# ---- fifo_rd_stream ----
**fifo_rd_stream: selected gate families**

Scale bar: 20 µm.
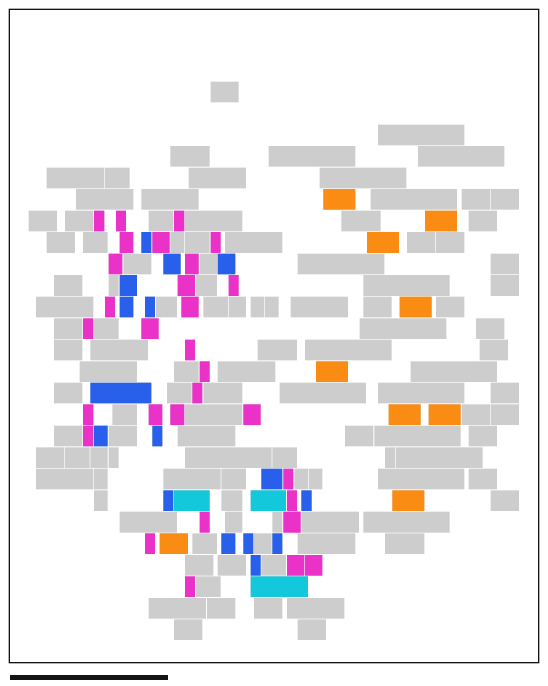
**fifo_rd_stream: close-up of the layout**

Scale bar: 10 µm. Region (27, 1) to (67, 41) µm. Cells in gray, sequential cells in the stronger gray; small squares are vias.
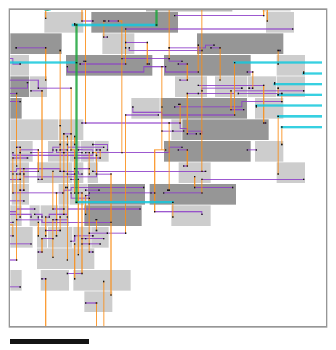
File: config.mk
export PLATFORM = sky130hd
export DESIGN_NAME = fifo_rd_stream
export DESIGN_NICKNAME = d
export VERILOG_FILES = /design/src/rtl/fifo_rd_stream.sv
export SDC_FILE = /design/constraint.sdc
export NUM_CORES = 1
export LEC_CHECK = 0
export CORE_ASPECT_RATIO = 1.25
export CORE_MARGIN = 2
export CORE_UTILIZATION = 30
export DETAILED_ROUTE_END_ITERATION = 16
export GPL_TIMING_DRIVEN = 1
export SETUP_SLACK_MARGIN = 0.02
export SLEW_MARGIN = 20
export SYNTH_ARGS = -nofsm -noshare
export SYNTH_HDL_FRONTEND = slang
export SYNTH_SLANG_ARGS = --single-unit
File: constraint.sdc
create_clock -name rd_clk -period 4.22 [get_ports rd_clk]
set_input_delay 0.633 -clock rd_clk [delete_from_list [all_inputs] [get_ports rd_clk]]
set_output_delay 0.633 -clock rd_clk [all_outputs]
set_load 0.05 [all_outputs]
File: src/rtl/fifo_rd_stream.sv
// fifo_rd_stream: drains a registered-read FIFO into a first-word-fall-through valid/ready stream with a 2-entry skid buffer
module fifo_rd_stream #(
  parameter int DATA_WIDTH = 8,
  parameter int CNT_WIDTH  = 16
) (
  input  logic                  rd_clk,
  input  logic                  rd_rst,
  input  logic                  empty,
  output logic                  rd_en,
  input  logic [DATA_WIDTH-1:0] rd_data,
  output logic                  m_valid,
  input  logic                  m_ready,
  output logic [DATA_WIDTH-1:0] m_data,
  output logic [CNT_WIDTH-1:0]  word_cnt
);
  localparam logic [1:0] EMPTY = 2'd0, ONE = 2'd1, TWO = 2'd2;
  logic [1:0] occ;
  logic pend, pop, push;
  logic [2:0] occ_nxt;
  logic [DATA_WIDTH-1:0] skid;
  assign pop = m_valid && m_ready;
  assign push = pend;
  assign occ_nxt = {1'b0, occ} + {2'b0, push} - {2'b0, pop};
  // occ_nxt counts the word in flight, so a read is only issued when it is guaranteed a slot
  assign rd_en = !rd_rst && !empty && occ_nxt < 3'd2;
  assign m_valid = occ != EMPTY;
  always_ff @(posedge rd_clk) begin
    if (rd_rst) begin
      occ <= EMPTY;
      pend <= 1'b0;
      word_cnt <= '0;
    end else begin
      assert (!(push && occ == TWO));
      occ <= occ_nxt[1:0];
      pend <= rd_en;
      if (pop) word_cnt <= word_cnt + CNT_WIDTH'(1);
      if (pop && occ == TWO) m_data <= skid;
      else if (push && (occ == EMPTY || pop)) m_data <= rd_data;
      if (push && occ == ONE && !pop) skid <= rd_data;
    end
  end
endmodule

==> results.tsv <==
metric	value	unit
hpwl	2130	µm
detail_route.wl_per_cell	13.1	µm
clk_pin_slew	0.07	ns
simple_gate_share	18.5	%
mux_area_share	6.78	%
n_all_inverters	3	
cts_hold_buf	0	
seq_cells	35	
min_period_over_period	87.3	%
yosys.area.top_type_share	32.5	%
timing.rr.start	occ[0]$_SDFF_PP0_	
yosys-stat-area	1480	µm²
fp_util	31.2	%
leakage	0.000670	µW
maxSlewViolCount	0	
largest_class	flip-flops and latches	
placed_cells	222	
yosys_warnings	0	
wl_met2	1300	µm
fin_util	42.9	%
timing.setup.tns	0	ns
outcome	finished clean	
syn_area_per_cell	11.5	µm²
top_layer	met4	
diodes	0	
tightest_slew	0.789	ns
grt_max_degree	23	
yosysCellCount	128	
fin_nets	184	
fin_ws	0.535	ns
crit_end	rd_en	
Notes on 'selected gate families' of fifo_rd_stream above:
color	family	cells
cyan	adder and majority cells	3
orange	multiplexers	9
magenta	NOR gates	30
blue	NAND gates	16

Notes on 'close-up of the layout' of fifo_rd_stream above:
color	layer
orange	metal 2
purple	metal 1
green	metal 4
cyan	metal 3
netlist names of flops here include	m_data (4), skid (4), occ (2)
most frequent	clkdlybuf4s50_1 (11), edfxtp_1 (8)
cells with their middle in the window	54
sequential cells in the window	11

## power by group
part	internal, µW	leakage (µW)	switching (µW)
Clock	173	0.0000556	122
Sequential	392	0.000299	21.2
Combinational	96.5	0.000315	153
Total	662	0.000670	296
## sequential cells by signal (all words and copies together) (netlist names)
signal,count
word_cnt,16
m_data,8
skid,8
occ,2
pend,1
## worst max-delay path, cell delays in order
cell and delay [ns]:
clkdlybuf4s50_1 0.61, nand2_1 0.17, or2_2 0.33, nand2_1 0.07, ha_1 0.16, fa_1 0.44
nor4_1 0.44, buf_12 0.20

# ---- instr_fetch_unit ----
**config.mk**
```make
export PLATFORM = sky130hd
export DESIGN_NAME = instr_fetch_unit
export DESIGN_NICKNAME = d
export VERILOG_FILES = /design/src/rtl/cpu_pkg.sv /design/src/rtl/fetch_buffer.sv /design/src/rtl/instr_fetch_unit.sv
export SDC_FILE = /design/constraint.sdc
export NUM_CORES = 1
export LEC_CHECK = 0
export CELL_PAD_IN_SITES_DETAIL_PLACEMENT = 0
export CELL_PAD_IN_SITES_GLOBAL_PLACEMENT = 1
export CORE_MARGIN = 2
export CORE_UTILIZATION = 35
export CTS_CLUSTER_DIAMETER = 80
export DETAILED_ROUTE_END_ITERATION = 10
export MAX_ROUTING_LAYER = met4
export PLACE_DENSITY = 0.78
export SLEW_MARGIN = 20
export SYNTH_ARGS = -nofsm -noshare
export SYNTH_HDL_FRONTEND = slang
export SYNTH_SLANG_ARGS = --single-unit
```
**constraint.sdc**
```tcl
create_clock -name clk -period 6.9 [get_ports clk]
set_input_delay 1.38 -clock clk [delete_from_list [all_inputs] [get_ports clk]]
set_output_delay 1.38 -clock clk [all_outputs]
set_load 0.1 [all_outputs]
```
**src/rtl/cpu_pkg.sv**
```systemverilog
// Shared CPU definitions: instruction width, opcode/funct encodings, fetch FSM states.
// Also holds the fetch buffer entry layout and the word-alignment helper.
package cpu_pkg;

    localparam int INSTR_W = 32;
    localparam logic [INSTR_W-1:0] DEFAULT_RESET_PC = 32'h0000_0000;

    localparam logic [6:0] OPC_LUI    = 7'b0110111;
    localparam logic [6:0] OPC_JAL    = 7'b1101111;
    localparam logic [6:0] OPC_JALR   = 7'b1100111;
    localparam logic [6:0] OPC_BRANCH = 7'b1100011;
    localparam logic [2:0] F3_BEQ     = 3'b000;
    localparam logic [2:0] F3_BNE     = 3'b001;

    typedef enum logic [1:0] {
        FETCH = 2'd0,
        HOLD  = 2'd1,
        DRAIN = 2'd2
    } fetch_state_t;

    typedef struct packed {
        logic [INSTR_W-1:0] pc;
        logic [INSTR_W-1:0] instr;
    } fetch_entry_t;

    function automatic logic [INSTR_W-1:0] word_align(input logic [INSTR_W-1:0] addr);
        return addr & ~32'h3;
    endfunction

endpackage

```
**src/rtl/fetch_buffer.sv**
```systemverilog
// Synchronous FIFO of fetched {pc, instr} entries; head visible combinationally, zero-latency pop.
// Flush wins over a same-cycle push; the caller never pushes when full nor pops when empty.
module fetch_buffer #(
    parameter int WIDTH = 64,
    parameter int DEPTH = 2,
    localparam int AW = $clog2(DEPTH),
    localparam int CW = AW + 1
) (
    input  logic             clk,
    input  logic             rst,
    input  logic             push,
    input  logic [WIDTH-1:0] push_dat,
    input  logic             pop,
    input  logic             flush,
    output logic [WIDTH-1:0] head_dat,
    output logic [CW-1:0]    count,
    output logic             empty,
    output logic             full
);

    logic [WIDTH-1:0] mem [DEPTH];
    logic [AW-1:0]    wr_ptr;
    logic [AW-1:0]    rd_ptr;

    always_ff @(posedge clk or posedge rst) begin
        if (rst) begin
            wr_ptr <= '0;
            rd_ptr <= '0;
            count  <= '0;
        end else if (flush) begin
            wr_ptr <= '0;
            rd_ptr <= '0;
            count  <= '0;
        end else begin
            if (push)
                wr_ptr <= wr_ptr + AW'(1);
            if (pop)
                rd_ptr <= rd_ptr + AW'(1);
            count <= count + CW'(push) - CW'(pop);
        end
    end

    always_ff @(posedge clk) begin
        if (push && !flush)
            mem[wr_ptr] <= push_dat;
    end

    assign head_dat = mem[rd_ptr];
    assign empty    = (count == '0);
    assign full     = (count == CW'(DEPTH));

endmodule

```
**src/rtl/instr_fetch_unit.sv**
```systemverilog
// Fetch stage: owns the PC, one outstanding imem req/ack, buffered valid/ready output; ack in N -> if_valid in N+1.
// Stops requesting when buffer plus outstanding fetch would overflow; redirect flushes and drains any stale fetch.
module instr_fetch_unit
    import cpu_pkg::*;
#(
    parameter logic [31:0] RESET_PC  = DEFAULT_RESET_PC,
    parameter int          BUF_DEPTH = 2
) (
    input  logic        clk,
    input  logic        rst,
    output logic        imem_req,
    output logic [31:0] imem_addr,
    input  logic        imem_ack,
    input  logic [31:0] imem_rdata,
    input  logic        redirect,
    input  logic [31:0] redirect_pc,
    output logic        if_valid,
    input  logic        if_ready,
    output logic [31:0] if_instr,
    output logic [31:0] if_pc,
    output logic [31:0] if_pc_plus4
);

    localparam int CW = $clog2(BUF_DEPTH) + 1;

    fetch_state_t state;
    logic [31:0]  pc;
    logic [31:0]  pc_next;
    logic [CW-1:0] buf_count;
    logic [CW-1:0] count_next;
    logic         buf_empty;
    logic         buf_full;
    logic         push;
    logic         pop;
    logic         has_space;
    fetch_entry_t push_entry;
    fetch_entry_t head;

    assign pop        = if_valid & if_ready;
    assign push       = imem_req & imem_ack & (state == FETCH) & ~redirect & ~buf_full;
    assign count_next = buf_count + CW'(push) - CW'(pop);
    assign has_space  = (count_next < CW'(BUF_DEPTH));
    assign pc_next    = redirect ? word_align(redirect_pc) : (push ? pc + 32'd4 : pc);

    assign push_entry.pc    = pc;
    assign push_entry.instr = imem_rdata;

    fetch_buffer #(
        .WIDTH ($bits(fetch_entry_t)),
        .DEPTH (BUF_DEPTH)
    ) u_buf (
        .clk      (clk),
        .rst      (rst),
        .push     (push),
        .push_dat (push_entry),
        .pop      (pop),
        .flush    (redirect),
        .head_dat (head),
        .count    (buf_count),
        .empty    (buf_empty),
        .full     (buf_full)
    );

    // imem_addr only diverges from pc while a pre-redirect fetch is being drained.
    always_ff @(posedge clk or posedge rst) begin
        if (rst) begin
            state     <= FETCH;
            pc        <= RESET_PC;
            imem_req  <= 1'b0;
            imem_addr <= RESET_PC;
        end else begin
            pc <= pc_next;
            if (redirect) begin
                imem_req <= 1'b1;
                if (imem_req && !imem_ack) begin
                    state <= DRAIN;
                end else begin
                    state     <= FETCH;
                    imem_addr <= pc_next;
                end
            end else begin
                case (state)
                    DRAIN: begin
                        if (imem_ack) begin
                            state     <= FETCH;
                            imem_req  <= 1'b1;
                            imem_addr <= pc;
                        end
                    end
                    default: begin
                        imem_addr <= pc_next;
                        if (has_space) begin
                            state    <= FETCH;
                            imem_req <= 1'b1;
                        end else begin
                            state    <= HOLD;
                            imem_req <= 1'b0;
                        end
                    end
                endcase
            end
        end
    end

    assign if_valid    = ~buf_empty;
    assign if_instr    = if_valid ? head.instr : '0;
    assign if_pc       = if_valid ? head.pc : '0;
    assign if_pc_plus4 = if_valid ? head.pc + 32'd4 : '0;

endmodule

```
**instr_fetch_unit: track usage over the die**

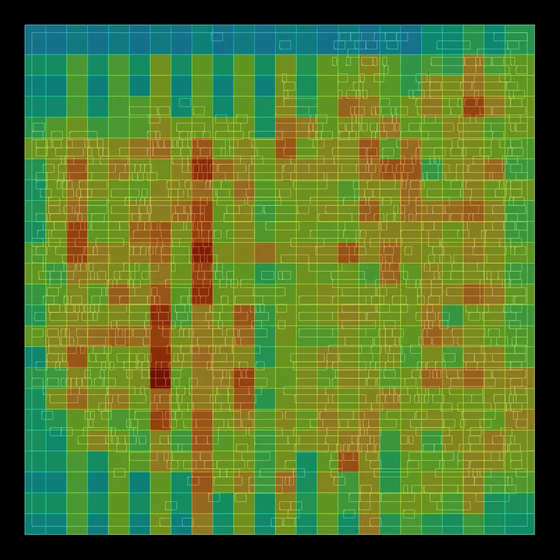
final core utilization: 46.0%
WL/cell: 18.7 µm
met2 usage: 26.9%
GRT busiest layer: met2

==> results.tsv <==
metric	value	unit
yosys-stat-area	9470	µm²
grtUsageTotal	18.0	%
timing.setup.tns	0	ns
cts_hold_buf	0	
synth_nets	876	
clk_pin_slew	0.07	ns
start_kind	flip-flop	
yosysTopAreaCell	edfxtp_1	
yosysCellCount	803	
syn_inst	803	
fa_ha_area_share	0.529	%
path_buffers	2	
ys_sh_xor	2.50	%
ys_async_sr_fraction	35.7	%
tap_cells	341	
numCtsBuffers	17	
cpLargestDelayFamily	buffers and inverters	
maxSlewViolCount	0	
largest_class	flip-flops and latches	
crit_path_start	u_buf.rd_ptr$_DFFE_PP0P_	
netlist_area	9470	µm²
met1_usage	25.7	%
rsz0062_at_grt	false	
fin_nets	1059	
holdCritPathClass	reg2reg	
drc	0	
nMultiInputCombCells	551	
grt-ovfl-total	0	
wl_met2	11000	µm
timing.rr.start	state[1]$_DFFE_PP0P_	
first_global_vias	6701	
reg2regPathDepth	5	
cts_root_buf	clkbuf_16	
cp_cell_sequence	buf_4 -> nand4_1 -> a221oi_1 -> nand3b_1 -> o41ai_1 -> clkdlybuf4s50_1	
crit_fanout	53	
outcome	finished clean	
metrics by stage:
step                worst slack [ns]  cell area (µm²)  utilization (%)
floorplan                      0.254             9470                -
global placement                1.31            11700             43.9
detailed placement              1.32            11700             43.9
CTS                            0.851            12300             46.0
global route                   0.663            12300             46.0
finish                         0.872            12300             46.0

# ---- irq_arbiter_flat ----
**irq_arbiter_flat: track usage over the die**

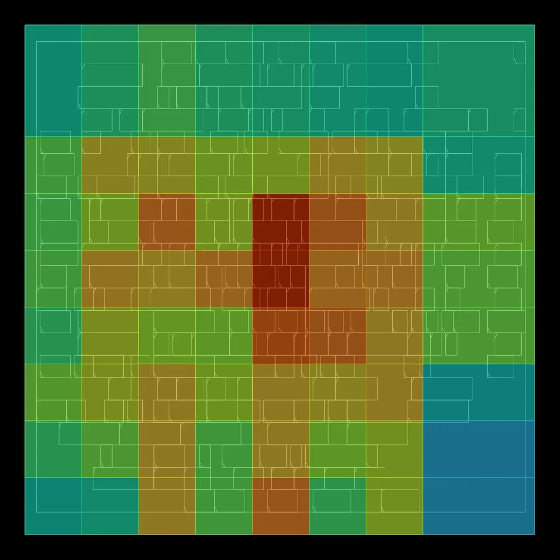
**config.mk**
```make
export PLATFORM = sky130hd
export DESIGN_NAME = irq_arbiter_flat
export DESIGN_NICKNAME = d
export VERILOG_FILES = /design/src/rtl/irq_arbiter_if.sv /design/src/rtl/irq_arbiter.sv /design/src/flat_wrapper.sv
export SDC_FILE = /design/constraint.sdc
export NUM_CORES = 1
export LEC_CHECK = 0
export CORE_UTILIZATION = 45
export DETAILED_ROUTE_END_ITERATION = 16
export PLACE_DENSITY = 0.86
export SETUP_SLACK_MARGIN = 0.15
export SYNTH_ARGS = -nofsm -noshare
export SYNTH_HDL_FRONTEND = slang
export SYNTH_SLANG_ARGS = --single-unit
```
**constraint.sdc**
```tcl
create_clock -name clk -period 1.9 [get_ports clk]
set_input_delay 0.38 -clock clk [delete_from_list [all_inputs] [get_ports clk]]
set_output_delay 0.38 -clock clk [all_outputs]
set_load 0.02 [all_outputs]
```
**src/rtl/irq_arbiter_if.sv**
```systemverilog
// Signal bundle between the interrupt sources/CPU side and irq_arbiter.
// The master drives the sources, mask writes and reti; the slave (the arbiter) drives the rest.
interface irq_arbiter_if;
    logic [7:0] i_irq_src;
    logic       i_mask_we;
    logic [7:0] i_mask_wdata;
    logic       i_reti;
    logic       o_IRQ;
    logic [4:0] o_ISR_addr;
    logic [7:0] o_pending;
    logic [7:0] o_in_service;
    logic [7:0] o_mask;
    logic       o_busy;

    modport master (
        output i_irq_src, i_mask_we, i_mask_wdata, i_reti,
        input  o_IRQ, o_ISR_addr, o_pending, o_in_service, o_mask, o_busy
    );

    modport slave (
        input  i_irq_src, i_mask_we, i_mask_wdata, i_reti,
        output o_IRQ, o_ISR_addr, o_pending, o_in_service, o_mask, o_busy
    );
endinterface

```
**src/rtl/irq_arbiter.sv**
```systemverilog
// 8-source edge-latched interrupt arbiter with a fixed priority (bit 0 highest) and a one-cycle IRQ pulse.
// Define IRQ_PREEMPT_EN to let a higher-priority source nest on top of the ISR currently running.
module irq_arbiter (
    input  logic          clk,
    input  logic          rst,
    irq_arbiter_if.slave  bus
);

    typedef enum logic [1:0] {IDLE, GRANT, SERVICE} state_t;

    state_t     state, state_nxt;
    logic [7:0] src_q;
    logic [7:0] pending;
    logic [7:0] in_service;
    logic [7:0] mask;
    logic [4:0] isr_addr;

    logic [7:0] rise;
    logic [7:0] eligible;
    logic [7:0] win_onehot;
    logic [2:0] win_idx;
    logic [7:0] svc_low;
    logic [7:0] svc_below;
    logic       grant;
    logic       retire;

    assign rise      = bus.i_irq_src & ~src_q;
    assign eligible  = pending & ~mask;
    // Isolate the lowest in-service bit; everything below it may preempt.
    assign svc_low   = in_service & (~in_service + 8'd1);
    assign svc_below = svc_low - 8'd1;

    always_comb begin
        win_idx    = '0;
        win_onehot = '0;
        for (int i = 7; i >= 0; i--) begin
            if (eligible[i]) begin
                win_idx    = 3'(i);
                win_onehot = 8'd1 << i;
            end
        end
    end

    always_ff @(posedge clk) begin
        // NOTE: state registers use non-blocking assignments so every flop samples pre-edge values.
        if (rst) state <= IDLE;
        else     state <= state_nxt;
    end

    always_comb begin
        // NOTE: defaults first so no path leaves a signal unassigned and infers a latch.
        state_nxt = state;
        grant     = 1'b0;
        retire    = 1'b0;
        case (state)
            IDLE: begin
                if (|eligible) begin
                    grant     = 1'b1;
                    state_nxt = GRANT;
                end
            end
            GRANT: state_nxt = SERVICE;
            SERVICE: begin
                if (bus.i_reti && |in_service) begin
                    retire = 1'b1;
                    if ((in_service & ~svc_low) == 8'h00) state_nxt = IDLE;
                end
`ifdef IRQ_PREEMPT_EN
                else if (|(eligible & svc_below)) begin
                    grant     = 1'b1;
                    state_nxt = GRANT;
                end
`endif
            end
            default: state_nxt = IDLE;
        endcase
    end

    always_ff @(posedge clk) begin
        if (rst) begin
            src_q      <= '0;
            pending    <= '0;
            in_service <= '0;
            mask       <= 8'hFF;
            isr_addr   <= '0;
        end else begin
            src_q      <= bus.i_irq_src;
            // A fresh edge wins over the grant clearing the same bit.
            pending    <= (pending & ~(grant ? win_onehot : 8'h00)) | rise;
            in_service <= (in_service & ~(retire ? svc_low : 8'h00)) | (grant ? win_onehot : 8'h00);
            if (bus.i_mask_we) mask <= bus.i_mask_wdata;
            if (grant) isr_addr <= {2'b00, win_idx};
        end
    end

    assign bus.o_IRQ        = (state == GRANT);
    assign bus.o_busy       = (state != IDLE);
    assign bus.o_ISR_addr   = isr_addr;
    assign bus.o_pending    = pending;
    assign bus.o_in_service = in_service;
    assign bus.o_mask       = mask;

endmodule

```
**src/flat_wrapper.sv**
```systemverilog
// flat-port wrapper written by rule: the top's interface ports become plain ports
module irq_arbiter_flat 
  (clk, rst, bus_i_irq_src, bus_i_mask_we, bus_i_mask_wdata, bus_i_reti, bus_o_IRQ, bus_o_ISR_addr, bus_o_pending, bus_o_in_service, bus_o_mask, bus_o_busy);
  irq_arbiter_if bus_i ();
  input  logic clk;
  input  logic rst;
  input wire logic [$bits(bus_i.i_irq_src)-1:0] bus_i_irq_src;
  input wire logic [$bits(bus_i.i_mask_we)-1:0] bus_i_mask_we;
  input wire logic [$bits(bus_i.i_mask_wdata)-1:0] bus_i_mask_wdata;
  input wire logic [$bits(bus_i.i_reti)-1:0] bus_i_reti;
  output wire logic [$bits(bus_i.o_IRQ)-1:0] bus_o_IRQ;
  output wire logic [$bits(bus_i.o_ISR_addr)-1:0] bus_o_ISR_addr;
  output wire logic [$bits(bus_i.o_pending)-1:0] bus_o_pending;
  output wire logic [$bits(bus_i.o_in_service)-1:0] bus_o_in_service;
  output wire logic [$bits(bus_i.o_mask)-1:0] bus_o_mask;
  output wire logic [$bits(bus_i.o_busy)-1:0] bus_o_busy;
  assign bus_i.i_irq_src = bus_i_irq_src;
  assign bus_i.i_mask_we = bus_i_mask_we;
  assign bus_i.i_mask_wdata = bus_i_mask_wdata;
  assign bus_i.i_reti = bus_i_reti;
  assign bus_o_IRQ = bus_i.o_IRQ;
  assign bus_o_ISR_addr = bus_i.o_ISR_addr;
  assign bus_o_pending = bus_i.o_pending;
  assign bus_o_in_service = bus_i.o_in_service;
  assign bus_o_mask = bus_i.o_mask;
  assign bus_o_busy = bus_i.o_busy;
  irq_arbiter u_core (.clk(clk), .rst(rst), .bus(bus_i));
endmodule
```
==> results.tsv <==
metric	value	unit
core_area	3390	µm²
min_period_over_period	90.2	%
syn2layout_area_growth	37.1	%
yosysTopAreaCell	dfxtp_1	
cp.depth	1	
crit_path_start	u_core.bus.o_pending[5]$_SDFF_PP0_	
layout_min_cycle_time	1.71	ns
comb_power_share	22.6	%
finalInstanceArea	2210	µm²
p_clk	418	µW
tap_cells	46	
seq_cells	37	
cts_resized	16	
clock_sinks	37	
outcome	finished clean	
vdd_drop_max	0.000412	V
final_hold_viol_count	0	
drive_gt1_share	10.9	%
mostFrequentLayoutCells	34 x dfxtp_1, 23 x clkdlybuf4s50_1, 17 x nor2b_1	
placed_cells	267	
start_kind	flip-flop	
r2r-end	u_core.bus.o_ISR_addr[0]$_SDFFE_PP0P_	
Notes on 'track usage over the die' of irq_arbiter_flat above:
final core utilization: 65.2%
gr usage total: 21.2%
GRT busiest layer: met2
GR Util met1: 24.8%

==> cell families after synthesis <==
group,count (synthesis),share of synthesized area [%]
flip-flops,37,46.0
AND/OR/NAND/NOR,78,28.5
other,1,0.233
adder cells (fa/ha/maj),2,1.24
AND-OR/OR-AND,40,15.5
multiplexers,8,4.97
buffers and inverters,9,3.57
==> state kept, by name (all words and copies together) (netlist names) <==
signal / flops
u_core.bus.o_ISR_addr: 3
u_core.src_q: 8
u_core.bus.o_mask: 8
u_core.bus.o_pending: 8
u_core.bus.o_in_service: 8
u_core.state: 2

# ---- muldiv_sequencer ----
**muldiv_sequencer: track usage over the die**

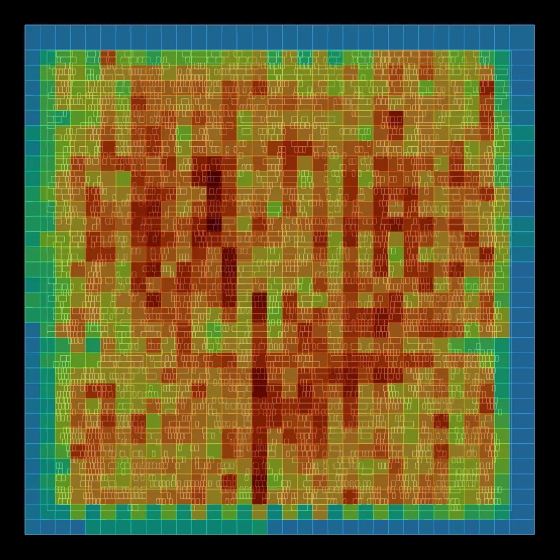
**muldiv_sequencer: met3 routing**

Scale bar: 50 µm.
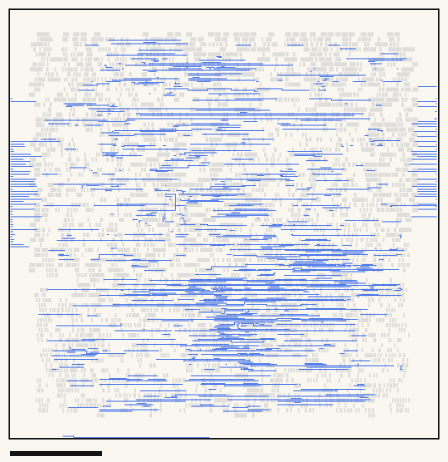
$ cat src/rtl/muldiv_sequencer_pkg.sv
// Shared op codes, FSM encodings and op-decode helpers for the iterative
// multiply/divide unit.
package muldiv_sequencer_pkg;

  // md op codes as delivered by the id->ex controls
  localparam logic [2:0] MD_OP_MULT  = 3'd0;
  localparam logic [2:0] MD_OP_MULTU = 3'd1;
  localparam logic [2:0] MD_OP_DIV   = 3'd2;
  localparam logic [2:0] MD_OP_DIVU  = 3'd3;
  localparam logic [2:0] MD_OP_MFHI  = 3'd4;
  localparam logic [2:0] MD_OP_MFLO  = 3'd5;
  localparam logic [2:0] MD_OP_MTHI  = 3'd6;
  localparam logic [2:0] MD_OP_MTLO  = 3'd7;

  // FSM encodings
  localparam logic [1:0] MD_ST_IDLE = 2'd0;
  localparam logic [1:0] MD_ST_CALC = 2'd1;
  localparam logic [1:0] MD_ST_FIX  = 2'd2;

  // Ops 0..3 start a multi-cycle computation
  function automatic logic md_is_calc(input logic [2:0] op);
    return ~op[2];
  endfunction

  // Among calc ops, bit 1 selects divide
  function automatic logic md_is_div(input logic [2:0] op);
    return op[1];
  endfunction

  // Among calc ops, even codes are the signed variants
  function automatic logic md_is_signed(input logic [2:0] op);
    return ~op[0];
  endfunction

endpackage

$ cat src/rtl/muldiv_sequencer.sv
// Iterative multiply/divide unit with HI/LO registers. Multiplies by 32-step
// shift-add and divides by 32-step restoring division on operand magnitudes,
// then applies sign fixup in a single FIX cycle before writing HI/LO.
//
// Handshake: an md op is accepted on a rising edge when
// md_valid_ex & ~stall_ex & ~kill_ex; stall_ex = md_valid_ex & busy, so the
// issuing stage holds the op until the unit is idle. kill_ex aborts an
// in-flight computation (HI/LO untouched) and drops any request that cycle.
module muldiv_sequencer
  import muldiv_sequencer_pkg::*;
#(
  parameter int DATA_WIDTH = 32
) (
  input  logic                  clk,
  input  logic                  rst,
  input  logic                  md_valid_ex,
  input  logic [2:0]            md_op_ex,
  input  logic [DATA_WIDTH-1:0] reg_s_data_ex,
  input  logic [DATA_WIDTH-1:0] reg_t_data_ex,
  input  logic                  kill_ex,
  output logic                  stall_ex,
  output logic                  busy,
  output logic [DATA_WIDTH-1:0] md_data_ex,
  output logic [DATA_WIDTH-1:0] hi,
  output logic [DATA_WIDTH-1:0] lo,
  output logic [1:0]            fsm_state
);

  localparam int CW = $clog2(DATA_WIDTH);
  localparam logic [CW-1:0] LAST_STEP = CW'(DATA_WIDTH - 1);

  logic [1:0]            state;
  logic [CW-1:0]         count;
  // acc: running high product / partial remainder
  // low: multiplier shifting out / quotient shifting in
  // operand: multiplicand / divisor magnitude
  logic [DATA_WIDTH-1:0] acc, low, operand;
  logic                  op_div, neg_q, neg_r, div_zero;

  logic                  accept, start, sgn;
  logic [DATA_WIDTH-1:0] rs_abs, rt_abs;
  logic [DATA_WIDTH:0]   mul_sum, rem_sh;
  logic                  div_ge;
  logic [DATA_WIDTH-1:0] div_diff;
  logic [2*DATA_WIDTH-1:0] prod, prod_neg;

  assign busy      = (state != MD_ST_IDLE);
  assign stall_ex  = md_valid_ex & busy;
  assign fsm_state = state;
  assign accept    = md_valid_ex & ~stall_ex & ~kill_ex;
  assign start     = accept & md_is_calc(md_op_ex);
  assign sgn       = md_is_signed(md_op_ex);
  assign rs_abs    = (sgn && reg_s_data_ex[DATA_WIDTH-1]) ? ('0 - reg_s_data_ex) : reg_s_data_ex;
  assign rt_abs    = (sgn && reg_t_data_ex[DATA_WIDTH-1]) ? ('0 - reg_t_data_ex) : reg_t_data_ex;

  // One datapath step: shift-add for multiply, restoring subtract for divide
  always_comb begin
    mul_sum  = {1'b0, acc} + (low[0] ? {1'b0, operand} : '0);
    rem_sh   = {acc, low[DATA_WIDTH-1]};
    div_ge   = (rem_sh >= {1'b0, operand});
    div_diff = rem_sh[DATA_WIDTH-1:0] - operand;
    prod     = {acc, low};
    prod_neg = '0 - prod;
  end

  // MFHI/MFLO read data, straight from HI/LO
  always_comb begin
    md_data_ex = '0;
    if (md_valid_ex && md_op_ex == MD_OP_MFHI) md_data_ex = hi;
    else if (md_valid_ex && md_op_ex == MD_OP_MFLO) md_data_ex = lo;
  end

  // FSM, step counter, operand latches and HI/LO writeback
  always_ff @(posedge clk) begin
    if (rst) begin
      state    <= MD_ST_IDLE;
      count    <= '0;
      acc      <= '0;
      low      <= '0;
      operand  <= '0;
      op_div   <= 1'b0;
      neg_q    <= 1'b0;
      neg_r    <= 1'b0;
      div_zero <= 1'b0;
      hi       <= '0;
      lo       <= '0;
    end else if (kill_ex && busy) begin
      state <= MD_ST_IDLE;
      count <= '0;
    end else begin
      case (state)
        MD_ST_IDLE: begin
          if (accept && md_op_ex == MD_OP_MTHI) hi <= reg_s_data_ex;
          if (accept && md_op_ex == MD_OP_MTLO) lo <= reg_s_data_ex;
          if (start) begin
            state    <= MD_ST_CALC;
            count    <= '0;
            acc      <= '0;
            op_div   <= md_is_div(md_op_ex);
            div_zero <= md_is_div(md_op_ex) && (reg_t_data_ex == '0);
            neg_r    <= sgn && reg_s_data_ex[DATA_WIDTH-1];
            neg_q    <= sgn && (reg_s_data_ex[DATA_WIDTH-1] ^ reg_t_data_ex[DATA_WIDTH-1])
                        && !(md_is_div(md_op_ex) && (reg_t_data_ex == '0));
            if (md_is_div(md_op_ex)) begin
              low     <= rs_abs;
              operand <= rt_abs;
            end else begin
              low     <= rt_abs;
              operand <= rs_abs;
            end
          end
        end
        MD_ST_CALC: begin
          if (op_div) begin
            acc <= div_ge ? div_diff : rem_sh[DATA_WIDTH-1:0];
            low <= {low[DATA_WIDTH-2:0], div_ge};
          end else begin
            acc <= mul_sum[DATA_WIDTH:1];
            low <= {mul_sum[0], low[DATA_WIDTH-1:1]};
          end
          count <= count + CW'(1);
          if (count == LAST_STEP) state <= MD_ST_FIX;
        end
        MD_ST_FIX: begin
          if (op_div) begin
            lo <= div_zero ? '1 : (neg_q ? ('0 - low) : low);
            hi <= neg_r ? ('0 - acc) : acc;
          end else begin
            {hi, lo} <= neg_q ? prod_neg : prod;
          end
          count <= '0;
          state <= MD_ST_IDLE;
        end
        default: begin
          state <= MD_ST_IDLE;
          count <= '0;
        end
      endcase
    end
  end

endmodule

$ cat config.mk
export PLATFORM = sky130hd
export DESIGN_NAME = muldiv_sequencer
export DESIGN_NICKNAME = d
export VERILOG_FILES = /design/src/rtl/muldiv_sequencer_pkg.sv /design/src/rtl/muldiv_sequencer.sv
export SDC_FILE = /design/constraint.sdc
export NUM_CORES = 1
export LEC_CHECK = 0
export ABC_AREA = 1
export CAP_MARGIN = 20
export CORE_MARGIN = 10
export CORE_UTILIZATION = 41
export CTS_CLUSTER_SIZE = 40
export DETAILED_ROUTE_END_ITERATION = 8
export PLACE_DENSITY = 0.62
export REMOVE_ABC_BUFFERS = 1
export SYNTH_ARGS = -nofsm -noshare
export SYNTH_HDL_FRONTEND = slang
export SYNTH_SLANG_ARGS = --single-unit
$ cat constraint.sdc
create_clock -name clk -period 5.09 [get_ports clk]
set_input_delay 0.7635 -clock clk [delete_from_list [all_inputs] [get_ports clk]]
set_output_delay 0.7635 -clock clk [all_outputs]
set_load 0.02 [all_outputs]
==> results.tsv <==
metric	value	unit
layout_min_cycle_time	3.97	ns
tap_cells	592	
grt_max_degree	120	
comb_area	12600	µm²
hold_end	count[3]$_SDFFE_PP0P_	
max_freq	252	MHz
buffers_excl_clock	202	
holdCritPathClass	reg2reg	
drive_gt1_share	4.50	%
maxPowerGroup	combinational cells	
powerDensity	210	nW/µm²
min_path_cells	2	
syn2layout_area_growth	14.9	%
yosysTopAreaCell	dfxtp_1	
outcome	finished clean	
cts_root_buf	clkbuf_16	
topCellsByArea	dfxtp_1 19%, nand2_1 18%, inv_1 9.7%	
postRouteAntennaNets	0	
r2r-end	low[27]$_SDFFE_PP0P_	
mux_area_share	0	%
Notes on 'track usage over the die' of muldiv_sequencer above:
WL/cell: 22.6 µm
GR Util met1: 46.1%
final core utilization: 47.8%

Notes on 'met3 routing' of muldiv_sequencer above:
main direction	horizontal
wire length on this layer	10,600 µm
longest straight run	132 µm
final WL: 91,800 µm
vias post-DR: 23,376

-- state kept, by name (all words and copies together) (netlist names) --
register   flops
lo            32
hi            32
low           32
operand       32
fsm_state      2
neg_q          1
count          5
div_zero       1
op_div         1
neg_r          1
acc           32
-- routing by layer --
layer	wire (µm)	global-route usage [%]	up-vias
li1	-	-	11072
met1	40200	46.1	10835
met2	37800	47.6	1308
met3	10600	8.09	159
met4	3200	11.0	2
met5	13	0	-
-- critical path, stage by stage --
cell,delay (ns)
clkdlybuf4s50_1,0.45
inv_1,0.07
nor2_2,0.54
nand3_1,0.20
buf_4,0.29
o21ai_0,0.22
clkdlybuf4s50_1,0.64

# ---- wptr_full_ctrl ----
**wptr_full_ctrl: selected gate families**

Scale bar: 10 µm.
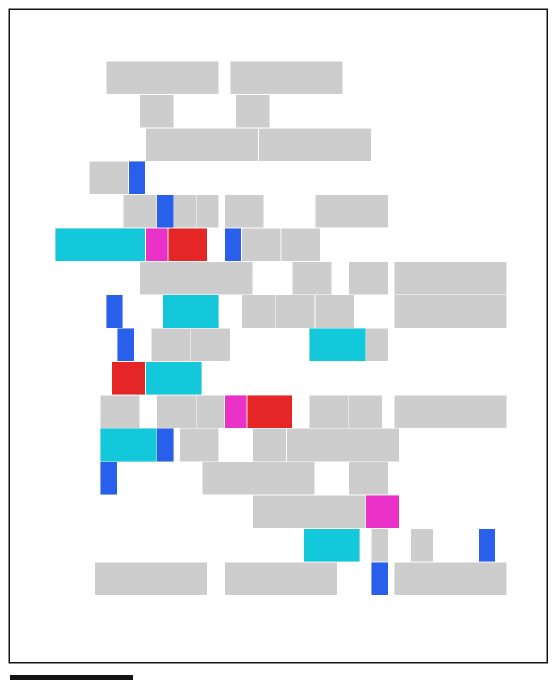
--- src/rtl/fifo_pkg.sv ---
// Shared async-FIFO helpers: Gray/binary pointer conversion used by both the
// write-domain and read-domain pointer controllers.
package fifo_pkg;

    localparam int DEFAULT_ADDRSIZE = 3;
    localparam int MAX_PTR_W        = 32;

    // Both functions work for any pointer width up to MAX_PTR_W as long as the
    // caller zero-extends the input and truncates the result to its own width.
    function automatic logic [MAX_PTR_W-1:0] bin2gray(input logic [MAX_PTR_W-1:0] bin);
        return bin ^ (bin >> 1);
    endfunction

    function automatic logic [MAX_PTR_W-1:0] gray2bin(input logic [MAX_PTR_W-1:0] gray);
        logic [MAX_PTR_W-1:0] bin;
        bin = '0;
        for (int i = 0; i < MAX_PTR_W; i++) begin
            bin[i] = ^(gray >> i);
        end
        return bin;
    endfunction

endpackage

--- src/rtl/gray2bin_comb.sv ---
// Combinational Gray-to-binary converter: each binary bit is the XOR of all
// Gray bits from the MSB down to that position.
module gray2bin_comb #(
    parameter int WIDTH = 4
) (
    input  logic [WIDTH-1:0] gray,
    output logic [WIDTH-1:0] bin
);

    for (genvar i = 0; i < WIDTH; i++) begin : g_bit
        assign bin[i] = ^gray[WIDTH-1:i];
    end

endmodule

--- src/rtl/wptr_full_ctrl.sv ---
// Write-domain pointer and full/level/overflow controller for the async FIFO.
// Consumes the synchronised Gray read pointer and owns the write pointers.
module wptr_full_ctrl
    import fifo_pkg::*;
#(
    parameter int ADDRSIZE     = DEFAULT_ADDRSIZE,
    parameter int AFULL_THRESH = 6
) (
    input  logic                wclk,
    input  logic                wrst,
    input  logic                winc,
    input  logic                wovf_clr,
    input  logic [ADDRSIZE:0]   wq2_rptr,
    output logic                wen,
    output logic [ADDRSIZE-1:0] waddr,
    output logic [ADDRSIZE:0]   wptr,
    output logic                wfull,
    output logic                walmost_full,
    output logic [ADDRSIZE:0]   wlevel,
    output logic                wovf
);

    localparam int PW = ADDRSIZE + 1;

    logic [ADDRSIZE:0] wbin;
    logic [ADDRSIZE:0] wbinnext;
    logic [ADDRSIZE:0] wgraynext;
    logic [ADDRSIZE:0] rbin_s;
    logic [ADDRSIZE:0] level_next;
    logic [ADDRSIZE:0] full_match;
    logic              full_next;
    logic              afull_next;
    logic              ovf_set;

    gray2bin_comb #(
        .WIDTH (PW)
    ) u_rptr_bin (
        .gray (wq2_rptr),
        .bin  (rbin_s)
    );

    // Reset gating keeps the RAM from capturing during an async reset window.
    assign wen   = winc & ~wfull & ~wrst;
    assign waddr = wbin[ADDRSIZE-1:0];

    // Full when the write pointer is exactly one lap ahead of the read pointer,
    // which in Gray code means the top two bits are inverted and the rest equal.
    always_comb begin
        wbinnext   = wbin + {{ADDRSIZE{1'b0}}, wen};
        wgraynext  = PW'(bin2gray(MAX_PTR_W'(wbinnext)));
        level_next = wbinnext - rbin_s;
        full_match = {~wq2_rptr[ADDRSIZE:ADDRSIZE-1], wq2_rptr[ADDRSIZE-2:0]};
        full_next  = (wgraynext == full_match);
        afull_next = (level_next >= PW'(AFULL_THRESH));
        ovf_set    = winc & wfull;
    end

    always_ff @(posedge wclk or posedge wrst) begin
        if (wrst) begin
            wbin         <= '0;
            wptr         <= '0;
            wfull        <= 1'b0;
            walmost_full <= 1'b0;
            wlevel       <= '0;
            wovf         <= 1'b0;
        end else begin
            wbin         <= wbinnext;
            wptr         <= wgraynext;
            wfull        <= full_next;
            walmost_full <= afull_next;
            wlevel       <= level_next;
            wovf         <= ovf_set | (wovf & ~wovf_clr);
        end
    end

endmodule

--- config.mk ---
export PLATFORM = sky130hd
export DESIGN_NAME = wptr_full_ctrl
export DESIGN_NICKNAME = d
export VERILOG_FILES = /design/src/rtl/fifo_pkg.sv /design/src/rtl/gray2bin_comb.sv /design/src/rtl/wptr_full_ctrl.sv
export SDC_FILE = /design/constraint.sdc
export NUM_CORES = 1
export LEC_CHECK = 0
export CORE_ASPECT_RATIO = 1.25
export CORE_MARGIN = 3
export CORE_UTILIZATION = 40
export CTS_CLUSTER_SIZE = 40
export DETAILED_ROUTE_END_ITERATION = 7
export DONT_BUFFER_PORTS = 1
export GPL_ROUTABILITY_DRIVEN = 0
export HOLD_SLACK_MARGIN = 0.02
export PLACE_DENSITY = 0.58
export SYNTH_ARGS = -nofsm -noshare
export SYNTH_HDL_FRONTEND = slang
export SYNTH_SLANG_ARGS = --single-unit
export TNS_END_PERCENT = 5
--- constraint.sdc ---
create_clock -name wclk -period 3.2 [get_ports wclk]
set_input_delay 0.48 -clock wclk [delete_from_list [all_inputs] [get_ports wclk]]
set_output_delay 0.48 -clock wclk [all_outputs]
set_load 0.01 [all_outputs]
==> results.tsv <==
metric	value	unit
worstPathRequired	3.36	ns
met1_usage	11.2	%
clk_pin_slew	0.08	ns
timing.rr.start	wfull$_DFF_PP0_	
syn_inst	60	
dpl-instance-area	733	µm²
vdd_drop_max	0.000493	V
portBuffers	0	
drv_cap	0	
flop_area	350	µm²
netlist_area	711	µm²
whs	0.117	ns
antenna_found_initial	0	
mux_area_share	0	%
syn2layout_area_growth	6.34	%
ys_sh_xor	20.8	%
yosys.stat.seqShare	49.3	%
drive_gt1_share	6.35	%
diodes	0	
warnings	26	
drc	0	
final_hold_viol_count	0	
comb_area	327	µm²
outcome	finished clean	
synth_nets	74	
finalInstanceArea	756	µm²
yosys-stat-area	711	µm²
maxSlewViolCount	0	
synth-seq-cells	14	
aoi_share	8.98	%
fa_ha_area_share	11.6	%
viasPerCell	5.06	
cpMaxStageDelayCell	fa_1	
## Picture notes: 'selected gate families' of wptr_full_ctrl
color	family	cells
magenta	NOR gates	3
blue	inverters	9
red	AND-OR and OR-AND gates	3
cyan	adder and majority cells	6

sequential cells by signal (all words and copies together), names as in the netlist:
name,count
wbin,4
walmost_full,1
wovf,1
wfull,1
wlevel,4
wptr,3
Yosys cell counts (2+ instances only):
cell	number	area [µm²]
a21oi_1	2	10.0
dfrtp_1	14	350
ha_1	5	62.6
inv_1	9	33.8
nor3_1	2	10.0
xnor2_1	8	70.1
xor2_1	7	61.3
layout make-up:
class / instances / area share [%]
Sequential cell: 14 / 46.4
Multi-Input combinational cell: 37 / 43.2
Inverter: 9 / 4.47
Clock buffer: 3 / 2.98
Tap cell: 18 / 2.98

# ---- debug_uart_tx_fifo ----
**debug_uart_tx_fifo: met1 routing**

Scale bar: 20 µm. Supply wires on this layer in gray.
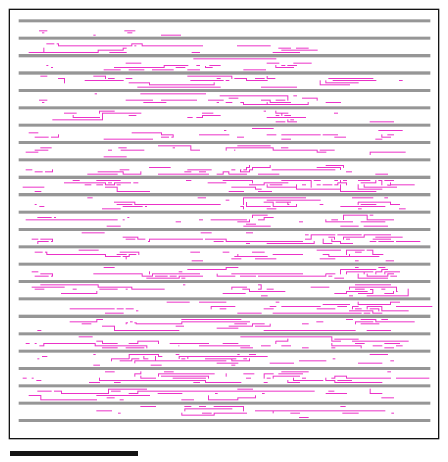
**debug_uart_tx_fifo: selected gate families**

Scale bar: 20 µm.
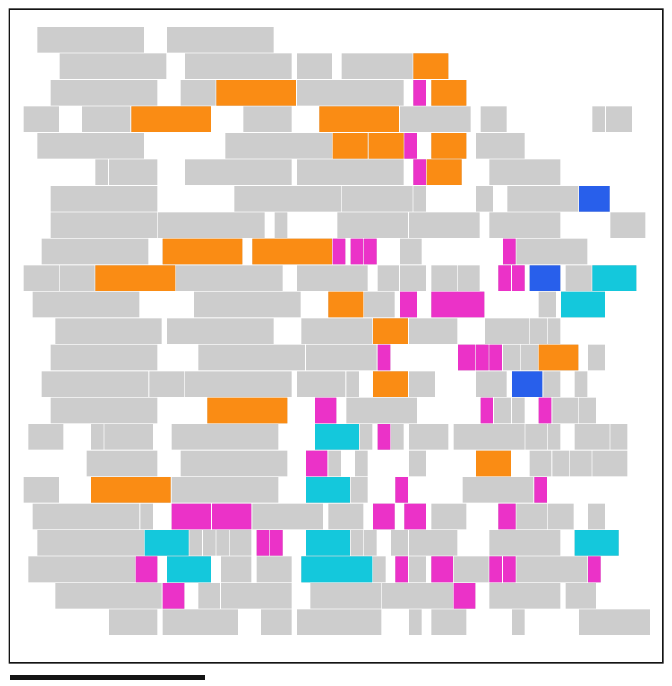
**debug_uart_tx_fifo: met3 routing**

Scale bar: 20 µm.
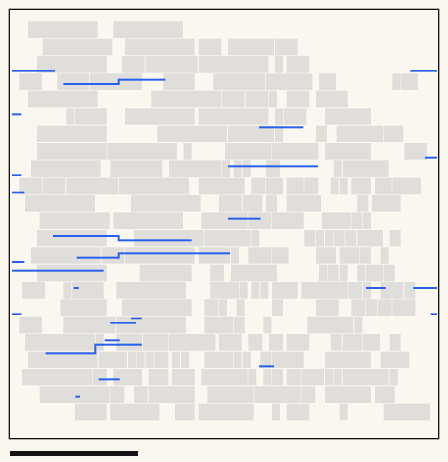
### src/rtl/debug_uart_tx_fifo.sv
// Buffered debug UART transmitter: small byte FIFO feeding an 8N1 serialiser.
// Latency: write at edge E pops at E+1, start bit drives from E+1; frame is 10*DIV cycles.
// Backpressure: none to the writer; a write to a full FIFO with no pop is dropped and flagged.
module debug_uart_tx_fifo #(
  parameter int CLOCK_MHZ  = 64,
  parameter int BIT_RATE   = 4_000_000,
  parameter int FIFO_DEPTH = 4
) (
  input  logic       clk,
  input  logic       rst,
  input  logic       wr_en,
  input  logic [7:0] wr_data,
  input  logic       clr_overflow,
  output logic       uart_txd,
  output logic       tx_busy,
  output logic       fifo_full,
  output logic [3:0] fifo_level,
  output logic       overflow
);

  localparam int DIV = (CLOCK_MHZ * 1_000_000) / BIT_RATE;
  localparam int CW  = (DIV >= 2) ? $clog2(DIV) : 1;
  localparam int AW  = (FIFO_DEPTH >= 2) ? $clog2(FIFO_DEPTH) : 1;
  localparam int PW  = AW + 1;

  // Reject clock/bit-rate pairs that do not give an integer divider of at least 2.
  if (DIV < 2 || ((CLOCK_MHZ * 1_000_000) % BIT_RATE) != 0) begin : g_bad_div
    $error("debug_uart_tx_fifo: CLOCK_MHZ*1e6/BIT_RATE must be an integer >= 2");
  end
  // Only power-of-two depths 2, 4 and 8 keep the pointer wrap transparent.
  if (FIFO_DEPTH != 2 && FIFO_DEPTH != 4 && FIFO_DEPTH != 8) begin : g_bad_depth
    $error("debug_uart_tx_fifo: FIFO_DEPTH must be 2, 4 or 8");
  end

  typedef enum logic [1:0] {IDLE, START, DATA, STOP} state_t;

  state_t          state_q, state_d;
  logic [CW-1:0]   cnt_q, cnt_d;
  logic [2:0]      idx_q, idx_d;
  logic [7:0]      sh_q, sh_d;
  logic            txd_q, txd_d;
  logic [PW-1:0]   wr_ptr_q, wr_ptr_d;
  logic [PW-1:0]   rd_ptr_q, rd_ptr_d;
  logic            ovf_q, ovf_d;
  logic [7:0]      mem_q [FIFO_DEPTH];

  logic [PW-1:0]   level;
  logic            empty, full, cnt_last, pop, push, drop;

  assign level    = wr_ptr_q - rd_ptr_q;
  assign empty    = (level == '0);
  assign full     = (level == PW'(FIFO_DEPTH));
  assign cnt_last = (cnt_q == CW'(DIV - 1));
  // Pop from IDLE immediately, or on the final stop-bit cycle to chain frames without a gap.
  assign pop      = !empty && ((state_q == IDLE) || (state_q == STOP && cnt_last));
  // A full FIFO still accepts a write when the head leaves in the same cycle.
  assign push     = wr_en && (!full || pop);
  assign drop     = wr_en && full && !pop;

  // FIFO pointers, shifter load and sticky overflow (set beats clear).
  always_comb begin
    wr_ptr_d = wr_ptr_q + PW'(push);
    rd_ptr_d = rd_ptr_q + PW'(pop);
    sh_d     = pop ? mem_q[rd_ptr_q[AW-1:0]] : sh_q;
    ovf_d    = ovf_q;
    if (clr_overflow) ovf_d = 1'b0;
    if (drop)         ovf_d = 1'b1;
  end

  // Next-state logic: bit timer and bit index advance only while a frame is on the line.
  always_comb begin
    state_d = state_q;
    cnt_d   = cnt_q;
    idx_d   = idx_q;
    case (state_q)
      IDLE: begin
        cnt_d = '0;
        idx_d = '0;
        if (pop) state_d = START;
      end
      START: begin
        cnt_d = cnt_last ? '0 : cnt_q + CW'(1);
        if (cnt_last) state_d = DATA;
      end
      DATA: begin
        cnt_d = cnt_last ? '0 : cnt_q + CW'(1);
        if (cnt_last) begin
          idx_d = idx_q + 3'd1;
          if (idx_q == 3'd7) state_d = STOP;
        end
      end
      STOP: begin
        cnt_d = cnt_last ? '0 : cnt_q + CW'(1);
        if (cnt_last) state_d = pop ? START : IDLE;
      end
      default: state_d = IDLE;
    endcase
  end

  // Line level for the coming cycle, taken from the next state so the pin is a plain flop.
  always_comb begin
    txd_d = 1'b1;
    case (state_d)
      START:   txd_d = 1'b0;
      DATA:    txd_d = sh_d[idx_d];
      default: txd_d = 1'b1;
    endcase
  end

  // Control state; reset abandons any frame and empties the FIFO.
  always_ff @(posedge clk) begin
    if (rst) begin
      state_q  <= IDLE;
      cnt_q    <= '0;
      idx_q    <= '0;
      sh_q     <= '0;
      txd_q    <= 1'b1;
      wr_ptr_q <= '0;
      rd_ptr_q <= '0;
      ovf_q    <= 1'b0;
    end else begin
      state_q  <= state_d;
      cnt_q    <= cnt_d;
      idx_q    <= idx_d;
      sh_q     <= sh_d;
      txd_q    <= txd_d;
      wr_ptr_q <= wr_ptr_d;
      rd_ptr_q <= rd_ptr_d;
      ovf_q    <= ovf_d;
    end
  end

  // FIFO storage; contents need no reset since the pointers define validity.
  always_ff @(posedge clk) begin
    if (push) mem_q[wr_ptr_q[AW-1:0]] <= wr_data;
  end

  assign uart_txd   = txd_q;
  assign tx_busy    = (state_q != IDLE) || !empty;
  assign fifo_full  = full;
  assign fifo_level = 4'(level);
  assign overflow   = ovf_q;

endmodule

### config.mk
export PLATFORM = sky130hd
export DESIGN_NAME = debug_uart_tx_fifo
export DESIGN_NICKNAME = d
export VERILOG_FILES = /design/src/rtl/debug_uart_tx_fifo.sv
export SDC_FILE = /design/constraint.sdc
export NUM_CORES = 1
export LEC_CHECK = 0
export ABC_CLOCK_PERIOD_IN_PS = 2950
export CAP_MARGIN = 10
export CORE_UTILIZATION = 57
export CTS_CLUSTER_DIAMETER = 200
export CTS_CLUSTER_SIZE = 8
export DETAILED_ROUTE_END_ITERATION = 8
export GPL_TIMING_DRIVEN = 0
export PLACE_DENSITY = 0.77
export RECOVER_POWER = 100
export SYNTH_ARGS = -nofsm -noshare
export SYNTH_HDL_FRONTEND = slang
export SYNTH_SLANG_ARGS = --single-unit
### constraint.sdc
create_clock -name clk -period 2.95 [get_ports clk]
set_input_delay 0.7375 -clock clk [delete_from_list [all_inputs] [get_ports clk]]
set_output_delay 0.7375 -clock clk [all_outputs]
set_load 0.03 [all_outputs]
==> results.tsv <==
metric	value	unit
worstHoldStart	cnt_q[0]$_SDFF_PP0_	
end_kind	output port	
rsz0062_at_grt	false	
hold_end	cnt_q[0]$_SDFF_PP0_	
warnings	27	
core_area	4030	µm²
outcome	finished clean	
timing.rr.start	wr_ptr_q[0]$_SDFF_PP0_	
synth_top_flop_cell	edfxtp_1	
comb_share	31.7	%
final_hold_viol_count	0	
drt-initial-drc-count	44	
cts_hold_buf	0	
grtUsageMet2	37.8	%
finalInstanceArea	2810	µm²
bufAreaShareNonClock	7.65	%
diodes	0	
fp.dieW	67.0	µm
io_pins	20	
worstSetupPathType	reg2out	
Notes on 'met1 routing' of debug_uart_tx_fifo above:
longest straight run	27.6 µm
nets with wire on the layer	214
share of all routed wire	41%
wire length on this layer	1,740 µm

Notes on 'selected gate families' of debug_uart_tx_fifo above:
color	family	cells
orange	multiplexers	19
magenta	NOR gates	37
blue	AND-OR and OR-AND gates	3
cyan	adder and majority cells	9

Notes on 'met3 routing' of debug_uart_tx_fifo above:
wire length on this layer	156 µm
longest straight run	17.2 µm

==> critical path: stages (launching register included) <==
cell,delay (ns)
dfxtp_1,0.35
inv_1,0.08
ha_1,0.20
fa_1,0.37
xor3_1,0.26
nor2_1,0.19
nand2_1,0.08
clkbuf_2,0.18
==> cells by family after synthesis <==
logic type,Yosys count
AOI/OAI and AO/OA,18
xor gates and xnor gates,6
adders and majority gates,9
buffers and inverters,15
DFF,57
muxes,19
other,1
and+or+nand+nor,54
==> power breakdown <==
group,leakage (µW),switching (µW),internal (µW)
sequential,0.000499,53.7,979
combinational,0.000499,568,426
clock,0.0000754,273,297
total,0.00107,896,1700

# ---- hxmpp_hitinfo_queue_flat ----
**hxmpp_hitinfo_queue_flat: close-up of the layout**

Scale bar: 10 µm. Region (66, 9) to (106, 49) µm. Cells in gray, sequential cells in the stronger gray; small squares are vias.
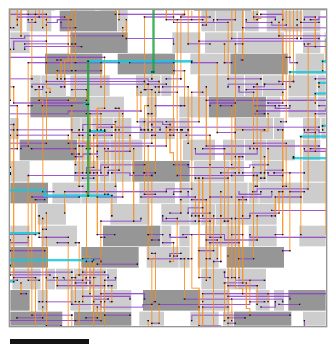
$ cat src/rtl/hxmpp_hitinfo_queue_if.sv
// Bus bundle for the HXMPP hit-info queue.
// master: the pipeline side that pushes, pops, flushes and observes status.
// slave : the queue itself.
// Signals: push/push_data/flush (per channel), pop/pop_chan, clear_err,
//          pop_data/pop_valid/pop_chan_out, empty/full/count, overflow/underflow.
interface hxmpp_hitinfo_queue_if #(
    parameter int unsigned NCHANNELS   = 2,
    parameter int unsigned CHANBITS    = 1,
    parameter int unsigned DEPTHBITS   = 3,
    parameter int unsigned HITINFOBITS = 8
);
    localparam int unsigned CNTW = DEPTHBITS + 1;

    logic [NCHANNELS-1:0]             push;
    logic [NCHANNELS*HITINFOBITS-1:0] push_data;
    logic                             pop;
    logic [CHANBITS-1:0]              pop_chan;
    logic [NCHANNELS-1:0]             flush;
    logic                             clear_err;

    logic [HITINFOBITS-1:0]           pop_data;
    logic                             pop_valid;
    logic [CHANBITS-1:0]              pop_chan_out;
    logic [NCHANNELS-1:0]             empty;
    logic [NCHANNELS-1:0]             full;
    logic [NCHANNELS*CNTW-1:0]        count;
    logic [NCHANNELS-1:0]             overflow;
    logic                             underflow;

    modport master (
        output push, push_data, pop, pop_chan, flush, clear_err,
        input  pop_data, pop_valid, pop_chan_out, empty, full, count,
               overflow, underflow
    );

    modport slave (
        input  push, push_data, pop, pop_chan, flush, clear_err,
        output pop_data, pop_valid, pop_chan_out, empty, full, count,
               overflow, underflow
    );
endinterface

$ cat src/rtl/hxmpp_hitinfo_queue.sv
// Multi-channel hit-info queue: one circular buffer per channel holds hit-info
// words until HNM pops the matching channel; the word appears registered one
// cycle after the pop.
// Ports: clk, reset (synchronous, active-low), bus (slave side of
//        hxmpp_hitinfo_queue_if: push/pop/flush/clear_err in, popped word,
//        occupancy status and sticky error flags out).
module hxmpp_hitinfo_queue #(
    parameter int unsigned NCHANNELS   = 2,
    parameter int unsigned CHANBITS    = 1,
    parameter int unsigned DEPTH       = 8,
    parameter int unsigned DEPTHBITS   = 3,
    parameter int unsigned HITINFOBITS = 8
) (
    input  logic                  clk,
    input  logic                  reset,
    hxmpp_hitinfo_queue_if.slave  bus
);
    localparam int unsigned CNTW = DEPTHBITS + 1;

    logic [HITINFOBITS-1:0] mem_q   [NCHANNELS][DEPTH];
    logic [HITINFOBITS-1:0] mem_d   [NCHANNELS][DEPTH];
    logic [DEPTHBITS-1:0]   wr_ptr_q [NCHANNELS];
    logic [DEPTHBITS-1:0]   wr_ptr_d [NCHANNELS];
    logic [DEPTHBITS-1:0]   rd_ptr_q [NCHANNELS];
    logic [DEPTHBITS-1:0]   rd_ptr_d [NCHANNELS];
    logic [CNTW-1:0]        count_q  [NCHANNELS];
    logic [CNTW-1:0]        count_d  [NCHANNELS];

    logic [HITINFOBITS-1:0] pop_data_q, pop_data_d;
    logic                   pop_valid_q, pop_valid_d;
    logic [CHANBITS-1:0]    pop_chan_out_q, pop_chan_out_d;
    logic [NCHANNELS-1:0]   overflow_q, overflow_d;
    logic                   underflow_q, underflow_d;

    logic [NCHANNELS-1:0]   pop_hit;
    logic [NCHANNELS-1:0]   pop_ok;
    logic [NCHANNELS-1:0]   push_ok;

    // Pointer increment with explicit wrap so DEPTH need not be a power of 2.
    function automatic logic [DEPTHBITS-1:0] ptr_inc(input logic [DEPTHBITS-1:0] p);
        return (p == DEPTHBITS'(DEPTH - 1)) ? '0 : p + DEPTHBITS'(1);
    endfunction

    // Next-state: per-channel push/pop/flush and pop output register.
    always_comb begin
        mem_d          = mem_q;
        wr_ptr_d       = wr_ptr_q;
        rd_ptr_d       = rd_ptr_q;
        count_d        = count_q;
        pop_valid_d    = 1'b0;
        pop_data_d     = pop_data_q;
        pop_chan_out_d = pop_chan_out_q;
        overflow_d     = bus.clear_err ? '0 : overflow_q;
        underflow_d    = bus.clear_err ? 1'b0 : underflow_q;
        pop_hit        = '0;
        pop_ok         = '0;
        push_ok        = '0;

        for (int c = 0; c < int'(NCHANNELS); c++) begin
            pop_hit[c] = bus.pop && (bus.pop_chan == CHANBITS'(c));
            // Occupancy is judged before this edge, so an empty channel never falls through.
            pop_ok[c]  = pop_hit[c] && !bus.flush[c] && (count_q[c] != '0);
            // A full channel still accepts a push when the same cycle frees a slot.
            push_ok[c] = bus.push[c] && !bus.flush[c] &&
                         ((count_q[c] != CNTW'(DEPTH)) || pop_ok[c]);

            if (bus.flush[c]) begin
                wr_ptr_d[c] = '0;
                rd_ptr_d[c] = '0;
                count_d[c]  = '0;
            end else begin
                if (pop_hit[c] && !pop_ok[c]) underflow_d = 1'b1;
                if (bus.push[c] && !push_ok[c]) overflow_d[c] = 1'b1;

                if (push_ok[c]) begin
                    mem_d[c][wr_ptr_q[c]] = bus.push_data[c*HITINFOBITS +: HITINFOBITS];
                    wr_ptr_d[c] = ptr_inc(wr_ptr_q[c]);
                end

                if (pop_ok[c]) begin
                    pop_valid_d    = 1'b1;
                    pop_data_d     = mem_q[c][rd_ptr_q[c]];
                    pop_chan_out_d = CHANBITS'(c);
                    rd_ptr_d[c]    = ptr_inc(rd_ptr_q[c]);
                end

                if (push_ok[c] && !pop_ok[c])      count_d[c] = count_q[c] + CNTW'(1);
                else if (pop_ok[c] && !push_ok[c]) count_d[c] = count_q[c] - CNTW'(1);
            end
        end

        // Channel index beyond the implemented lanes.
        if (bus.pop && (pop_hit == '0)) underflow_d = 1'b1;
    end

    // Control/status registers with synchronous active-low reset.
    always_ff @(posedge clk) begin
        if (!reset) begin
            for (int c = 0; c < int'(NCHANNELS); c++) begin
                wr_ptr_q[c] <= '0;
                rd_ptr_q[c] <= '0;
                count_q[c]  <= '0;
            end
            pop_valid_q    <= 1'b0;
            pop_data_q     <= '0;
            pop_chan_out_q <= '0;
            overflow_q     <= '0;
            underflow_q    <= 1'b0;
        end else begin
            wr_ptr_q       <= wr_ptr_d;
            rd_ptr_q       <= rd_ptr_d;
            count_q        <= count_d;
            pop_valid_q    <= pop_valid_d;
            pop_data_q     <= pop_data_d;
            pop_chan_out_q <= pop_chan_out_d;
            overflow_q     <= overflow_d;
            underflow_q    <= underflow_d;
        end
    end

    // Storage array; contents are meaningless once pointers are reset.
    always_ff @(posedge clk) begin
        mem_q <= mem_d;
    end

    // Status is derived directly from the count registers.
    always_comb begin
        bus.count = '0;
        bus.empty = '0;
        bus.full  = '0;
        for (int c = 0; c < int'(NCHANNELS); c++) begin
            bus.count[c*CNTW +: CNTW] = count_q[c];
            bus.empty[c] = (count_q[c] == '0);
            bus.full[c]  = (count_q[c] == CNTW'(DEPTH));
        end
    end

    assign bus.pop_data     = pop_data_q;
    assign bus.pop_valid    = pop_valid_q;
    assign bus.pop_chan_out = pop_chan_out_q;
    assign bus.overflow     = overflow_q;
    assign bus.underflow    = underflow_q;
endmodule

$ cat src/flat_wrapper.sv
// flat-port wrapper written by rule: the top's interface ports become plain ports
module hxmpp_hitinfo_queue_flat 
#(
    parameter int unsigned NCHANNELS   = 2,
    parameter int unsigned CHANBITS    = 1,
    parameter int unsigned DEPTH       = 8,
    parameter int unsigned DEPTHBITS   = 3,
    parameter int unsigned HITINFOBITS = 8
)
  (clk, reset, bus_push, bus_push_data, bus_pop, bus_pop_chan, bus_flush, bus_clear_err, bus_pop_data, bus_pop_valid, bus_pop_chan_out, bus_empty, bus_full, bus_count, bus_overflow, bus_underflow);
  hxmpp_hitinfo_queue_if #(.NCHANNELS(NCHANNELS), .CHANBITS(CHANBITS), .DEPTHBITS(DEPTHBITS), .HITINFOBITS(HITINFOBITS)) bus_i ();
  input  logic clk;
  input  logic reset;
  input wire logic [$bits(bus_i.push)-1:0] bus_push;
  input wire logic [$bits(bus_i.push_data)-1:0] bus_push_data;
  input wire logic [$bits(bus_i.pop)-1:0] bus_pop;
  input wire logic [$bits(bus_i.pop_chan)-1:0] bus_pop_chan;
  input wire logic [$bits(bus_i.flush)-1:0] bus_flush;
  input wire logic [$bits(bus_i.clear_err)-1:0] bus_clear_err;
  output wire logic [$bits(bus_i.pop_data)-1:0] bus_pop_data;
  output wire logic [$bits(bus_i.pop_valid)-1:0] bus_pop_valid;
  output wire logic [$bits(bus_i.pop_chan_out)-1:0] bus_pop_chan_out;
  output wire logic [$bits(bus_i.empty)-1:0] bus_empty;
  output wire logic [$bits(bus_i.full)-1:0] bus_full;
  output wire logic [$bits(bus_i.count)-1:0] bus_count;
  output wire logic [$bits(bus_i.overflow)-1:0] bus_overflow;
  output wire logic [$bits(bus_i.underflow)-1:0] bus_underflow;
  assign bus_i.push = bus_push;
  assign bus_i.push_data = bus_push_data;
  assign bus_i.pop = bus_pop;
  assign bus_i.pop_chan = bus_pop_chan;
  assign bus_i.flush = bus_flush;
  assign bus_i.clear_err = bus_clear_err;
  assign bus_pop_data = bus_i.pop_data;
  assign bus_pop_valid = bus_i.pop_valid;
  assign bus_pop_chan_out = bus_i.pop_chan_out;
  assign bus_empty = bus_i.empty;
  assign bus_full = bus_i.full;
  assign bus_count = bus_i.count;
  assign bus_overflow = bus_i.overflow;
  assign bus_underflow = bus_i.underflow;
  hxmpp_hitinfo_queue #(.NCHANNELS(NCHANNELS), .CHANBITS(CHANBITS), .DEPTH(DEPTH), .DEPTHBITS(DEPTHBITS), .HITINFOBITS(HITINFOBITS)) u_core (.clk(clk), .reset(reset), .bus(bus_i));
endmodule
$ cat config.mk
export PLATFORM = sky130hd
export DESIGN_NAME = hxmpp_hitinfo_queue_flat
export DESIGN_NICKNAME = d
export VERILOG_FILES = /design/src/rtl/hxmpp_hitinfo_queue_if.sv /design/src/rtl/hxmpp_hitinfo_queue.sv /design/src/flat_wrapper.sv
export SDC_FILE = /design/constraint.sdc
export NUM_CORES = 1
export LEC_CHECK = 0
export CORE_MARGIN = 4
export CORE_UTILIZATION = 60
export CTS_BUF_LIST = sky130_fd_sc_hd__clkbuf_4 sky130_fd_sc_hd__clkbuf_8
export DETAILED_ROUTE_END_ITERATION = 7
export MAX_ROUTING_LAYER = met4
export PLACE_DENSITY = 0.81
export SLEW_MARGIN = 20
export SYNTH_ARGS = -nofsm -noshare
export SYNTH_HDL_FRONTEND = slang
export SYNTH_SLANG_ARGS = --single-unit
$ cat constraint.sdc
create_clock -name clk -period 6 [get_ports clk]
set_input_delay 1.5 -clock clk [delete_from_list [all_inputs] [get_ports clk]]
set_output_delay 1.5 -clock clk [all_outputs]
set_load 0.01 [all_outputs]
==> results.tsv <==
metric	value	unit
outcome	finished clean	
placed_cells	603	
numCtsBuffers	17	
viasPerCell	5.92	
antenna_found_initial	0	
io_pins	50	
comb_power_share	5.6	%
finalSetupViolCount	0	
dpl-instance-area	7260	µm²
ctsLongestPathBuffers	2	
tightest_slew	0.840	ns
grt_max_degree	28	
clock_latency	0.46	ns
stdcell_count	635	
largest_register_ff_count	128	
postRouteAntennaNets	0	
fp.dieW	114	µm
min_path_cells	2	
holdCritPathClass	reg2reg	
ys_async_sr_fraction	0	%
seqPwrFrac	56.0	%
drt-initial-drc-count	311	
yosys_warnings	0	
whs	0.467	ns
syn2layout_area_growth	14.0	%
fin_util	70.4	%
wirelength	12300	µm
## Picture notes: 'close-up of the layout' of hxmpp_hitinfo_queue_flat
color	layer
green	metal 4
orange	metal 2
purple	metal 1
cyan	metal 3
sequential cells in the window	17
cells with their middle in the window	119
most frequent	dfxtp_1 (17), clkdlybuf4s50_1 (15)
netlist names of flops here include	u_core.bus.pop_data (5), u_core.bus.count (3), u_core.rd_ptr_q (3)

[final cells by class]
class                           count  area (µm²)
Multi-Input combinational cell    242        2040
Tap cell                          140         175
Timing Repair Buffer               53         520
Sequential cell                   161        4500
Clock inverter                     15         198
Inverter                            7        26.3
Clock buffer                       17         234
Fill cell                         708        3240
[kinds of logic (layout without fill, tap and decap cells)]
logic type,count (synthesis),count (layout),synth area share (%)
buffers and inverters,30,92,3.26
AOI/OAI and AO/OA,52,52,5.45
xor gates and xnor gates,4,4,0.519
and+or+nand+nor,110,110,8.69
adders and majority gates,16,16,3.19
DFF,161,161,66.7
muxes,60,60,12.2

# ---- can_reg_read_mux ----
[src/rtl/can_regmap_pkg.sv]
// CAN register map shared by the read mux and the write demux,
// plus the read-path FSM state encoding.
package can_regmap_pkg;

  localparam logic [7:0] ADDR_ECR        = 8'h10;
  localparam logic [7:0] ADDR_ESR        = 8'h14;
  localparam logic [7:0] ADDR_SR         = 8'h18;
  localparam logic [7:0] ADDR_ISR        = 8'h1C;
  localparam logic [7:0] ADDR_RXFIFO_ID  = 8'h50;
  localparam logic [7:0] ADDR_RXFIFO_DLC = 8'h54;
  localparam logic [7:0] ADDR_RXFIFO_DW1 = 8'h58;
  localparam logic [7:0] ADDR_RXFIFO_DW2 = 8'h5C;

  typedef enum logic [1:0] {
    RD_IDLE    = 2'd0,
    RD_SELECT  = 2'd1,
    RD_ACK     = 2'd2,
    RD_RELEASE = 2'd3
  } rd_state_e;

endpackage

[src/rtl/can_reg_read_decode.sv]
// Combinational read decode: exact-match address to one register word,
// flagging unmapped addresses and RX reads while the FIFO is empty.
module can_reg_read_decode
  import can_regmap_pkg::*;
#(
  parameter int DATA_W = 32,
  parameter int ADDR_W = 8
) (
  input  logic [ADDR_W-1:0] addr,
  input  logic [DATA_W-1:0] err_count,
  input  logic [DATA_W-1:0] err_status,
  input  logic [DATA_W-1:0] status,
  input  logic [DATA_W-1:0] interrupt_status,
  input  logic [DATA_W-1:0] rxfifo_id,
  input  logic [DATA_W-1:0] rxfifo_dlc,
  input  logic [DATA_W-1:0] rxfifo_dataword1,
  input  logic [DATA_W-1:0] rxfifo_dataword2,
  input  logic              rxfifo_empty,
  output logic [DATA_W-1:0] rd_data,
  output logic              rd_err
);

  always_comb begin
    rd_data = '0;
    rd_err  = 1'b0;
    case (addr)
      ADDR_W'(ADDR_ECR): rd_data = err_count;
      ADDR_W'(ADDR_ESR): rd_data = err_status;
      ADDR_W'(ADDR_SR):  rd_data = status;
      ADDR_W'(ADDR_ISR): rd_data = interrupt_status;
      // An empty FIFO has no valid head word, so RX reads error out.
      ADDR_W'(ADDR_RXFIFO_ID):  if (rxfifo_empty) rd_err = 1'b1; else rd_data = rxfifo_id;
      ADDR_W'(ADDR_RXFIFO_DLC): if (rxfifo_empty) rd_err = 1'b1; else rd_data = rxfifo_dlc;
      ADDR_W'(ADDR_RXFIFO_DW1): if (rxfifo_empty) rd_err = 1'b1; else rd_data = rxfifo_dataword1;
      ADDR_W'(ADDR_RXFIFO_DW2): if (rxfifo_empty) rd_err = 1'b1; else rd_data = rxfifo_dataword2;
      default: rd_err = 1'b1;
    endcase
  end

endmodule

[src/rtl/can_reg_read_mux.sv]
// Controller read-path mux: CS/ack handshake over the CAN core status and
// RX FIFO words, popping the FIFO once per completed last-data-word read.
module can_reg_read_mux
  import can_regmap_pkg::*;
#(
  parameter int                DATA_W      = 32,
  parameter int                ADDR_W      = 8,
  parameter logic [ADDR_W-1:0] RX_POP_ADDR = ADDR_W'(8'h5C)
) (
  input  logic              sys_clk,
  input  logic              IP2Can_reset,
  input  logic              Controller2MUX_CS,
  input  logic [ADDR_W-1:0] addr_bus,
  input  logic [DATA_W-1:0] Can2MUX_err_count,
  input  logic [DATA_W-1:0] Can2MUX_err_status,
  input  logic [DATA_W-1:0] Can2MUX_status,
  input  logic [DATA_W-1:0] Can2MUX_interrupt_status,
  input  logic [DATA_W-1:0] Can2MUX_rxfifo_id,
  input  logic [DATA_W-1:0] Can2MUX_rxfifo_dlc,
  input  logic [DATA_W-1:0] Can2MUX_rxfifo_dataword1,
  input  logic [DATA_W-1:0] Can2MUX_rxfifo_dataword2,
  input  logic              Can2MUX_rxfifo_empty,
  output logic [DATA_W-1:0] MUX2Controller_data,
  output logic              MUX2Controller_ack,
  output logic              MUX2Controller_err,
  output logic              MUX2rxfifo_rd
);

  rd_state_e         state_q, state_d;
  logic [ADDR_W-1:0] addr_q, addr_d;
  logic [DATA_W-1:0] data_q, data_d;
  logic              ack_q, ack_d;
  logic              err_q, err_d;
  logic              rd_q, rd_d;

  logic [DATA_W-1:0] dec_data;
  logic              dec_err;

  can_reg_read_decode #(.DATA_W(DATA_W), .ADDR_W(ADDR_W)) u_decode (
    .addr             (addr_q),
    .err_count        (Can2MUX_err_count),
    .err_status       (Can2MUX_err_status),
    .status           (Can2MUX_status),
    .interrupt_status (Can2MUX_interrupt_status),
    .rxfifo_id        (Can2MUX_rxfifo_id),
    .rxfifo_dlc       (Can2MUX_rxfifo_dlc),
    .rxfifo_dataword1 (Can2MUX_rxfifo_dataword1),
    .rxfifo_dataword2 (Can2MUX_rxfifo_dataword2),
    .rxfifo_empty     (Can2MUX_rxfifo_empty),
    .rd_data          (dec_data),
    .rd_err           (dec_err)
  );

  always_comb begin
    state_d = state_q;
    addr_d  = addr_q;
    data_d  = data_q;
    ack_d   = ack_q;
    err_d   = err_q;
    rd_d    = 1'b0;
    case (state_q)
      RD_IDLE: begin
        data_d = '0;
        ack_d  = 1'b0;
        err_d  = 1'b0;
        if (Controller2MUX_CS) begin
          addr_d  = addr_bus;
          state_d = RD_SELECT;
        end
      end
      RD_SELECT: begin
        data_d  = dec_data;
        err_d   = dec_err;
        ack_d   = 1'b1;
        // dec_err already covers the empty-FIFO case, so a pop never
        // accompanies an error response.
        rd_d    = (addr_q == RX_POP_ADDR) && !dec_err;
        state_d = RD_ACK;
      end
      RD_ACK: begin
        if (!Controller2MUX_CS) begin
          data_d  = '0;
          ack_d   = 1'b0;
          err_d   = 1'b0;
          state_d = RD_RELEASE;
        end
      end
      RD_RELEASE: state_d = RD_IDLE;
      default:    state_d = RD_IDLE;
    endcase
  end

  always_ff @(posedge sys_clk or posedge IP2Can_reset) begin
    if (IP2Can_reset) begin
      state_q <= RD_IDLE;
      addr_q  <= '0;
      data_q  <= '0;
      ack_q   <= 1'b0;
      err_q   <= 1'b0;
      rd_q    <= 1'b0;
    end else begin
      state_q <= state_d;
      addr_q  <= addr_d;
      data_q  <= data_d;
      ack_q   <= ack_d;
      err_q   <= err_d;
      rd_q    <= rd_d;
    end
  end

  assign MUX2Controller_data = data_q;
  assign MUX2Controller_ack  = ack_q;
  assign MUX2Controller_err  = err_q;
  assign MUX2rxfifo_rd       = rd_q;

endmodule

[config.mk]
export PLATFORM = sky130hd
export DESIGN_NAME = can_reg_read_mux
export DESIGN_NICKNAME = d
export VERILOG_FILES = /design/src/rtl/can_regmap_pkg.sv /design/src/rtl/can_reg_read_decode.sv /design/src/rtl/can_reg_read_mux.sv
export SDC_FILE = /design/constraint.sdc
export NUM_CORES = 1
export LEC_CHECK = 0
export CORE_MARGIN = 5
export CORE_UTILIZATION = 35
export DETAILED_ROUTE_END_ITERATION = 10
export MAX_ROUTING_LAYER = met4
export PLACE_DENSITY = 0.81
export SLEW_MARGIN = 20
export SYNTH_ARGS = -nofsm -noshare
export SYNTH_HDL_FRONTEND = slang
export SYNTH_HIERARCHICAL = 1
export SYNTH_SLANG_ARGS = --single-unit
[constraint.sdc]
create_clock -name sys_clk -period 2.25 [get_ports sys_clk]
set_clock_uncertainty 0.05 [all_clocks]
set_input_delay 0.45 -clock sys_clk [delete_from_list [all_inputs] [get_ports sys_clk]]
set_output_delay 0.45 -clock sys_clk [all_outputs]
set_load 0.03 [all_outputs]
==> results.tsv <==
metric	value	unit
die-area	14200	µm²
top_layer	met4	
num_rows	39	
netlist_area	4160	µm²
edf_count	0	
ys_types	33	
powerDensity	804	nW/µm²
p_seq	1110	µW
synth_nets	651	
die_h	119	µm
seqPwrFrac	18.5	%
r2r-end	MUX2Controller_data[8]$_DFFE_PP0P_	
cpMaxStageDelayCell	dfrtp_4	
fin_nets	943	
pg_comb	3970	µW
outcome	finished clean	
cp_cell_sequence	buf_12 -> buf_4 -> mux2i_1 -> o22ai_1 -> a22o_1 -> nand2_1 -> mux2i_1	
maxPowerGroup	combinational cells	
vdd_drop_max	0.000638	V
core_area	11500	µm²
yosysTopAreaCell	dfrtp_1	
cts_tree	built	
layout_min_cycle_time	1.92	ns
start_kind	flip-flop	
cp_common_cell	mux2i_1	
-- logic make-up after synthesis --
group / Yosys count / synth area share, %
and+or+nand+nor: 50 / 5.86
buffers and inverters: 75 / 10.2
AOI/OAI and AO/OA: 65 / 12.0
adders and majority gates: 4 / 1.20
DFF: 45 / 27.0
muxes: 140 / 43.8
-- cell type report --
type	count	share of cell area (%)
timing repair buffer	324	43.3
multi-input combinational	259	34.9
sequential	45	15.0
clock buffer	5	1.67
clock inverter	3	0.867
tap	143	2.38
inverter	36	1.80
**can_reg_read_mux: met3 routing**

Scale bar: 20 µm.
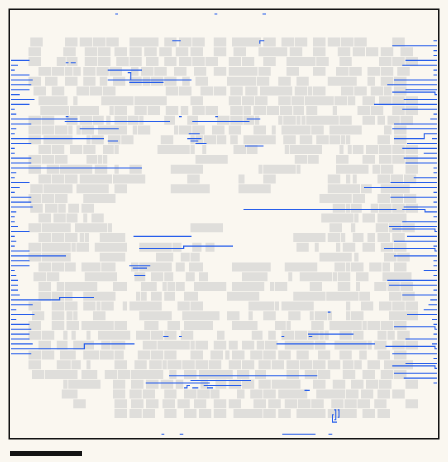
nets with wire on the layer	164
longest straight run	42.3 µm
wire length on this layer	1,210 µm
share of all routed wire	7.1%
main direction	horizontal
vias post-DR: 4,313
GR Util met3: 4.55%
final WL: 16,900 µm

**can_reg_read_mux: close-up of the layout**

Scale bar: 10 µm. Region (69, 10) to (109, 50) µm. Cells in gray, sequential cells in the stronger gray; small squares are vias.
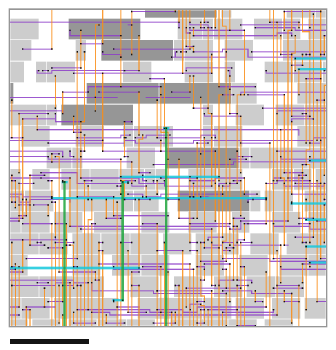
color	layer
cyan	metal 3
green	metal 4
orange	metal 2
purple	metal 1
most frequent	clkdlybuf4s50_1 (45), mux2i_1 (15)
netlist names of flops here include	MUX2Controller_data (7)
cells with their middle in the window	104
sequential cells in the window	7


# ---- key_event_decoder_flat ----
--- src/rtl/key_event_decoder_if.sv ---
// -----------------------------------------------------------------------------
// key_event_decoder_if
// Purpose : Groups the key-level input and all event outputs of the key event
//           decoder into one bundle.
// Signals :
//   key_value     [2:0] debounced key levels, 0 = pressed, idle 3'b111
//   press_pulse   [2:0] one-cycle pulse per key on press
//   release_pulse [2:0] one-cycle pulse per key on release
//   long_pulse    [2:0] one-cycle pulse per key on long-press threshold
//   repeat_pulse  [2:0] one-cycle pulse per key on each auto-repeat
//   evt_valid           encoded event strobe
//   evt_key       [1:0] key index of encoded event
//   evt_type      [1:0] 00 press, 01 release, 10 long, 11 repeat
//   evt_drop            a lower-priority event was lost this cycle
// Modports: master = key source / event consumer, slave = decoder.
// -----------------------------------------------------------------------------
interface key_event_decoder_if;
    logic [2:0] key_value;
    logic [2:0] press_pulse;
    logic [2:0] release_pulse;
    logic [2:0] long_pulse;
    logic [2:0] repeat_pulse;
    logic       evt_valid;
    logic [1:0] evt_key;
    logic [1:0] evt_type;
    logic       evt_drop;

    modport master (
        output key_value,
        input  press_pulse, release_pulse, long_pulse, repeat_pulse,
        input  evt_valid, evt_key, evt_type, evt_drop
    );

    modport slave (
        input  key_value,
        output press_pulse, release_pulse, long_pulse, repeat_pulse,
        output evt_valid, evt_key, evt_type, evt_drop
    );
endinterface

--- src/rtl/key_event_decoder.sv ---
// -----------------------------------------------------------------------------
// key_event_decoder
// Purpose : Turns three debounced active-low key levels into single-cycle
//           press / release / long-press / auto-repeat events, as per-key pulse
//           vectors and as one priority-encoded event bus (key 0 highest).
// Ports   :
//   clk    system clock
//   rst_n  asynchronous active-low reset
//   kbus   key_event_decoder_if.slave (key_value in, pulses and evt_* out)
// Parameters:
//   LONG_CYCLES   press-to-long-press distance in cycles (>= 2)
//   REPEAT_CYCLES distance between auto-repeat events (>= 2)
//   REPEAT_EN     1 = repeat after long-press, 0 = latch until release
//   CNT_W         hold counter width, holds max(LONG,REPEAT)-1
// -----------------------------------------------------------------------------
module key_event_decoder #(
    parameter int unsigned LONG_CYCLES   = 25_000_000,
    parameter int unsigned REPEAT_CYCLES = 5_000_000,
    parameter bit          REPEAT_EN     = 1'b1,
    parameter int unsigned CNT_W         = 25
) (
    input  logic                 clk,
    input  logic                 rst_n,
    key_event_decoder_if.slave   kbus
);

    typedef enum logic [1:0] {
        S_IDLE    = 2'd0,
        S_HELD    = 2'd1,
        S_REPEAT  = 2'd2,
        S_LATCHED = 2'd3
    } state_t;

    localparam logic [CNT_W-1:0] LONG_M1   = CNT_W'(LONG_CYCLES - 1);
    localparam logic [CNT_W-1:0] REPEAT_M1 = CNT_W'(REPEAT_CYCLES - 1);

    state_t           r_state [3];
    logic [CNT_W-1:0] r_cnt   [3];
    logic [2:0]       r_kv_d;
    logic [2:0]       r_press;
    logic [2:0]       r_release;
    logic [2:0]       r_long;
    logic [2:0]       r_repeat;
    logic             r_evt_valid;
    logic [1:0]       r_evt_key;
    logic [1:0]       r_evt_type;
    logic             r_evt_drop;

    logic [2:0]       w_press;
    logic [2:0]       w_rel;
    logic [2:0]       w_any;
    logic [1:0]       w_sel_key;
    logic [1:0]       w_sel_type;
    logic             w_multi;

    // Only one of the four pulses can be high per key, so a plain
    // priority pick yields the event code.
    function automatic logic [1:0] evt_code(input logic p, input logic r,
                                            input logic l, input logic rp);
        logic [1:0] code;
        code = 2'b00;
        if (r)       code = 2'b01;
        else if (l)  code = 2'b10;
        else if (rp) code = 2'b11;
        else if (p)  code = 2'b00;
        return code;
    endfunction

    assign w_press = r_kv_d & ~kbus.key_value;
    assign w_rel   = ~r_kv_d & kbus.key_value;
    assign w_any   = r_press | r_release | r_long | r_repeat;
    assign w_multi = (w_any[0] & w_any[1]) | (w_any[0] & w_any[2]) |
                     (w_any[1] & w_any[2]);

    // Walk from key 2 down to key 0 so the lowest index overwrites last.
    always_comb begin
        w_sel_key  = 2'd0;
        w_sel_type = 2'd0;
        for (int i = 2; i >= 0; i--) begin
            if (w_any[i]) begin
                w_sel_key  = 2'(i);
                w_sel_type = evt_code(r_press[i], r_release[i], r_long[i], r_repeat[i]);
            end
        end
    end

    always_ff @(posedge clk or negedge rst_n) begin
        if (!rst_n) begin
            r_kv_d      <= 3'b111;
            r_press     <= 3'b000;
            r_release   <= 3'b000;
            r_long      <= 3'b000;
            r_repeat    <= 3'b000;
            r_evt_valid <= 1'b0;
            r_evt_key   <= 2'd0;
            r_evt_type  <= 2'd0;
            r_evt_drop  <= 1'b0;
            for (int i = 0; i < 3; i++) begin
                r_state[i] <= S_IDLE;
                r_cnt[i]   <= '0;
            end
        end else begin
            r_kv_d <= kbus.key_value;

            // Encoded bus lags the pulse vectors by one cycle.
            r_evt_valid <= |w_any;
            r_evt_key   <= w_sel_key;
            r_evt_type  <= w_sel_type;
            r_evt_drop  <= w_multi;

            for (int i = 0; i < 3; i++) begin
                r_press[i]   <= 1'b0;
                r_release[i] <= 1'b0;
                r_long[i]    <= 1'b0;
                r_repeat[i]  <= 1'b0;

                case (r_state[i])
                    S_IDLE: begin
                        if (w_press[i]) begin
                            r_state[i] <= S_HELD;
                            r_cnt[i]   <= '0;
                            r_press[i] <= 1'b1;
                        end
                    end
                    S_HELD: begin
                        // Release is checked first so it wins over a threshold.
                        if (w_rel[i]) begin
                            r_state[i]   <= S_IDLE;
                            r_cnt[i]     <= '0;
                            r_release[i] <= 1'b1;
                        end else if (r_cnt[i] == LONG_M1) begin
                            r_long[i]  <= 1'b1;
                            r_cnt[i]   <= '0;
                            r_state[i] <= REPEAT_EN ? S_REPEAT : S_LATCHED;
                        end else begin
                            r_cnt[i] <= r_cnt[i] + 1'b1;
                        end
                    end
                    S_REPEAT: begin
                        if (w_rel[i]) begin
                            r_state[i]   <= S_IDLE;
                            r_cnt[i]     <= '0;
                            r_release[i] <= 1'b1;
                        end else if (r_cnt[i] == REPEAT_M1) begin
                            r_repeat[i] <= 1'b1;
                            r_cnt[i]    <= '0;
                        end else begin
                            r_cnt[i] <= r_cnt[i] + 1'b1;
                        end
                    end
                    S_LATCHED: begin
                        if (w_rel[i]) begin
                            r_state[i]   <= S_IDLE;
                            r_cnt[i]     <= '0;
                            r_release[i] <= 1'b1;
                        end
                    end
                    default: begin
                        r_state[i] <= S_IDLE;
                        r_cnt[i]   <= '0;
                    end
                endcase
            end
        end
    end

    assign kbus.press_pulse   = r_press;
    assign kbus.release_pulse = r_release;
    assign kbus.long_pulse    = r_long;
    assign kbus.repeat_pulse  = r_repeat;
    assign kbus.evt_valid     = r_evt_valid;
    assign kbus.evt_key       = r_evt_key;
    assign kbus.evt_type      = r_evt_type;
    assign kbus.evt_drop      = r_evt_drop;

endmodule
--- src/flat_wrapper.sv ---
// flat-port wrapper written by rule: the top's interface ports become plain ports
module key_event_decoder_flat 
#(
    parameter int unsigned LONG_CYCLES   = 25_000_000,
    parameter int unsigned REPEAT_CYCLES = 5_000_000,
    parameter bit          REPEAT_EN     = 1'b1,
    parameter int unsigned CNT_W         = 25
)
  (clk, rst_n, kbus_key_value, kbus_press_pulse, kbus_release_pulse, kbus_long_pulse, kbus_repeat_pulse, kbus_evt_valid, kbus_evt_key, kbus_evt_type, kbus_evt_drop);
  key_event_decoder_if kbus_i ();
  input  logic clk;
  input  logic rst_n;
  input wire logic [$bits(kbus_i.key_value)-1:0] kbus_key_value;
  output wire logic [$bits(kbus_i.press_pulse)-1:0] kbus_press_pulse;
  output wire logic [$bits(kbus_i.release_pulse)-1:0] kbus_release_pulse;
  output wire logic [$bits(kbus_i.long_pulse)-1:0] kbus_long_pulse;
  output wire logic [$bits(kbus_i.repeat_pulse)-1:0] kbus_repeat_pulse;
  output wire logic [$bits(kbus_i.evt_valid)-1:0] kbus_evt_valid;
  output wire logic [$bits(kbus_i.evt_key)-1:0] kbus_evt_key;
  output wire logic [$bits(kbus_i.evt_type)-1:0] kbus_evt_type;
  output wire logic [$bits(kbus_i.evt_drop)-1:0] kbus_evt_drop;
  assign kbus_i.key_value = kbus_key_value;
  assign kbus_press_pulse = kbus_i.press_pulse;
  assign kbus_release_pulse = kbus_i.release_pulse;
  assign kbus_long_pulse = kbus_i.long_pulse;
  assign kbus_repeat_pulse = kbus_i.repeat_pulse;
  assign kbus_evt_valid = kbus_i.evt_valid;
  assign kbus_evt_key = kbus_i.evt_key;
  assign kbus_evt_type = kbus_i.evt_type;
  assign kbus_evt_drop = kbus_i.evt_drop;
  key_event_decoder #(.LONG_CYCLES(LONG_CYCLES), .REPEAT_CYCLES(REPEAT_CYCLES), .REPEAT_EN(REPEAT_EN), .CNT_W(CNT_W)) u_core (.clk(clk), .rst_n(rst_n), .kbus(kbus_i));
endmodule
--- config.mk ---
export PLATFORM = sky130hd
export DESIGN_NAME = key_event_decoder_flat
export DESIGN_NICKNAME = d
export VERILOG_FILES = /design/src/rtl/key_event_decoder_if.sv /design/src/rtl/key_event_decoder.sv /design/src/flat_wrapper.sv
export SDC_FILE = /design/constraint.sdc
export NUM_CORES = 1
export LEC_CHECK = 0
export CAP_MARGIN = 15
export CORE_MARGIN = 2
export CORE_UTILIZATION = 60
export CTS_CLUSTER_SIZE = 40
export DETAILED_ROUTE_END_ITERATION = 10
export PLACE_DENSITY = 0.79
export SLEW_MARGIN = 20
export SYNTH_ARGS = -nofsm -noshare
export SYNTH_HDL_FRONTEND = slang
export SYNTH_SLANG_ARGS = --single-unit
--- constraint.sdc ---
create_clock -name clk -period 3.2 [get_ports clk]
set_clock_uncertainty 0.05 [all_clocks]
set_input_delay 0.32 -clock clk [delete_from_list [all_inputs] [get_ports clk]]
set_output_delay 0.32 -clock clk [all_outputs]
set_load 0.02 [all_outputs]
**key_event_decoder_flat: track usage over the die**

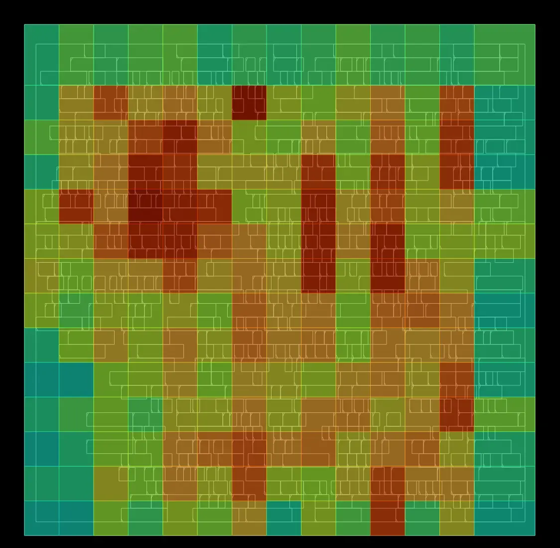
met2 usage: 44.7%
GRT busiest layer: met2
GR Util met1: 37.1%
gr usage total: 27.8%
final core utilization: 68.8%

**key_event_decoder_flat: selected gate families**

Scale bar: 20 µm.
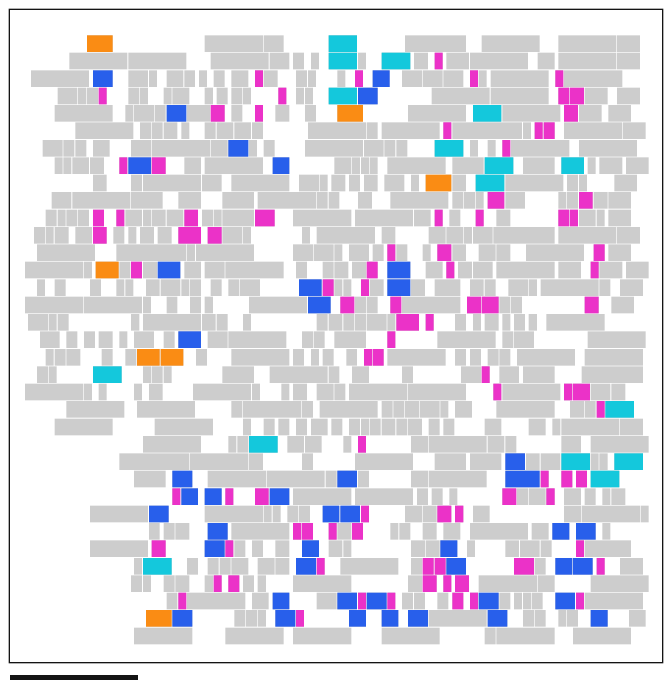
color	family	cells
magenta	NOR gates	91
cyan	adder and majority cells	16
blue	AND-OR and OR-AND gates	45
orange	multiplexers	7
combinational share of cell area: 46.8%
Finished Layout Cells: 798
dominant logic cell type in the layout: dfrtp_1

**key_event_decoder_flat: close-up of the layout**

Scale bar: 10 µm. Region (56, 5) to (96, 45) µm. Cells in gray, sequential cells in the stronger gray; small squares are vias.
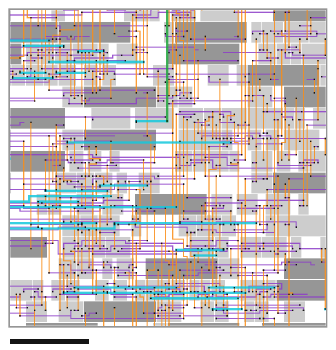
color	layer
green	metal 4
purple	metal 1
orange	metal 2
cyan	metal 3
sequential cells in the window	18
cells with their middle in the window	135
netlist names of flops here include	u_core.r_cnt (15), u_core.r_state (2)
most frequent	dfrtp_1 (17), nor2_1 (13), nand3_1 (12)

==> results.tsv <==
metric	value	unit
outcome	finished clean	
worstPathRequired	3.41	ns
die-area	10400	µm²
seqPwrFrac	40.9	%
final_hold_viol_count	0	
mostFrequentLayoutCells	99 x dfrtp_1, 71 x nand2_1, 69 x nand3_1	
min_path_cells	1	
reg2regPathDepth	6	
portBuffers	22	
max_freq	364	MHz
drv_cap	0	
maxSlewViolCount	0	
drt-initial-drc-count	373	
cp_cell_sequence	or4_1 -> nor4_1 -> a31o_2 -> a21oi_1 -> o311a_1 -> a221o_1	
drc	0	
syn2layout_area_growth	11.3	%
yosys_warnings	0	
seq_cells	102	
hold_end	u_core.r_kv_d[0]$_DFF_PN1_	
sequential cells by signal, summed over array words and instances (netlist names):
| register | flops |
|---|---|
| u_core.kbus.long_pulse | 3 |
| u_core.kbus.evt_key | 2 |
| u_core.kbus.evt_type | 2 |
| u_core.r_state | 6 |
| u_core.kbus.release_pulse | 3 |
| u_core.r_cnt | 75 |
| u_core.kbus.press_pulse | 3 |
| u_core.kbus.evt_drop | 1 |
| u_core.kbus.evt_valid | 1 |
| u_core.r_kv_d | 3 |
| u_core.kbus.repeat_pulse | 3 |

# ---- gumnut_port_timer ----
--- config.mk ---
export PLATFORM = sky130hd
export DESIGN_NAME = gumnut_port_timer
export DESIGN_NICKNAME = d
export VERILOG_FILES = /design/src/rtl/gumnut_port_pkg.sv /design/src/rtl/gumnut_prescaler.sv /design/src/rtl/gumnut_port_timer.sv
export SDC_FILE = /design/constraint.sdc
export NUM_CORES = 1
export LEC_CHECK = 0
export CORE_UTILIZATION = 30
export DETAILED_ROUTE_END_ITERATION = 6
export MAX_ROUTING_LAYER = met4
export PLACE_DENSITY = 0.58
export SLEW_MARGIN = 20
export SYNTH_ARGS = -nofsm -noshare
export SYNTH_HDL_FRONTEND = slang
export SYNTH_SLANG_ARGS = --single-unit
--- constraint.sdc ---
create_clock -name clk_i -period 1.9 [get_ports clk_i]
set_input_delay 0.19 -clock clk_i [delete_from_list [all_inputs] [get_ports clk_i]]
set_output_delay 0.19 -clock clk_i [all_outputs]
set_load 0.02 [all_outputs]
--- src/rtl/gumnut_port_pkg.sv ---
// gumnut_port_pkg: shared constants for Gumnut I/O port peripherals.
//   REG_*  : register offsets within a 4-register port window (adr[1:0]).
//   CTRL_* : bit positions in the timer CTRL register.
//   STAT_* : bit positions in the timer STATUS register.
package gumnut_port_pkg;

  localparam logic [1:0] REG_CTRL   = 2'd0;
  localparam logic [1:0] REG_RELOAD = 2'd1;
  localparam logic [1:0] REG_COUNT  = 2'd2;
  localparam logic [1:0] REG_STATUS = 2'd3;

  localparam int unsigned CTRL_EN   = 0;
  localparam int unsigned CTRL_AUTO = 1;
  localparam int unsigned CTRL_IE   = 2;

  localparam int unsigned STAT_EXPIRED = 0;
  localparam int unsigned STAT_IRQ     = 1;

endpackage

--- src/rtl/gumnut_prescaler.sv ---
// gumnut_prescaler: divides clk_i into a one-cycle tick every PRESCALE cycles.
//   clk_i : clock
//   rst_i : asynchronous active-high reset
//   en    : count enable; counter held at 0 while low
//   clr   : restart the count from 0 on this edge
//   tick  : high during the last cycle of each PRESCALE-cycle period
// PRESCALE legal range is 1..256.
module gumnut_prescaler #(
  parameter int unsigned PRESCALE = 4
) (
  input  logic clk_i,
  input  logic rst_i,
  input  logic en,
  input  logic clr,
  output logic tick
);

  localparam int unsigned CntW = (PRESCALE > 1) ? $clog2(PRESCALE) : 1;
  localparam logic [CntW-1:0] CntMax = CntW'(PRESCALE - 1);

  logic [CntW-1:0] cnt_q, cnt_d;

  assign tick = en & (cnt_q == CntMax);

  always_comb begin
    cnt_d = cnt_q + CntW'(1);
    if (!en || clr || tick) begin
      cnt_d = '0;
    end
  end

  always_ff @(posedge clk_i or posedge rst_i) begin
    if (rst_i) begin
      cnt_q <= '0;
    end else begin
      cnt_q <= cnt_d;
    end
  end

endmodule

--- src/rtl/gumnut_port_timer.sv ---
// gumnut_port_timer: Gumnut port-bus target with an 8-bit down-counting timer and IRQ.
//   clk_i, rst_i          : clock, asynchronous active-high reset
//   port_cyc_i/stb_i/we_i : bus cycle, strobe, write enable from the CPU
//   port_adr_i/dat_i      : port address and write data
//   port_dat_o/ack_o      : read data (0 unless acked) and transfer acknowledge
//   int_req / int_ack     : level interrupt request, one-cycle acknowledge from CPU
// Registers (adr[1:0]): 0 CTRL {IE,AUTO,EN}, 1 RELOAD, 2 COUNT, 3 STATUS {IRQ,EXPIRED}.
// Build option: define GUMNUT_PORT_TIMER_ZERO_WAIT_EN for a combinational (zero-wait)
// ack and read data; otherwise the ack is registered with one wait state.
module gumnut_port_timer
  import gumnut_port_pkg::*;
#(
  parameter logic [7:0]  BASE_ADR = 8'h10,
  parameter int unsigned PRESCALE = 4
) (
  input  logic       clk_i,
  input  logic       rst_i,
  input  logic       port_cyc_i,
  input  logic       port_stb_i,
  input  logic       port_we_i,
  input  logic [7:0] port_adr_i,
  input  logic [7:0] port_dat_i,
  output logic [7:0] port_dat_o,
  output logic       port_ack_o,
  output logic       int_req,
  input  logic       int_ack
);

  logic       req, hit, xfer, wr_commit;
  logic [1:0] off;
  logic [7:0] rdata;

  logic       ctrl_en_q, ctrl_en_d;
  logic       ctrl_auto_q, ctrl_auto_d;
  logic       ctrl_ie_q, ctrl_ie_d;
  logic [7:0] reload_q, reload_d;
  logic [7:0] count_q, count_d;
  logic       expired_q, expired_d;

  logic tick, tick_eff, pre_clr;

  assign req = port_cyc_i & port_stb_i;
  assign hit = (port_adr_i[7:2] == BASE_ADR[7:2]);
  assign off = port_adr_i[1:0];

  // --------------------------------------------------------------------------
  // Bus handshake
  // --------------------------------------------------------------------------
`ifdef GUMNUT_PORT_TIMER_ZERO_WAIT_EN
  assign xfer       = req & hit;
  assign port_ack_o = xfer;
  assign port_dat_o = (xfer & ~port_we_i) ? rdata : 8'h00;
`else
  logic       ack_q;
  logic       done_q;
  logic [7:0] dat_q;

  // done_q remembers that the current strobe was already served, so a CPU
  // holding stb in its wait state gets a single ack per strobe.
  assign xfer = req & hit & ~done_q;

  always_ff @(posedge clk_i or posedge rst_i) begin
    if (rst_i) begin
      ack_q  <= 1'b0;
      done_q <= 1'b0;
      dat_q  <= 8'h00;
    end else begin
      ack_q  <= xfer;
      done_q <= req & (done_q | xfer);
      dat_q  <= (xfer & ~port_we_i) ? rdata : 8'h00;
    end
  end

  assign port_ack_o = ack_q;
  assign port_dat_o = dat_q;
`endif

  // Writes commit on the edge that raises (registered) or ends (zero-wait) the ack.
  assign wr_commit = xfer & port_we_i;

  // --------------------------------------------------------------------------
  // Prescaler
  // --------------------------------------------------------------------------
  // A CTRL write clearing EN restarts the prescaler and swallows a same-edge tick.
  assign pre_clr  = wr_commit & (off == REG_CTRL) & ~port_dat_i[CTRL_EN];
  assign tick_eff = tick & ~pre_clr;

  gumnut_prescaler #(
    .PRESCALE (PRESCALE)
  ) u_prescaler (
    .clk_i (clk_i),
    .rst_i (rst_i),
    .en    (ctrl_en_q),
    .clr   (pre_clr),
    .tick  (tick)
  );

  assign int_req = expired_q & ctrl_ie_q;

  // --------------------------------------------------------------------------
  // Read mux
  // --------------------------------------------------------------------------
  always_comb begin
    rdata = 8'h00;
    case (off)
      REG_CTRL: begin
        rdata[CTRL_EN]   = ctrl_en_q;
        rdata[CTRL_AUTO] = ctrl_auto_q;
        rdata[CTRL_IE]   = ctrl_ie_q;
      end
      REG_RELOAD: rdata = reload_q;
      REG_COUNT:  rdata = count_q;
      REG_STATUS: begin
        rdata[STAT_EXPIRED] = expired_q;
        rdata[STAT_IRQ]     = int_req;
      end
    endcase
  end

  // --------------------------------------------------------------------------
  // Timer and register next state
  // --------------------------------------------------------------------------
  always_comb begin
    ctrl_en_d   = ctrl_en_q;
    ctrl_auto_d = ctrl_auto_q;
    ctrl_ie_d   = ctrl_ie_q;
    reload_d    = reload_q;
    count_d     = count_q;
    expired_d   = expired_q;

    // Clears are applied first so that a same-edge expiry overrides them.
    if (int_ack && int_req) begin
      expired_d = 1'b0;
    end
    if (wr_commit && (off == REG_STATUS) && port_dat_i[STAT_EXPIRED]) begin
      expired_d = 1'b0;
    end

    if (tick_eff) begin
      if (count_q != 8'd0) begin
        count_d = count_q - 8'd1;
      end else begin
        expired_d = 1'b1;
        if (ctrl_auto_q) begin
          count_d = reload_q;
        end else begin
          ctrl_en_d = 1'b0;
        end
      end
    end

    // Bus writes override the timer's own updates on the same edge.
    if (wr_commit) begin
      case (off)
        REG_CTRL: begin
          ctrl_en_d   = port_dat_i[CTRL_EN];
          ctrl_auto_d = port_dat_i[CTRL_AUTO];
          ctrl_ie_d   = port_dat_i[CTRL_IE];
        end
        REG_RELOAD: reload_d = port_dat_i;
        REG_COUNT:  count_d  = port_dat_i;
        REG_STATUS: ;
      endcase
    end
  end

  always_ff @(posedge clk_i or posedge rst_i) begin
    if (rst_i) begin
      ctrl_en_q   <= 1'b0;
      ctrl_auto_q <= 1'b0;
      ctrl_ie_q   <= 1'b0;
      reload_q    <= 8'h00;
      count_q     <= 8'h00;
      expired_q   <= 1'b0;
    end else begin
      ctrl_en_q   <= ctrl_en_d;
      ctrl_auto_q <= ctrl_auto_d;
      ctrl_ie_q   <= ctrl_ie_d;
      reload_q    <= reload_d;
      count_q     <= count_d;
      expired_q   <= expired_d;
    end
  end

endmodule

**gumnut_port_timer: met3 routing**

Scale bar: 20 µm.
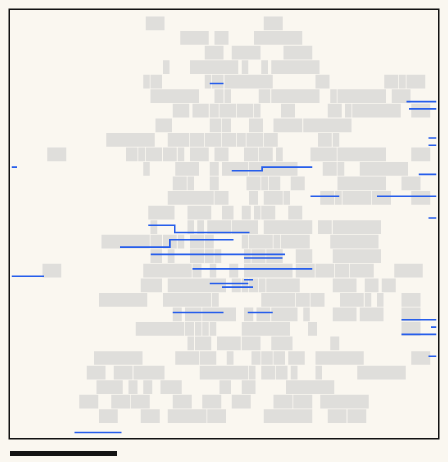
wire length on this layer	203 µm
nets with wire on the layer	24
share of all routed wire	4.5%

**gumnut_port_timer: selected gate families**

Scale bar: 20 µm.
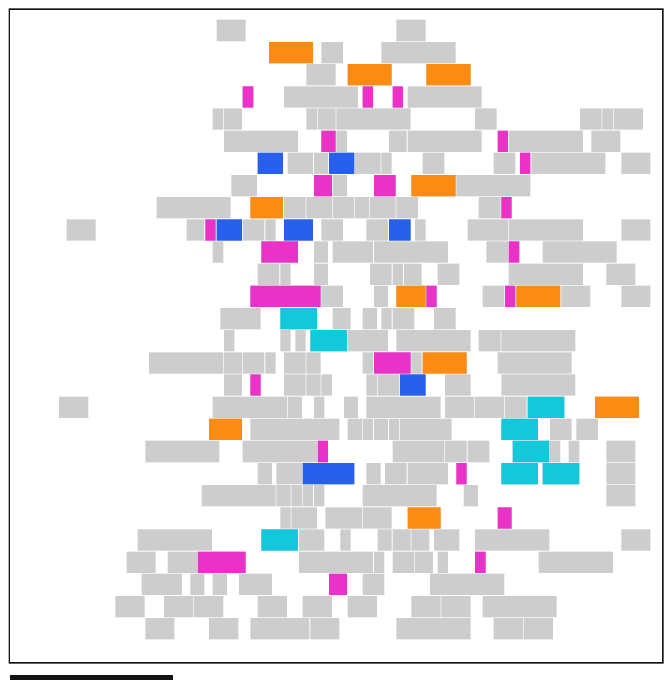
color	family	cells
magenta	NOR gates	23
orange	multiplexers	11
cyan	adder and majority cells	8
blue	AND-OR and OR-AND gates	7

power by group through the flow:
stage / registers, µW / logic (µW) / clock network, µW
after floorplan: 714 / 59.9 / 0
after global placement: 716 / 148 / 0
after detailed placement: 717 / 148 / 0
after CTS: 703 / 150 / 672
after global routing: 705 / 164 / 701
final: 704 / 150 / 655
metal layers:
metal  vias up  track usage [%]  share of wire, %
met1       750             22.0                49
li1        757                -                 -
met3         5             4.23               4.4
met4         0             4.82               1.3
met2        39             23.8                46
met5         -                -                 0
==> results.tsv <==
metric	value	unit
outcome	finished clean	
seqPwrFrac	46.7	%
fillers	559	
timing.setup.tns	0	ns
final_hold_viol_count	0	
common_cells	32 x dfrtp_1, 17 x nand2_1, 14 x nor2_1	
crit_end	count_q[2]$_DFF_PP0_	
htree_levels	2	
yosys_warnings	0	
ys_sh_xor	0	%
ctsLongestPathBuffers	2	
detail_route.wl_per_cell	14.8	µm
timing.rr.start	count_q[1]$_DFF_PP0_	
crit_path_start	count_q[1]$_DFF_PP0_	
drt-initial-drc-count	159	
simple_gate_share	17.7	%
yosys-stat-area	1830	µm²
worstPathRequired	2.08	ns
io_pins	32	
grt_pass1_wl	7670	µm
antenna_found_initial	0	

# ---- bin_to_bcd_seq ----
**src/rtl/bin_to_bcd_seq.sv**
```systemverilog
// Sequential binary-to-BCD converter (double-dabble, one bit per clock).
// Holds the last completed result for the downstream seven-segment mux.
module bin_to_bcd_seq #(
    parameter int unsigned WIDTH  = 13,
    parameter int unsigned DIGITS = 4
) (
    input  logic                  Clk,
    input  logic                  Rst,
    input  logic                  start,
    input  logic [WIDTH-1:0]      number,
    output logic                  busy,
    output logic                  done,
    output logic [4*DIGITS-1:0]   bcd,
    output logic                  overflow
);

    localparam int unsigned CntW = $clog2(WIDTH + 1);
    localparam int unsigned BcdW = 4 * DIGITS;

    function automatic longint unsigned max_value();
        longint unsigned v;
        v = 1;
        for (int i = 0; i < int'(DIGITS); i++) begin
            v = v * 10;
        end
        return v - 1;
    endfunction

    localparam longint unsigned MaxVal = max_value();

    typedef enum logic [0:0] {StIdle, StShift} state_e;

    state_e            state_q;
    logic [WIDTH-1:0]  bin_q;
    logic [BcdW-1:0]   scratch_q;
    logic [CntW-1:0]   cnt_q;
    logic              ovf_pend_q;
    logic [BcdW-1:0]   corr;
    logic [BcdW-1:0]   shifted;

    // Add-3 correction on every digit in parallel, then shift in the next binary MSB.
    always_comb begin
        corr = scratch_q;
        for (int i = 0; i < int'(DIGITS); i++) begin
            if (scratch_q[4*i +: 4] >= 4'd5) begin
                corr[4*i +: 4] = scratch_q[4*i +: 4] + 4'd3;
            end
        end
        shifted = BcdW'({corr, bin_q[WIDTH-1]});
    end

    always_ff @(posedge Clk or posedge Rst) begin
        if (Rst) begin
            state_q    <= StIdle;
            bin_q      <= '0;
            scratch_q  <= '0;
            cnt_q      <= '0;
            ovf_pend_q <= 1'b0;
            busy       <= 1'b0;
            done       <= 1'b0;
            bcd        <= '0;
            overflow   <= 1'b0;
        end else begin
            done <= 1'b0;
            unique case (state_q)
                StIdle: begin
                    if (start) begin
                        bin_q      <= number;
                        scratch_q  <= '0;
                        cnt_q      <= CntW'(WIDTH);
                        ovf_pend_q <= (64'(number) > MaxVal);
                        busy       <= 1'b1;
                        state_q    <= StShift;
                    end
                end
                StShift: begin
                    scratch_q <= shifted;
                    bin_q     <= bin_q << 1;
                    cnt_q     <= cnt_q - 1'b1;
                    if (cnt_q == CntW'(1)) begin
                        // Out-of-range inputs saturate the display to all nines.
                        bcd      <= ovf_pend_q ? {DIGITS{4'h9}} : shifted;
                        overflow <= ovf_pend_q;
                        done     <= 1'b1;
                        busy     <= 1'b0;
                        state_q  <= StIdle;
                    end
                end
                default: state_q <= StIdle;
            endcase
        end
    end

endmodule

```
**config.mk**
```make
export PLATFORM = sky130hd
export DESIGN_NAME = bin_to_bcd_seq
export DESIGN_NICKNAME = d
export VERILOG_FILES = /design/src/rtl/bin_to_bcd_seq.sv
export SDC_FILE = /design/constraint.sdc
export NUM_CORES = 1
export LEC_CHECK = 0
export CORE_MARGIN = 1.5
export CORE_UTILIZATION = 30
export DETAILED_ROUTE_END_ITERATION = 10
export DONT_BUFFER_PORTS = 1
export GPL_ROUTABILITY_DRIVEN = 1
export PLACE_DENSITY = 0.45
export REMOVE_ABC_BUFFERS = 1
export SLEW_MARGIN = 20
export SYNTH_ARGS = -nofsm -noshare
export SYNTH_HDL_FRONTEND = slang
export SYNTH_SLANG_ARGS = --single-unit
```
**constraint.sdc**
```tcl
create_clock -name Clk -period 3.42 [get_ports Clk]
set_clock_uncertainty 0.1 [all_clocks]
set_input_delay 0.684 -clock Clk [delete_from_list [all_inputs] [get_ports Clk]]
set_output_delay 0.684 -clock Clk [all_outputs]
set_load 0.005 [all_outputs]
```
**bin_to_bcd_seq: track usage over the die**

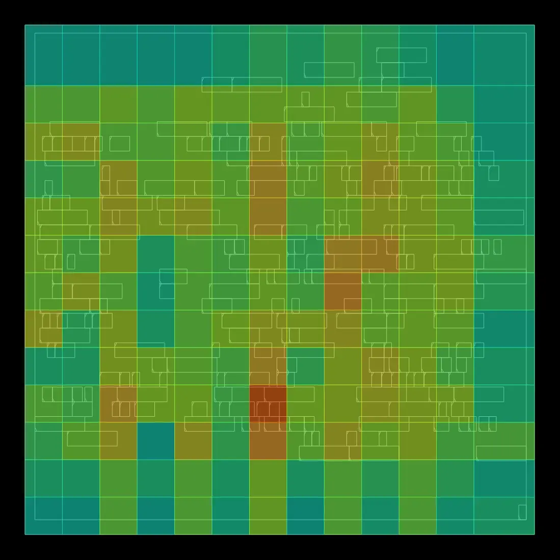
WL/cell: 14.3 µm
GR Util met3: 3.72%
final core utilization: 32.9%

==> results.tsv <==
metric	value	unit
synth_top_flop_cell	dfrtp_1	
drv_cap	0	
cts_hold_buf	0	
pg_comb	954	µW
comb_area	1050	µm²
syn2layout_area_growth	7.86	%
cpMaxStageDelayCell	or4b_4	
dpl-instance-area	2570	µm²
hpwl	3220	µm
synth-seq-cells	52	
powerDensity	931	nW/µm²
die-area	8830	µm²
outcome	finished clean	
timing.rr.start	cnt_q[1]$_DFFE_PP0P_	
tap_cells	105	
common_cells	52 x dfrtp_1, 31 x nand2_1, 24 x o21ai_0	
fp.dieW	94.0	µm
num_rows	33	
placed_cells	333	
place_ws	1.49	ns
tightest_slew	0.813	ns
warnings	30	
drt-initial-drc-count	92	
fp_util	30.5	%
vdd_drop_max	0.000284	V
fin_nets	261	
-- kinds of logic after synthesis --
group,after synthesis
AND/OR/NAND/NOR,62
multiplexers,25
XOR/XNOR,5
other,1
adder cells (fa/ha/maj),10
AND-OR/OR-AND,55
flip-flops,52
buffers and inverters,28
-- sequential cells by signal (all words and copies together) (netlist names) --
name,cells
bcd,16
bin_q,13
busy,1
cnt_q,4
done,1
scratch_q,16
state_q,1
-- per-layer routing --
metal / wire length, µm / share of wire, %
met1: 2470 / 51
met2: 2110 / 43
met3: 268 / 5.5
met4: 15 / 0.31
met5: 0 / 0

# ---- pipelined_ripple_adder ----
**pipelined_ripple_adder: close-up of the layout**

Scale bar: 10 µm. Region (73, 11) to (113, 51) µm. Cells in gray, sequential cells in the stronger gray; small squares are vias.
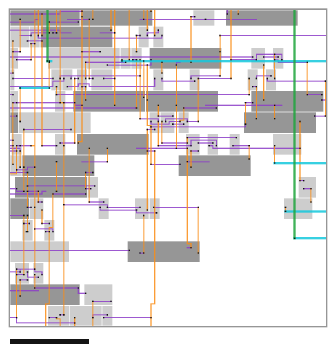
**pipelined_ripple_adder: met1 routing**

Scale bar: 20 µm. Supply wires on this layer in gray.
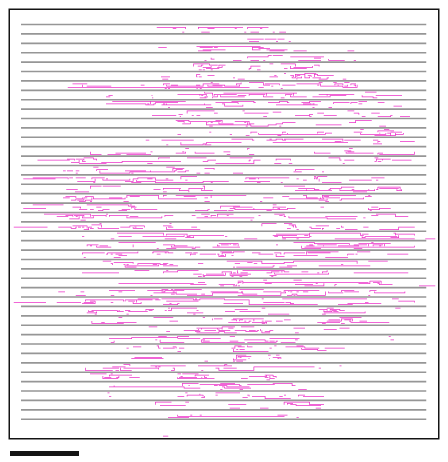
`src/rtl/pipelined_ripple_adder_pkg.sv`:
```
// Shared widths and stage-count helper for the pipelined ripple adder.
package pipelined_ripple_adder_pkg;

    localparam int ADD_WIDTH = 16;
    localparam int ADD_SEG_W = 4;

    function automatic int calc_nseg(input int width, input int seg_w);
        return width / seg_w;
    endfunction

endpackage

```
`src/rtl/pipelined_ripple_adder_seg.sv`:
```
// One SEG_W-bit combinational ripple segment built from single-bit full adders.
// The carry into the top bit is exposed so the last segment can flag signed overflow.
module full_adder (
    input  logic a,
    input  logic b,
    input  logic ci,
    output logic s,
    output logic co
);
    assign s  = a ^ b ^ ci;
    assign co = (a & b) | (ci & (a ^ b));
endmodule

module seg_ripple_adder #(
    parameter int SEG_W = 4
) (
    input  logic [SEG_W-1:0] a,
    input  logic [SEG_W-1:0] b,
    input  logic             ci,
    output logic [SEG_W-1:0] s,
    output logic             co,
    output logic             c_msb_in
);
    logic [SEG_W:0] c;

    assign c[0] = ci;

    for (genvar i = 0; i < SEG_W; i++) begin : g_bit
        full_adder u_fa (
            .a  (a[i]),
            .b  (b[i]),
            .ci (c[i]),
            .s  (s[i]),
            .co (c[i+1])
        );
    end

    assign co       = c[SEG_W];
    assign c_msb_in = c[SEG_W-1];
endmodule

```
`src/rtl/pipelined_ripple_adder.sv`:
```
// Pipelined ripple-carry adder/subtractor: one SEG_W-bit segment per stage, with
// operand skew and sum deskew carried alongside, and a global stall on back-pressure.
module pipelined_ripple_adder
    import pipelined_ripple_adder_pkg::*;
#(
    parameter int WIDTH = ADD_WIDTH,
    parameter int SEG_W = ADD_SEG_W
) (
    input  logic             clk,
    input  logic             rst,
    input  logic             in_valid,
    output logic             in_ready,
    input  logic [WIDTH-1:0] a,
    input  logic [WIDTH-1:0] b,
    input  logic             cin,
    input  logic             sub,
    output logic             out_valid,
    input  logic             out_ready,
    output logic [WIDTH-1:0] sum,
    output logic             cout,
    output logic             ovf
);
    localparam int NSEG = calc_nseg(WIDTH, SEG_W);

    if (WIDTH < SEG_W || (WIDTH % SEG_W) != 0) begin : g_param_check
        $fatal(1, "pipelined_ripple_adder: WIDTH must be a non-zero multiple of SEG_W");
    end

    logic             adv;
    logic [WIDTH-1:0] b_eff;
    logic             c_eff;

    logic             v_q  [NSEG];
    logic             v_d  [NSEG];
    logic [WIDTH-1:0] a_q  [NSEG];
    logic [WIDTH-1:0] a_d  [NSEG];
    logic [WIDTH-1:0] b_q  [NSEG];
    logic [WIDTH-1:0] b_d  [NSEG];
    logic [WIDTH-1:0] s_q  [NSEG];
    logic [WIDTH-1:0] s_d  [NSEG];
    logic             c_q  [NSEG];
    logic             c_d  [NSEG];
    logic             cmsb [NSEG];
    logic             ovf_q;

    // The whole pipe moves together; it only freezes when the output slot is full and unread.
    assign adv      = !out_valid || out_ready;
    assign in_ready = adv;
    assign b_eff    = b ^ {WIDTH{sub}};
    assign c_eff    = sub | cin;

    for (genvar k = 0; k < NSEG; k++) begin : g_stage
        localparam logic [WIDTH-1:0] SEG_MASK = WIDTH'({SEG_W{1'b1}}) << (k * SEG_W);

        logic [WIDTH-1:0] s_src;
        logic             c_src;
        logic [SEG_W-1:0] seg_s;

        if (k == 0) begin : g_head
            assign v_d[k] = in_valid;
            assign a_d[k] = a;
            assign b_d[k] = b_eff;
            assign s_src  = '0;
            assign c_src  = c_eff;
        end else begin : g_body
            assign v_d[k] = v_q[k-1];
            assign a_d[k] = a_q[k-1];
            assign b_d[k] = b_q[k-1];
            assign s_src  = s_q[k-1];
            assign c_src  = c_q[k-1];
        end

        seg_ripple_adder #(.SEG_W(SEG_W)) u_seg (
            .a        (a_d[k][k*SEG_W +: SEG_W]),
            .b        (b_d[k][k*SEG_W +: SEG_W]),
            .ci       (c_src),
            .s        (seg_s),
            .co       (c_d[k]),
            .c_msb_in (cmsb[k])
        );

        // Lower slices pass through unchanged; this stage fills in its own slice.
        assign s_d[k] = (s_src & ~SEG_MASK) | (WIDTH'(seg_s) << (k * SEG_W));
    end

    always_ff @(posedge clk or posedge rst) begin
        if (rst) begin
            for (int k = 0; k < NSEG; k++) begin
                v_q[k] <= 1'b0;
                a_q[k] <= '0;
                b_q[k] <= '0;
                s_q[k] <= '0;
                c_q[k] <= 1'b0;
            end
            ovf_q <= 1'b0;
        end else if (adv) begin
            for (int k = 0; k < NSEG; k++) begin
                v_q[k] <= v_d[k];
                a_q[k] <= a_d[k];
                b_q[k] <= b_d[k];
                s_q[k] <= s_d[k];
                c_q[k] <= c_d[k];
            end
            ovf_q <= cmsb[NSEG-1] ^ c_d[NSEG-1];
        end
    end

    assign out_valid = v_q[NSEG-1];
    assign sum       = s_q[NSEG-1];
    assign cout      = c_q[NSEG-1];
    assign ovf       = ovf_q;
endmodule
```
`config.mk`:
```
export PLATFORM = sky130hd
export DESIGN_NAME = pipelined_ripple_adder
export DESIGN_NICKNAME = d
export VERILOG_FILES = /design/src/rtl/pipelined_ripple_adder_pkg.sv /design/src/rtl/pipelined_ripple_adder_seg.sv /design/src/rtl/pipelined_ripple_adder.sv
export SDC_FILE = /design/constraint.sdc
export NUM_CORES = 1
export LEC_CHECK = 0
export ABC_AREA = 1
export CAP_MARGIN = 20
export CORE_MARGIN = 3
export CORE_UTILIZATION = 30
export DETAILED_ROUTE_END_ITERATION = 8
export PLACE_DENSITY = 0.54
export SLEW_MARGIN = 25
export SYNTH_ARGS = -nofsm -noshare
export SYNTH_HDL_FRONTEND = slang
export SYNTH_HIERARCHICAL = 1
export SYNTH_SLANG_ARGS = --single-unit
```
`constraint.sdc`:
```
create_clock -name clk -period 4.6 [get_ports clk]
set_clock_uncertainty 0.05 [all_clocks]
set_input_delay 0.92 -clock clk [delete_from_list [all_inputs] [get_ports clk]]
set_output_delay 0.92 -clock clk [all_outputs]
set_load 0.02 [all_outputs]
```
==> results.tsv <==
metric	value	unit
outcome	finished clean	
critPathArrivalTime	3.69	ns
final_hold_viol_count	0	
die-area	15300	µm²
yosysCellCount	451	
fin_util	38.9	%
clk_pin_slew	0.07	ns
syn2layout_area_growth	25.0	%
cts_tree	built	
power	3400	µW
clock_sinks	97	
timing.setup.tns	0	ns
max_slew_margin	41.9	%
seqPwrFrac	42.3	%
yosys-stat-area	4170	µm²
cp_slowest_stage_delay	0.58	ns
vdd_drop_max	0.000227	V
fin_nets	556	
synth-seq-cells	97	
## Picture notes: 'close-up of the layout' of pipelined_ripple_adder
color	layer
green	metal 4
purple	metal 1
cyan	metal 3
orange	metal 2
cells with their middle in the window	62
sequential cells in the window	15
most frequent	nand2_1 (23), dfrtp_1 (15), o21ai_0 (7)
netlist names of flops here include	sum (7), v_d (3), g_stage.s_src (2)

## Picture notes: 'met1 routing' of pipelined_ripple_adder
share of all routed wire	47%
wire length on this layer	3,850 µm
final WL: 8200 µm
GR Util met1: 15.5%
vias post-DR: 2,902

==> logic make-up (layout without fill, tap and decap cells) <==
logic type / count (synthesis) / after routing / share of synthesized area [%]
flip-flops: 97 / 97 / 58.2
adder cells (fa/ha/maj): 16 / 16 / 7.68
XOR/XNOR: 4 / 4 / 0.840
AND-OR/OR-AND: 50 / 50 / 6.00
buffers and inverters: 66 / 122 / 6.93
AND/OR/NAND/NOR: 218 / 218 / 20.3
==> state kept, by name (all words and copies together), names as in the netlist <==
signal / cells
a_d: 24
b_d: 24
cout: 1
g_stage.c_src: 3
g_stage.s_src: 24
out_valid: 1
ovf: 1
sum: 16
v_d: 3


==> layout pictures side by side <==
Met1 routing.
picture 1
Scale bar: 50 µm. Supply wires on this layer in gray.
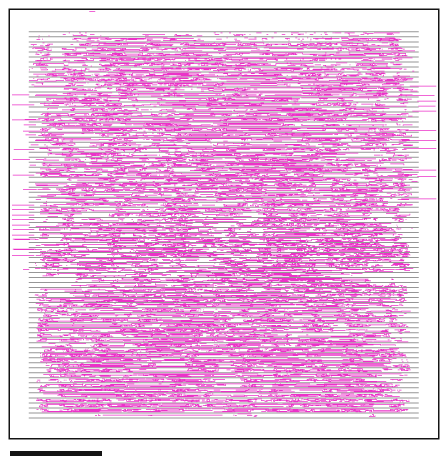
picture 2
Scale bar: 20 µm. Supply wires on this layer in gray.
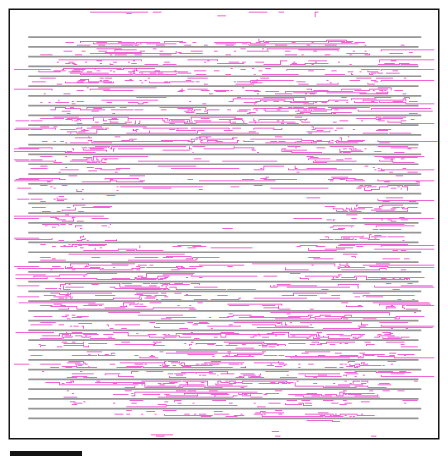
picture 3
Scale bar: 10 µm. Supply wires on this layer in gray.
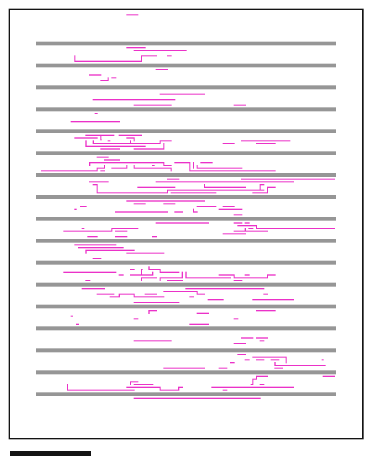
picture 4
Scale bar: 20 µm. Supply wires on this layer in gray.
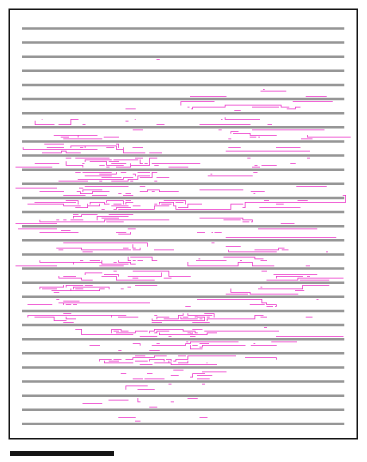
picture 5
Scale bar: 20 µm. Supply wires on this layer in gray.
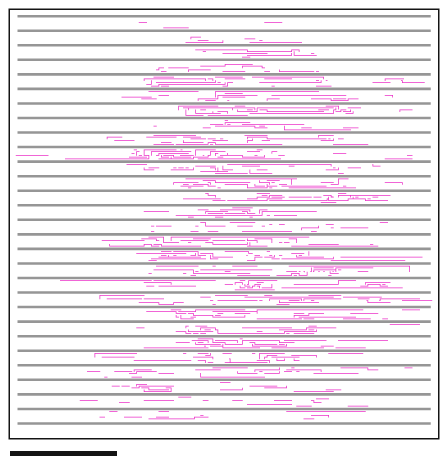
picture 6
Scale bar: 20 µm. Supply wires on this layer in gray.
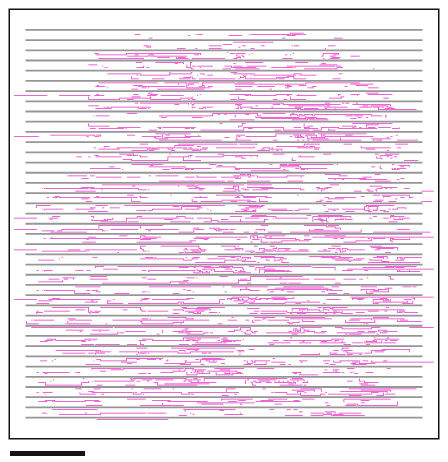
| picture | from |
|---|---|
| picture 4 | fifo_rd_stream |
| picture 2 | can_reg_read_mux |
| picture 1 | muldiv_sequencer |
| picture 6 | hxmpp_hitinfo_queue_flat |
| picture 3 | wptr_full_ctrl |
| picture 5 | gumnut_port_timer |


==> gallery <==
Met3 routing.
Plate I
Scale bar: 20 µm.
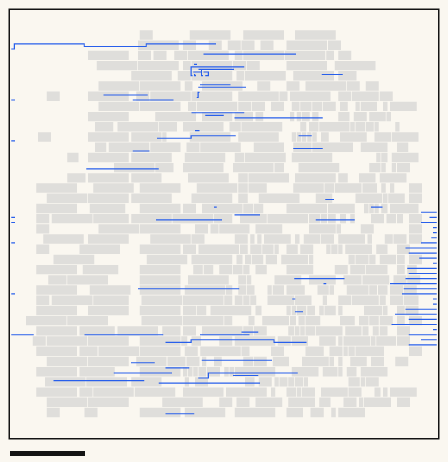
Plate II
Scale bar: 20 µm.
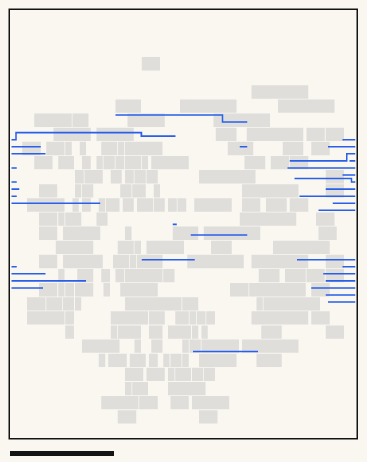
Plate III
Scale bar: 50 µm.
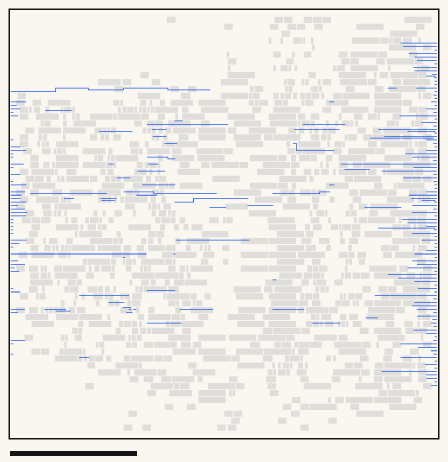
Plate IV
Scale bar: 10 µm.
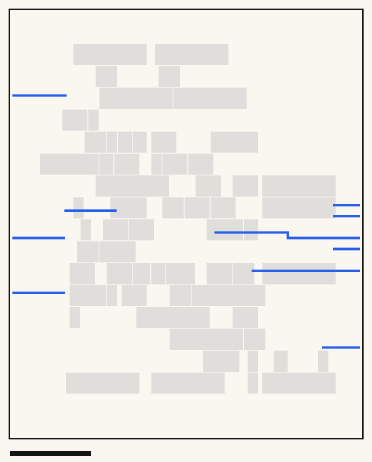
Plate V
Scale bar: 20 µm.
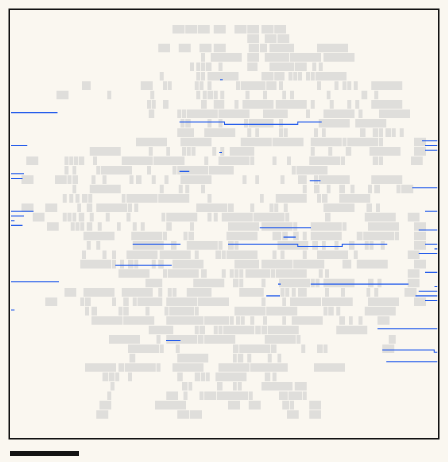
Plate VI
Scale bar: 20 µm.
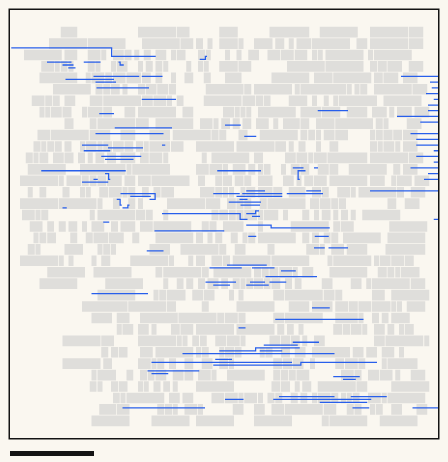
wptr_full_ctrl: Plate IV
pipelined_ripple_adder: Plate V
key_event_decoder_flat: Plate VI
fifo_rd_stream: Plate II
hxmpp_hitinfo_queue_flat: Plate I
instr_fetch_unit: Plate III
- largest die: Plate III
- smallest die: Plate IV

Power figures rest on the tool's default switching activity, not on a simulated workload.
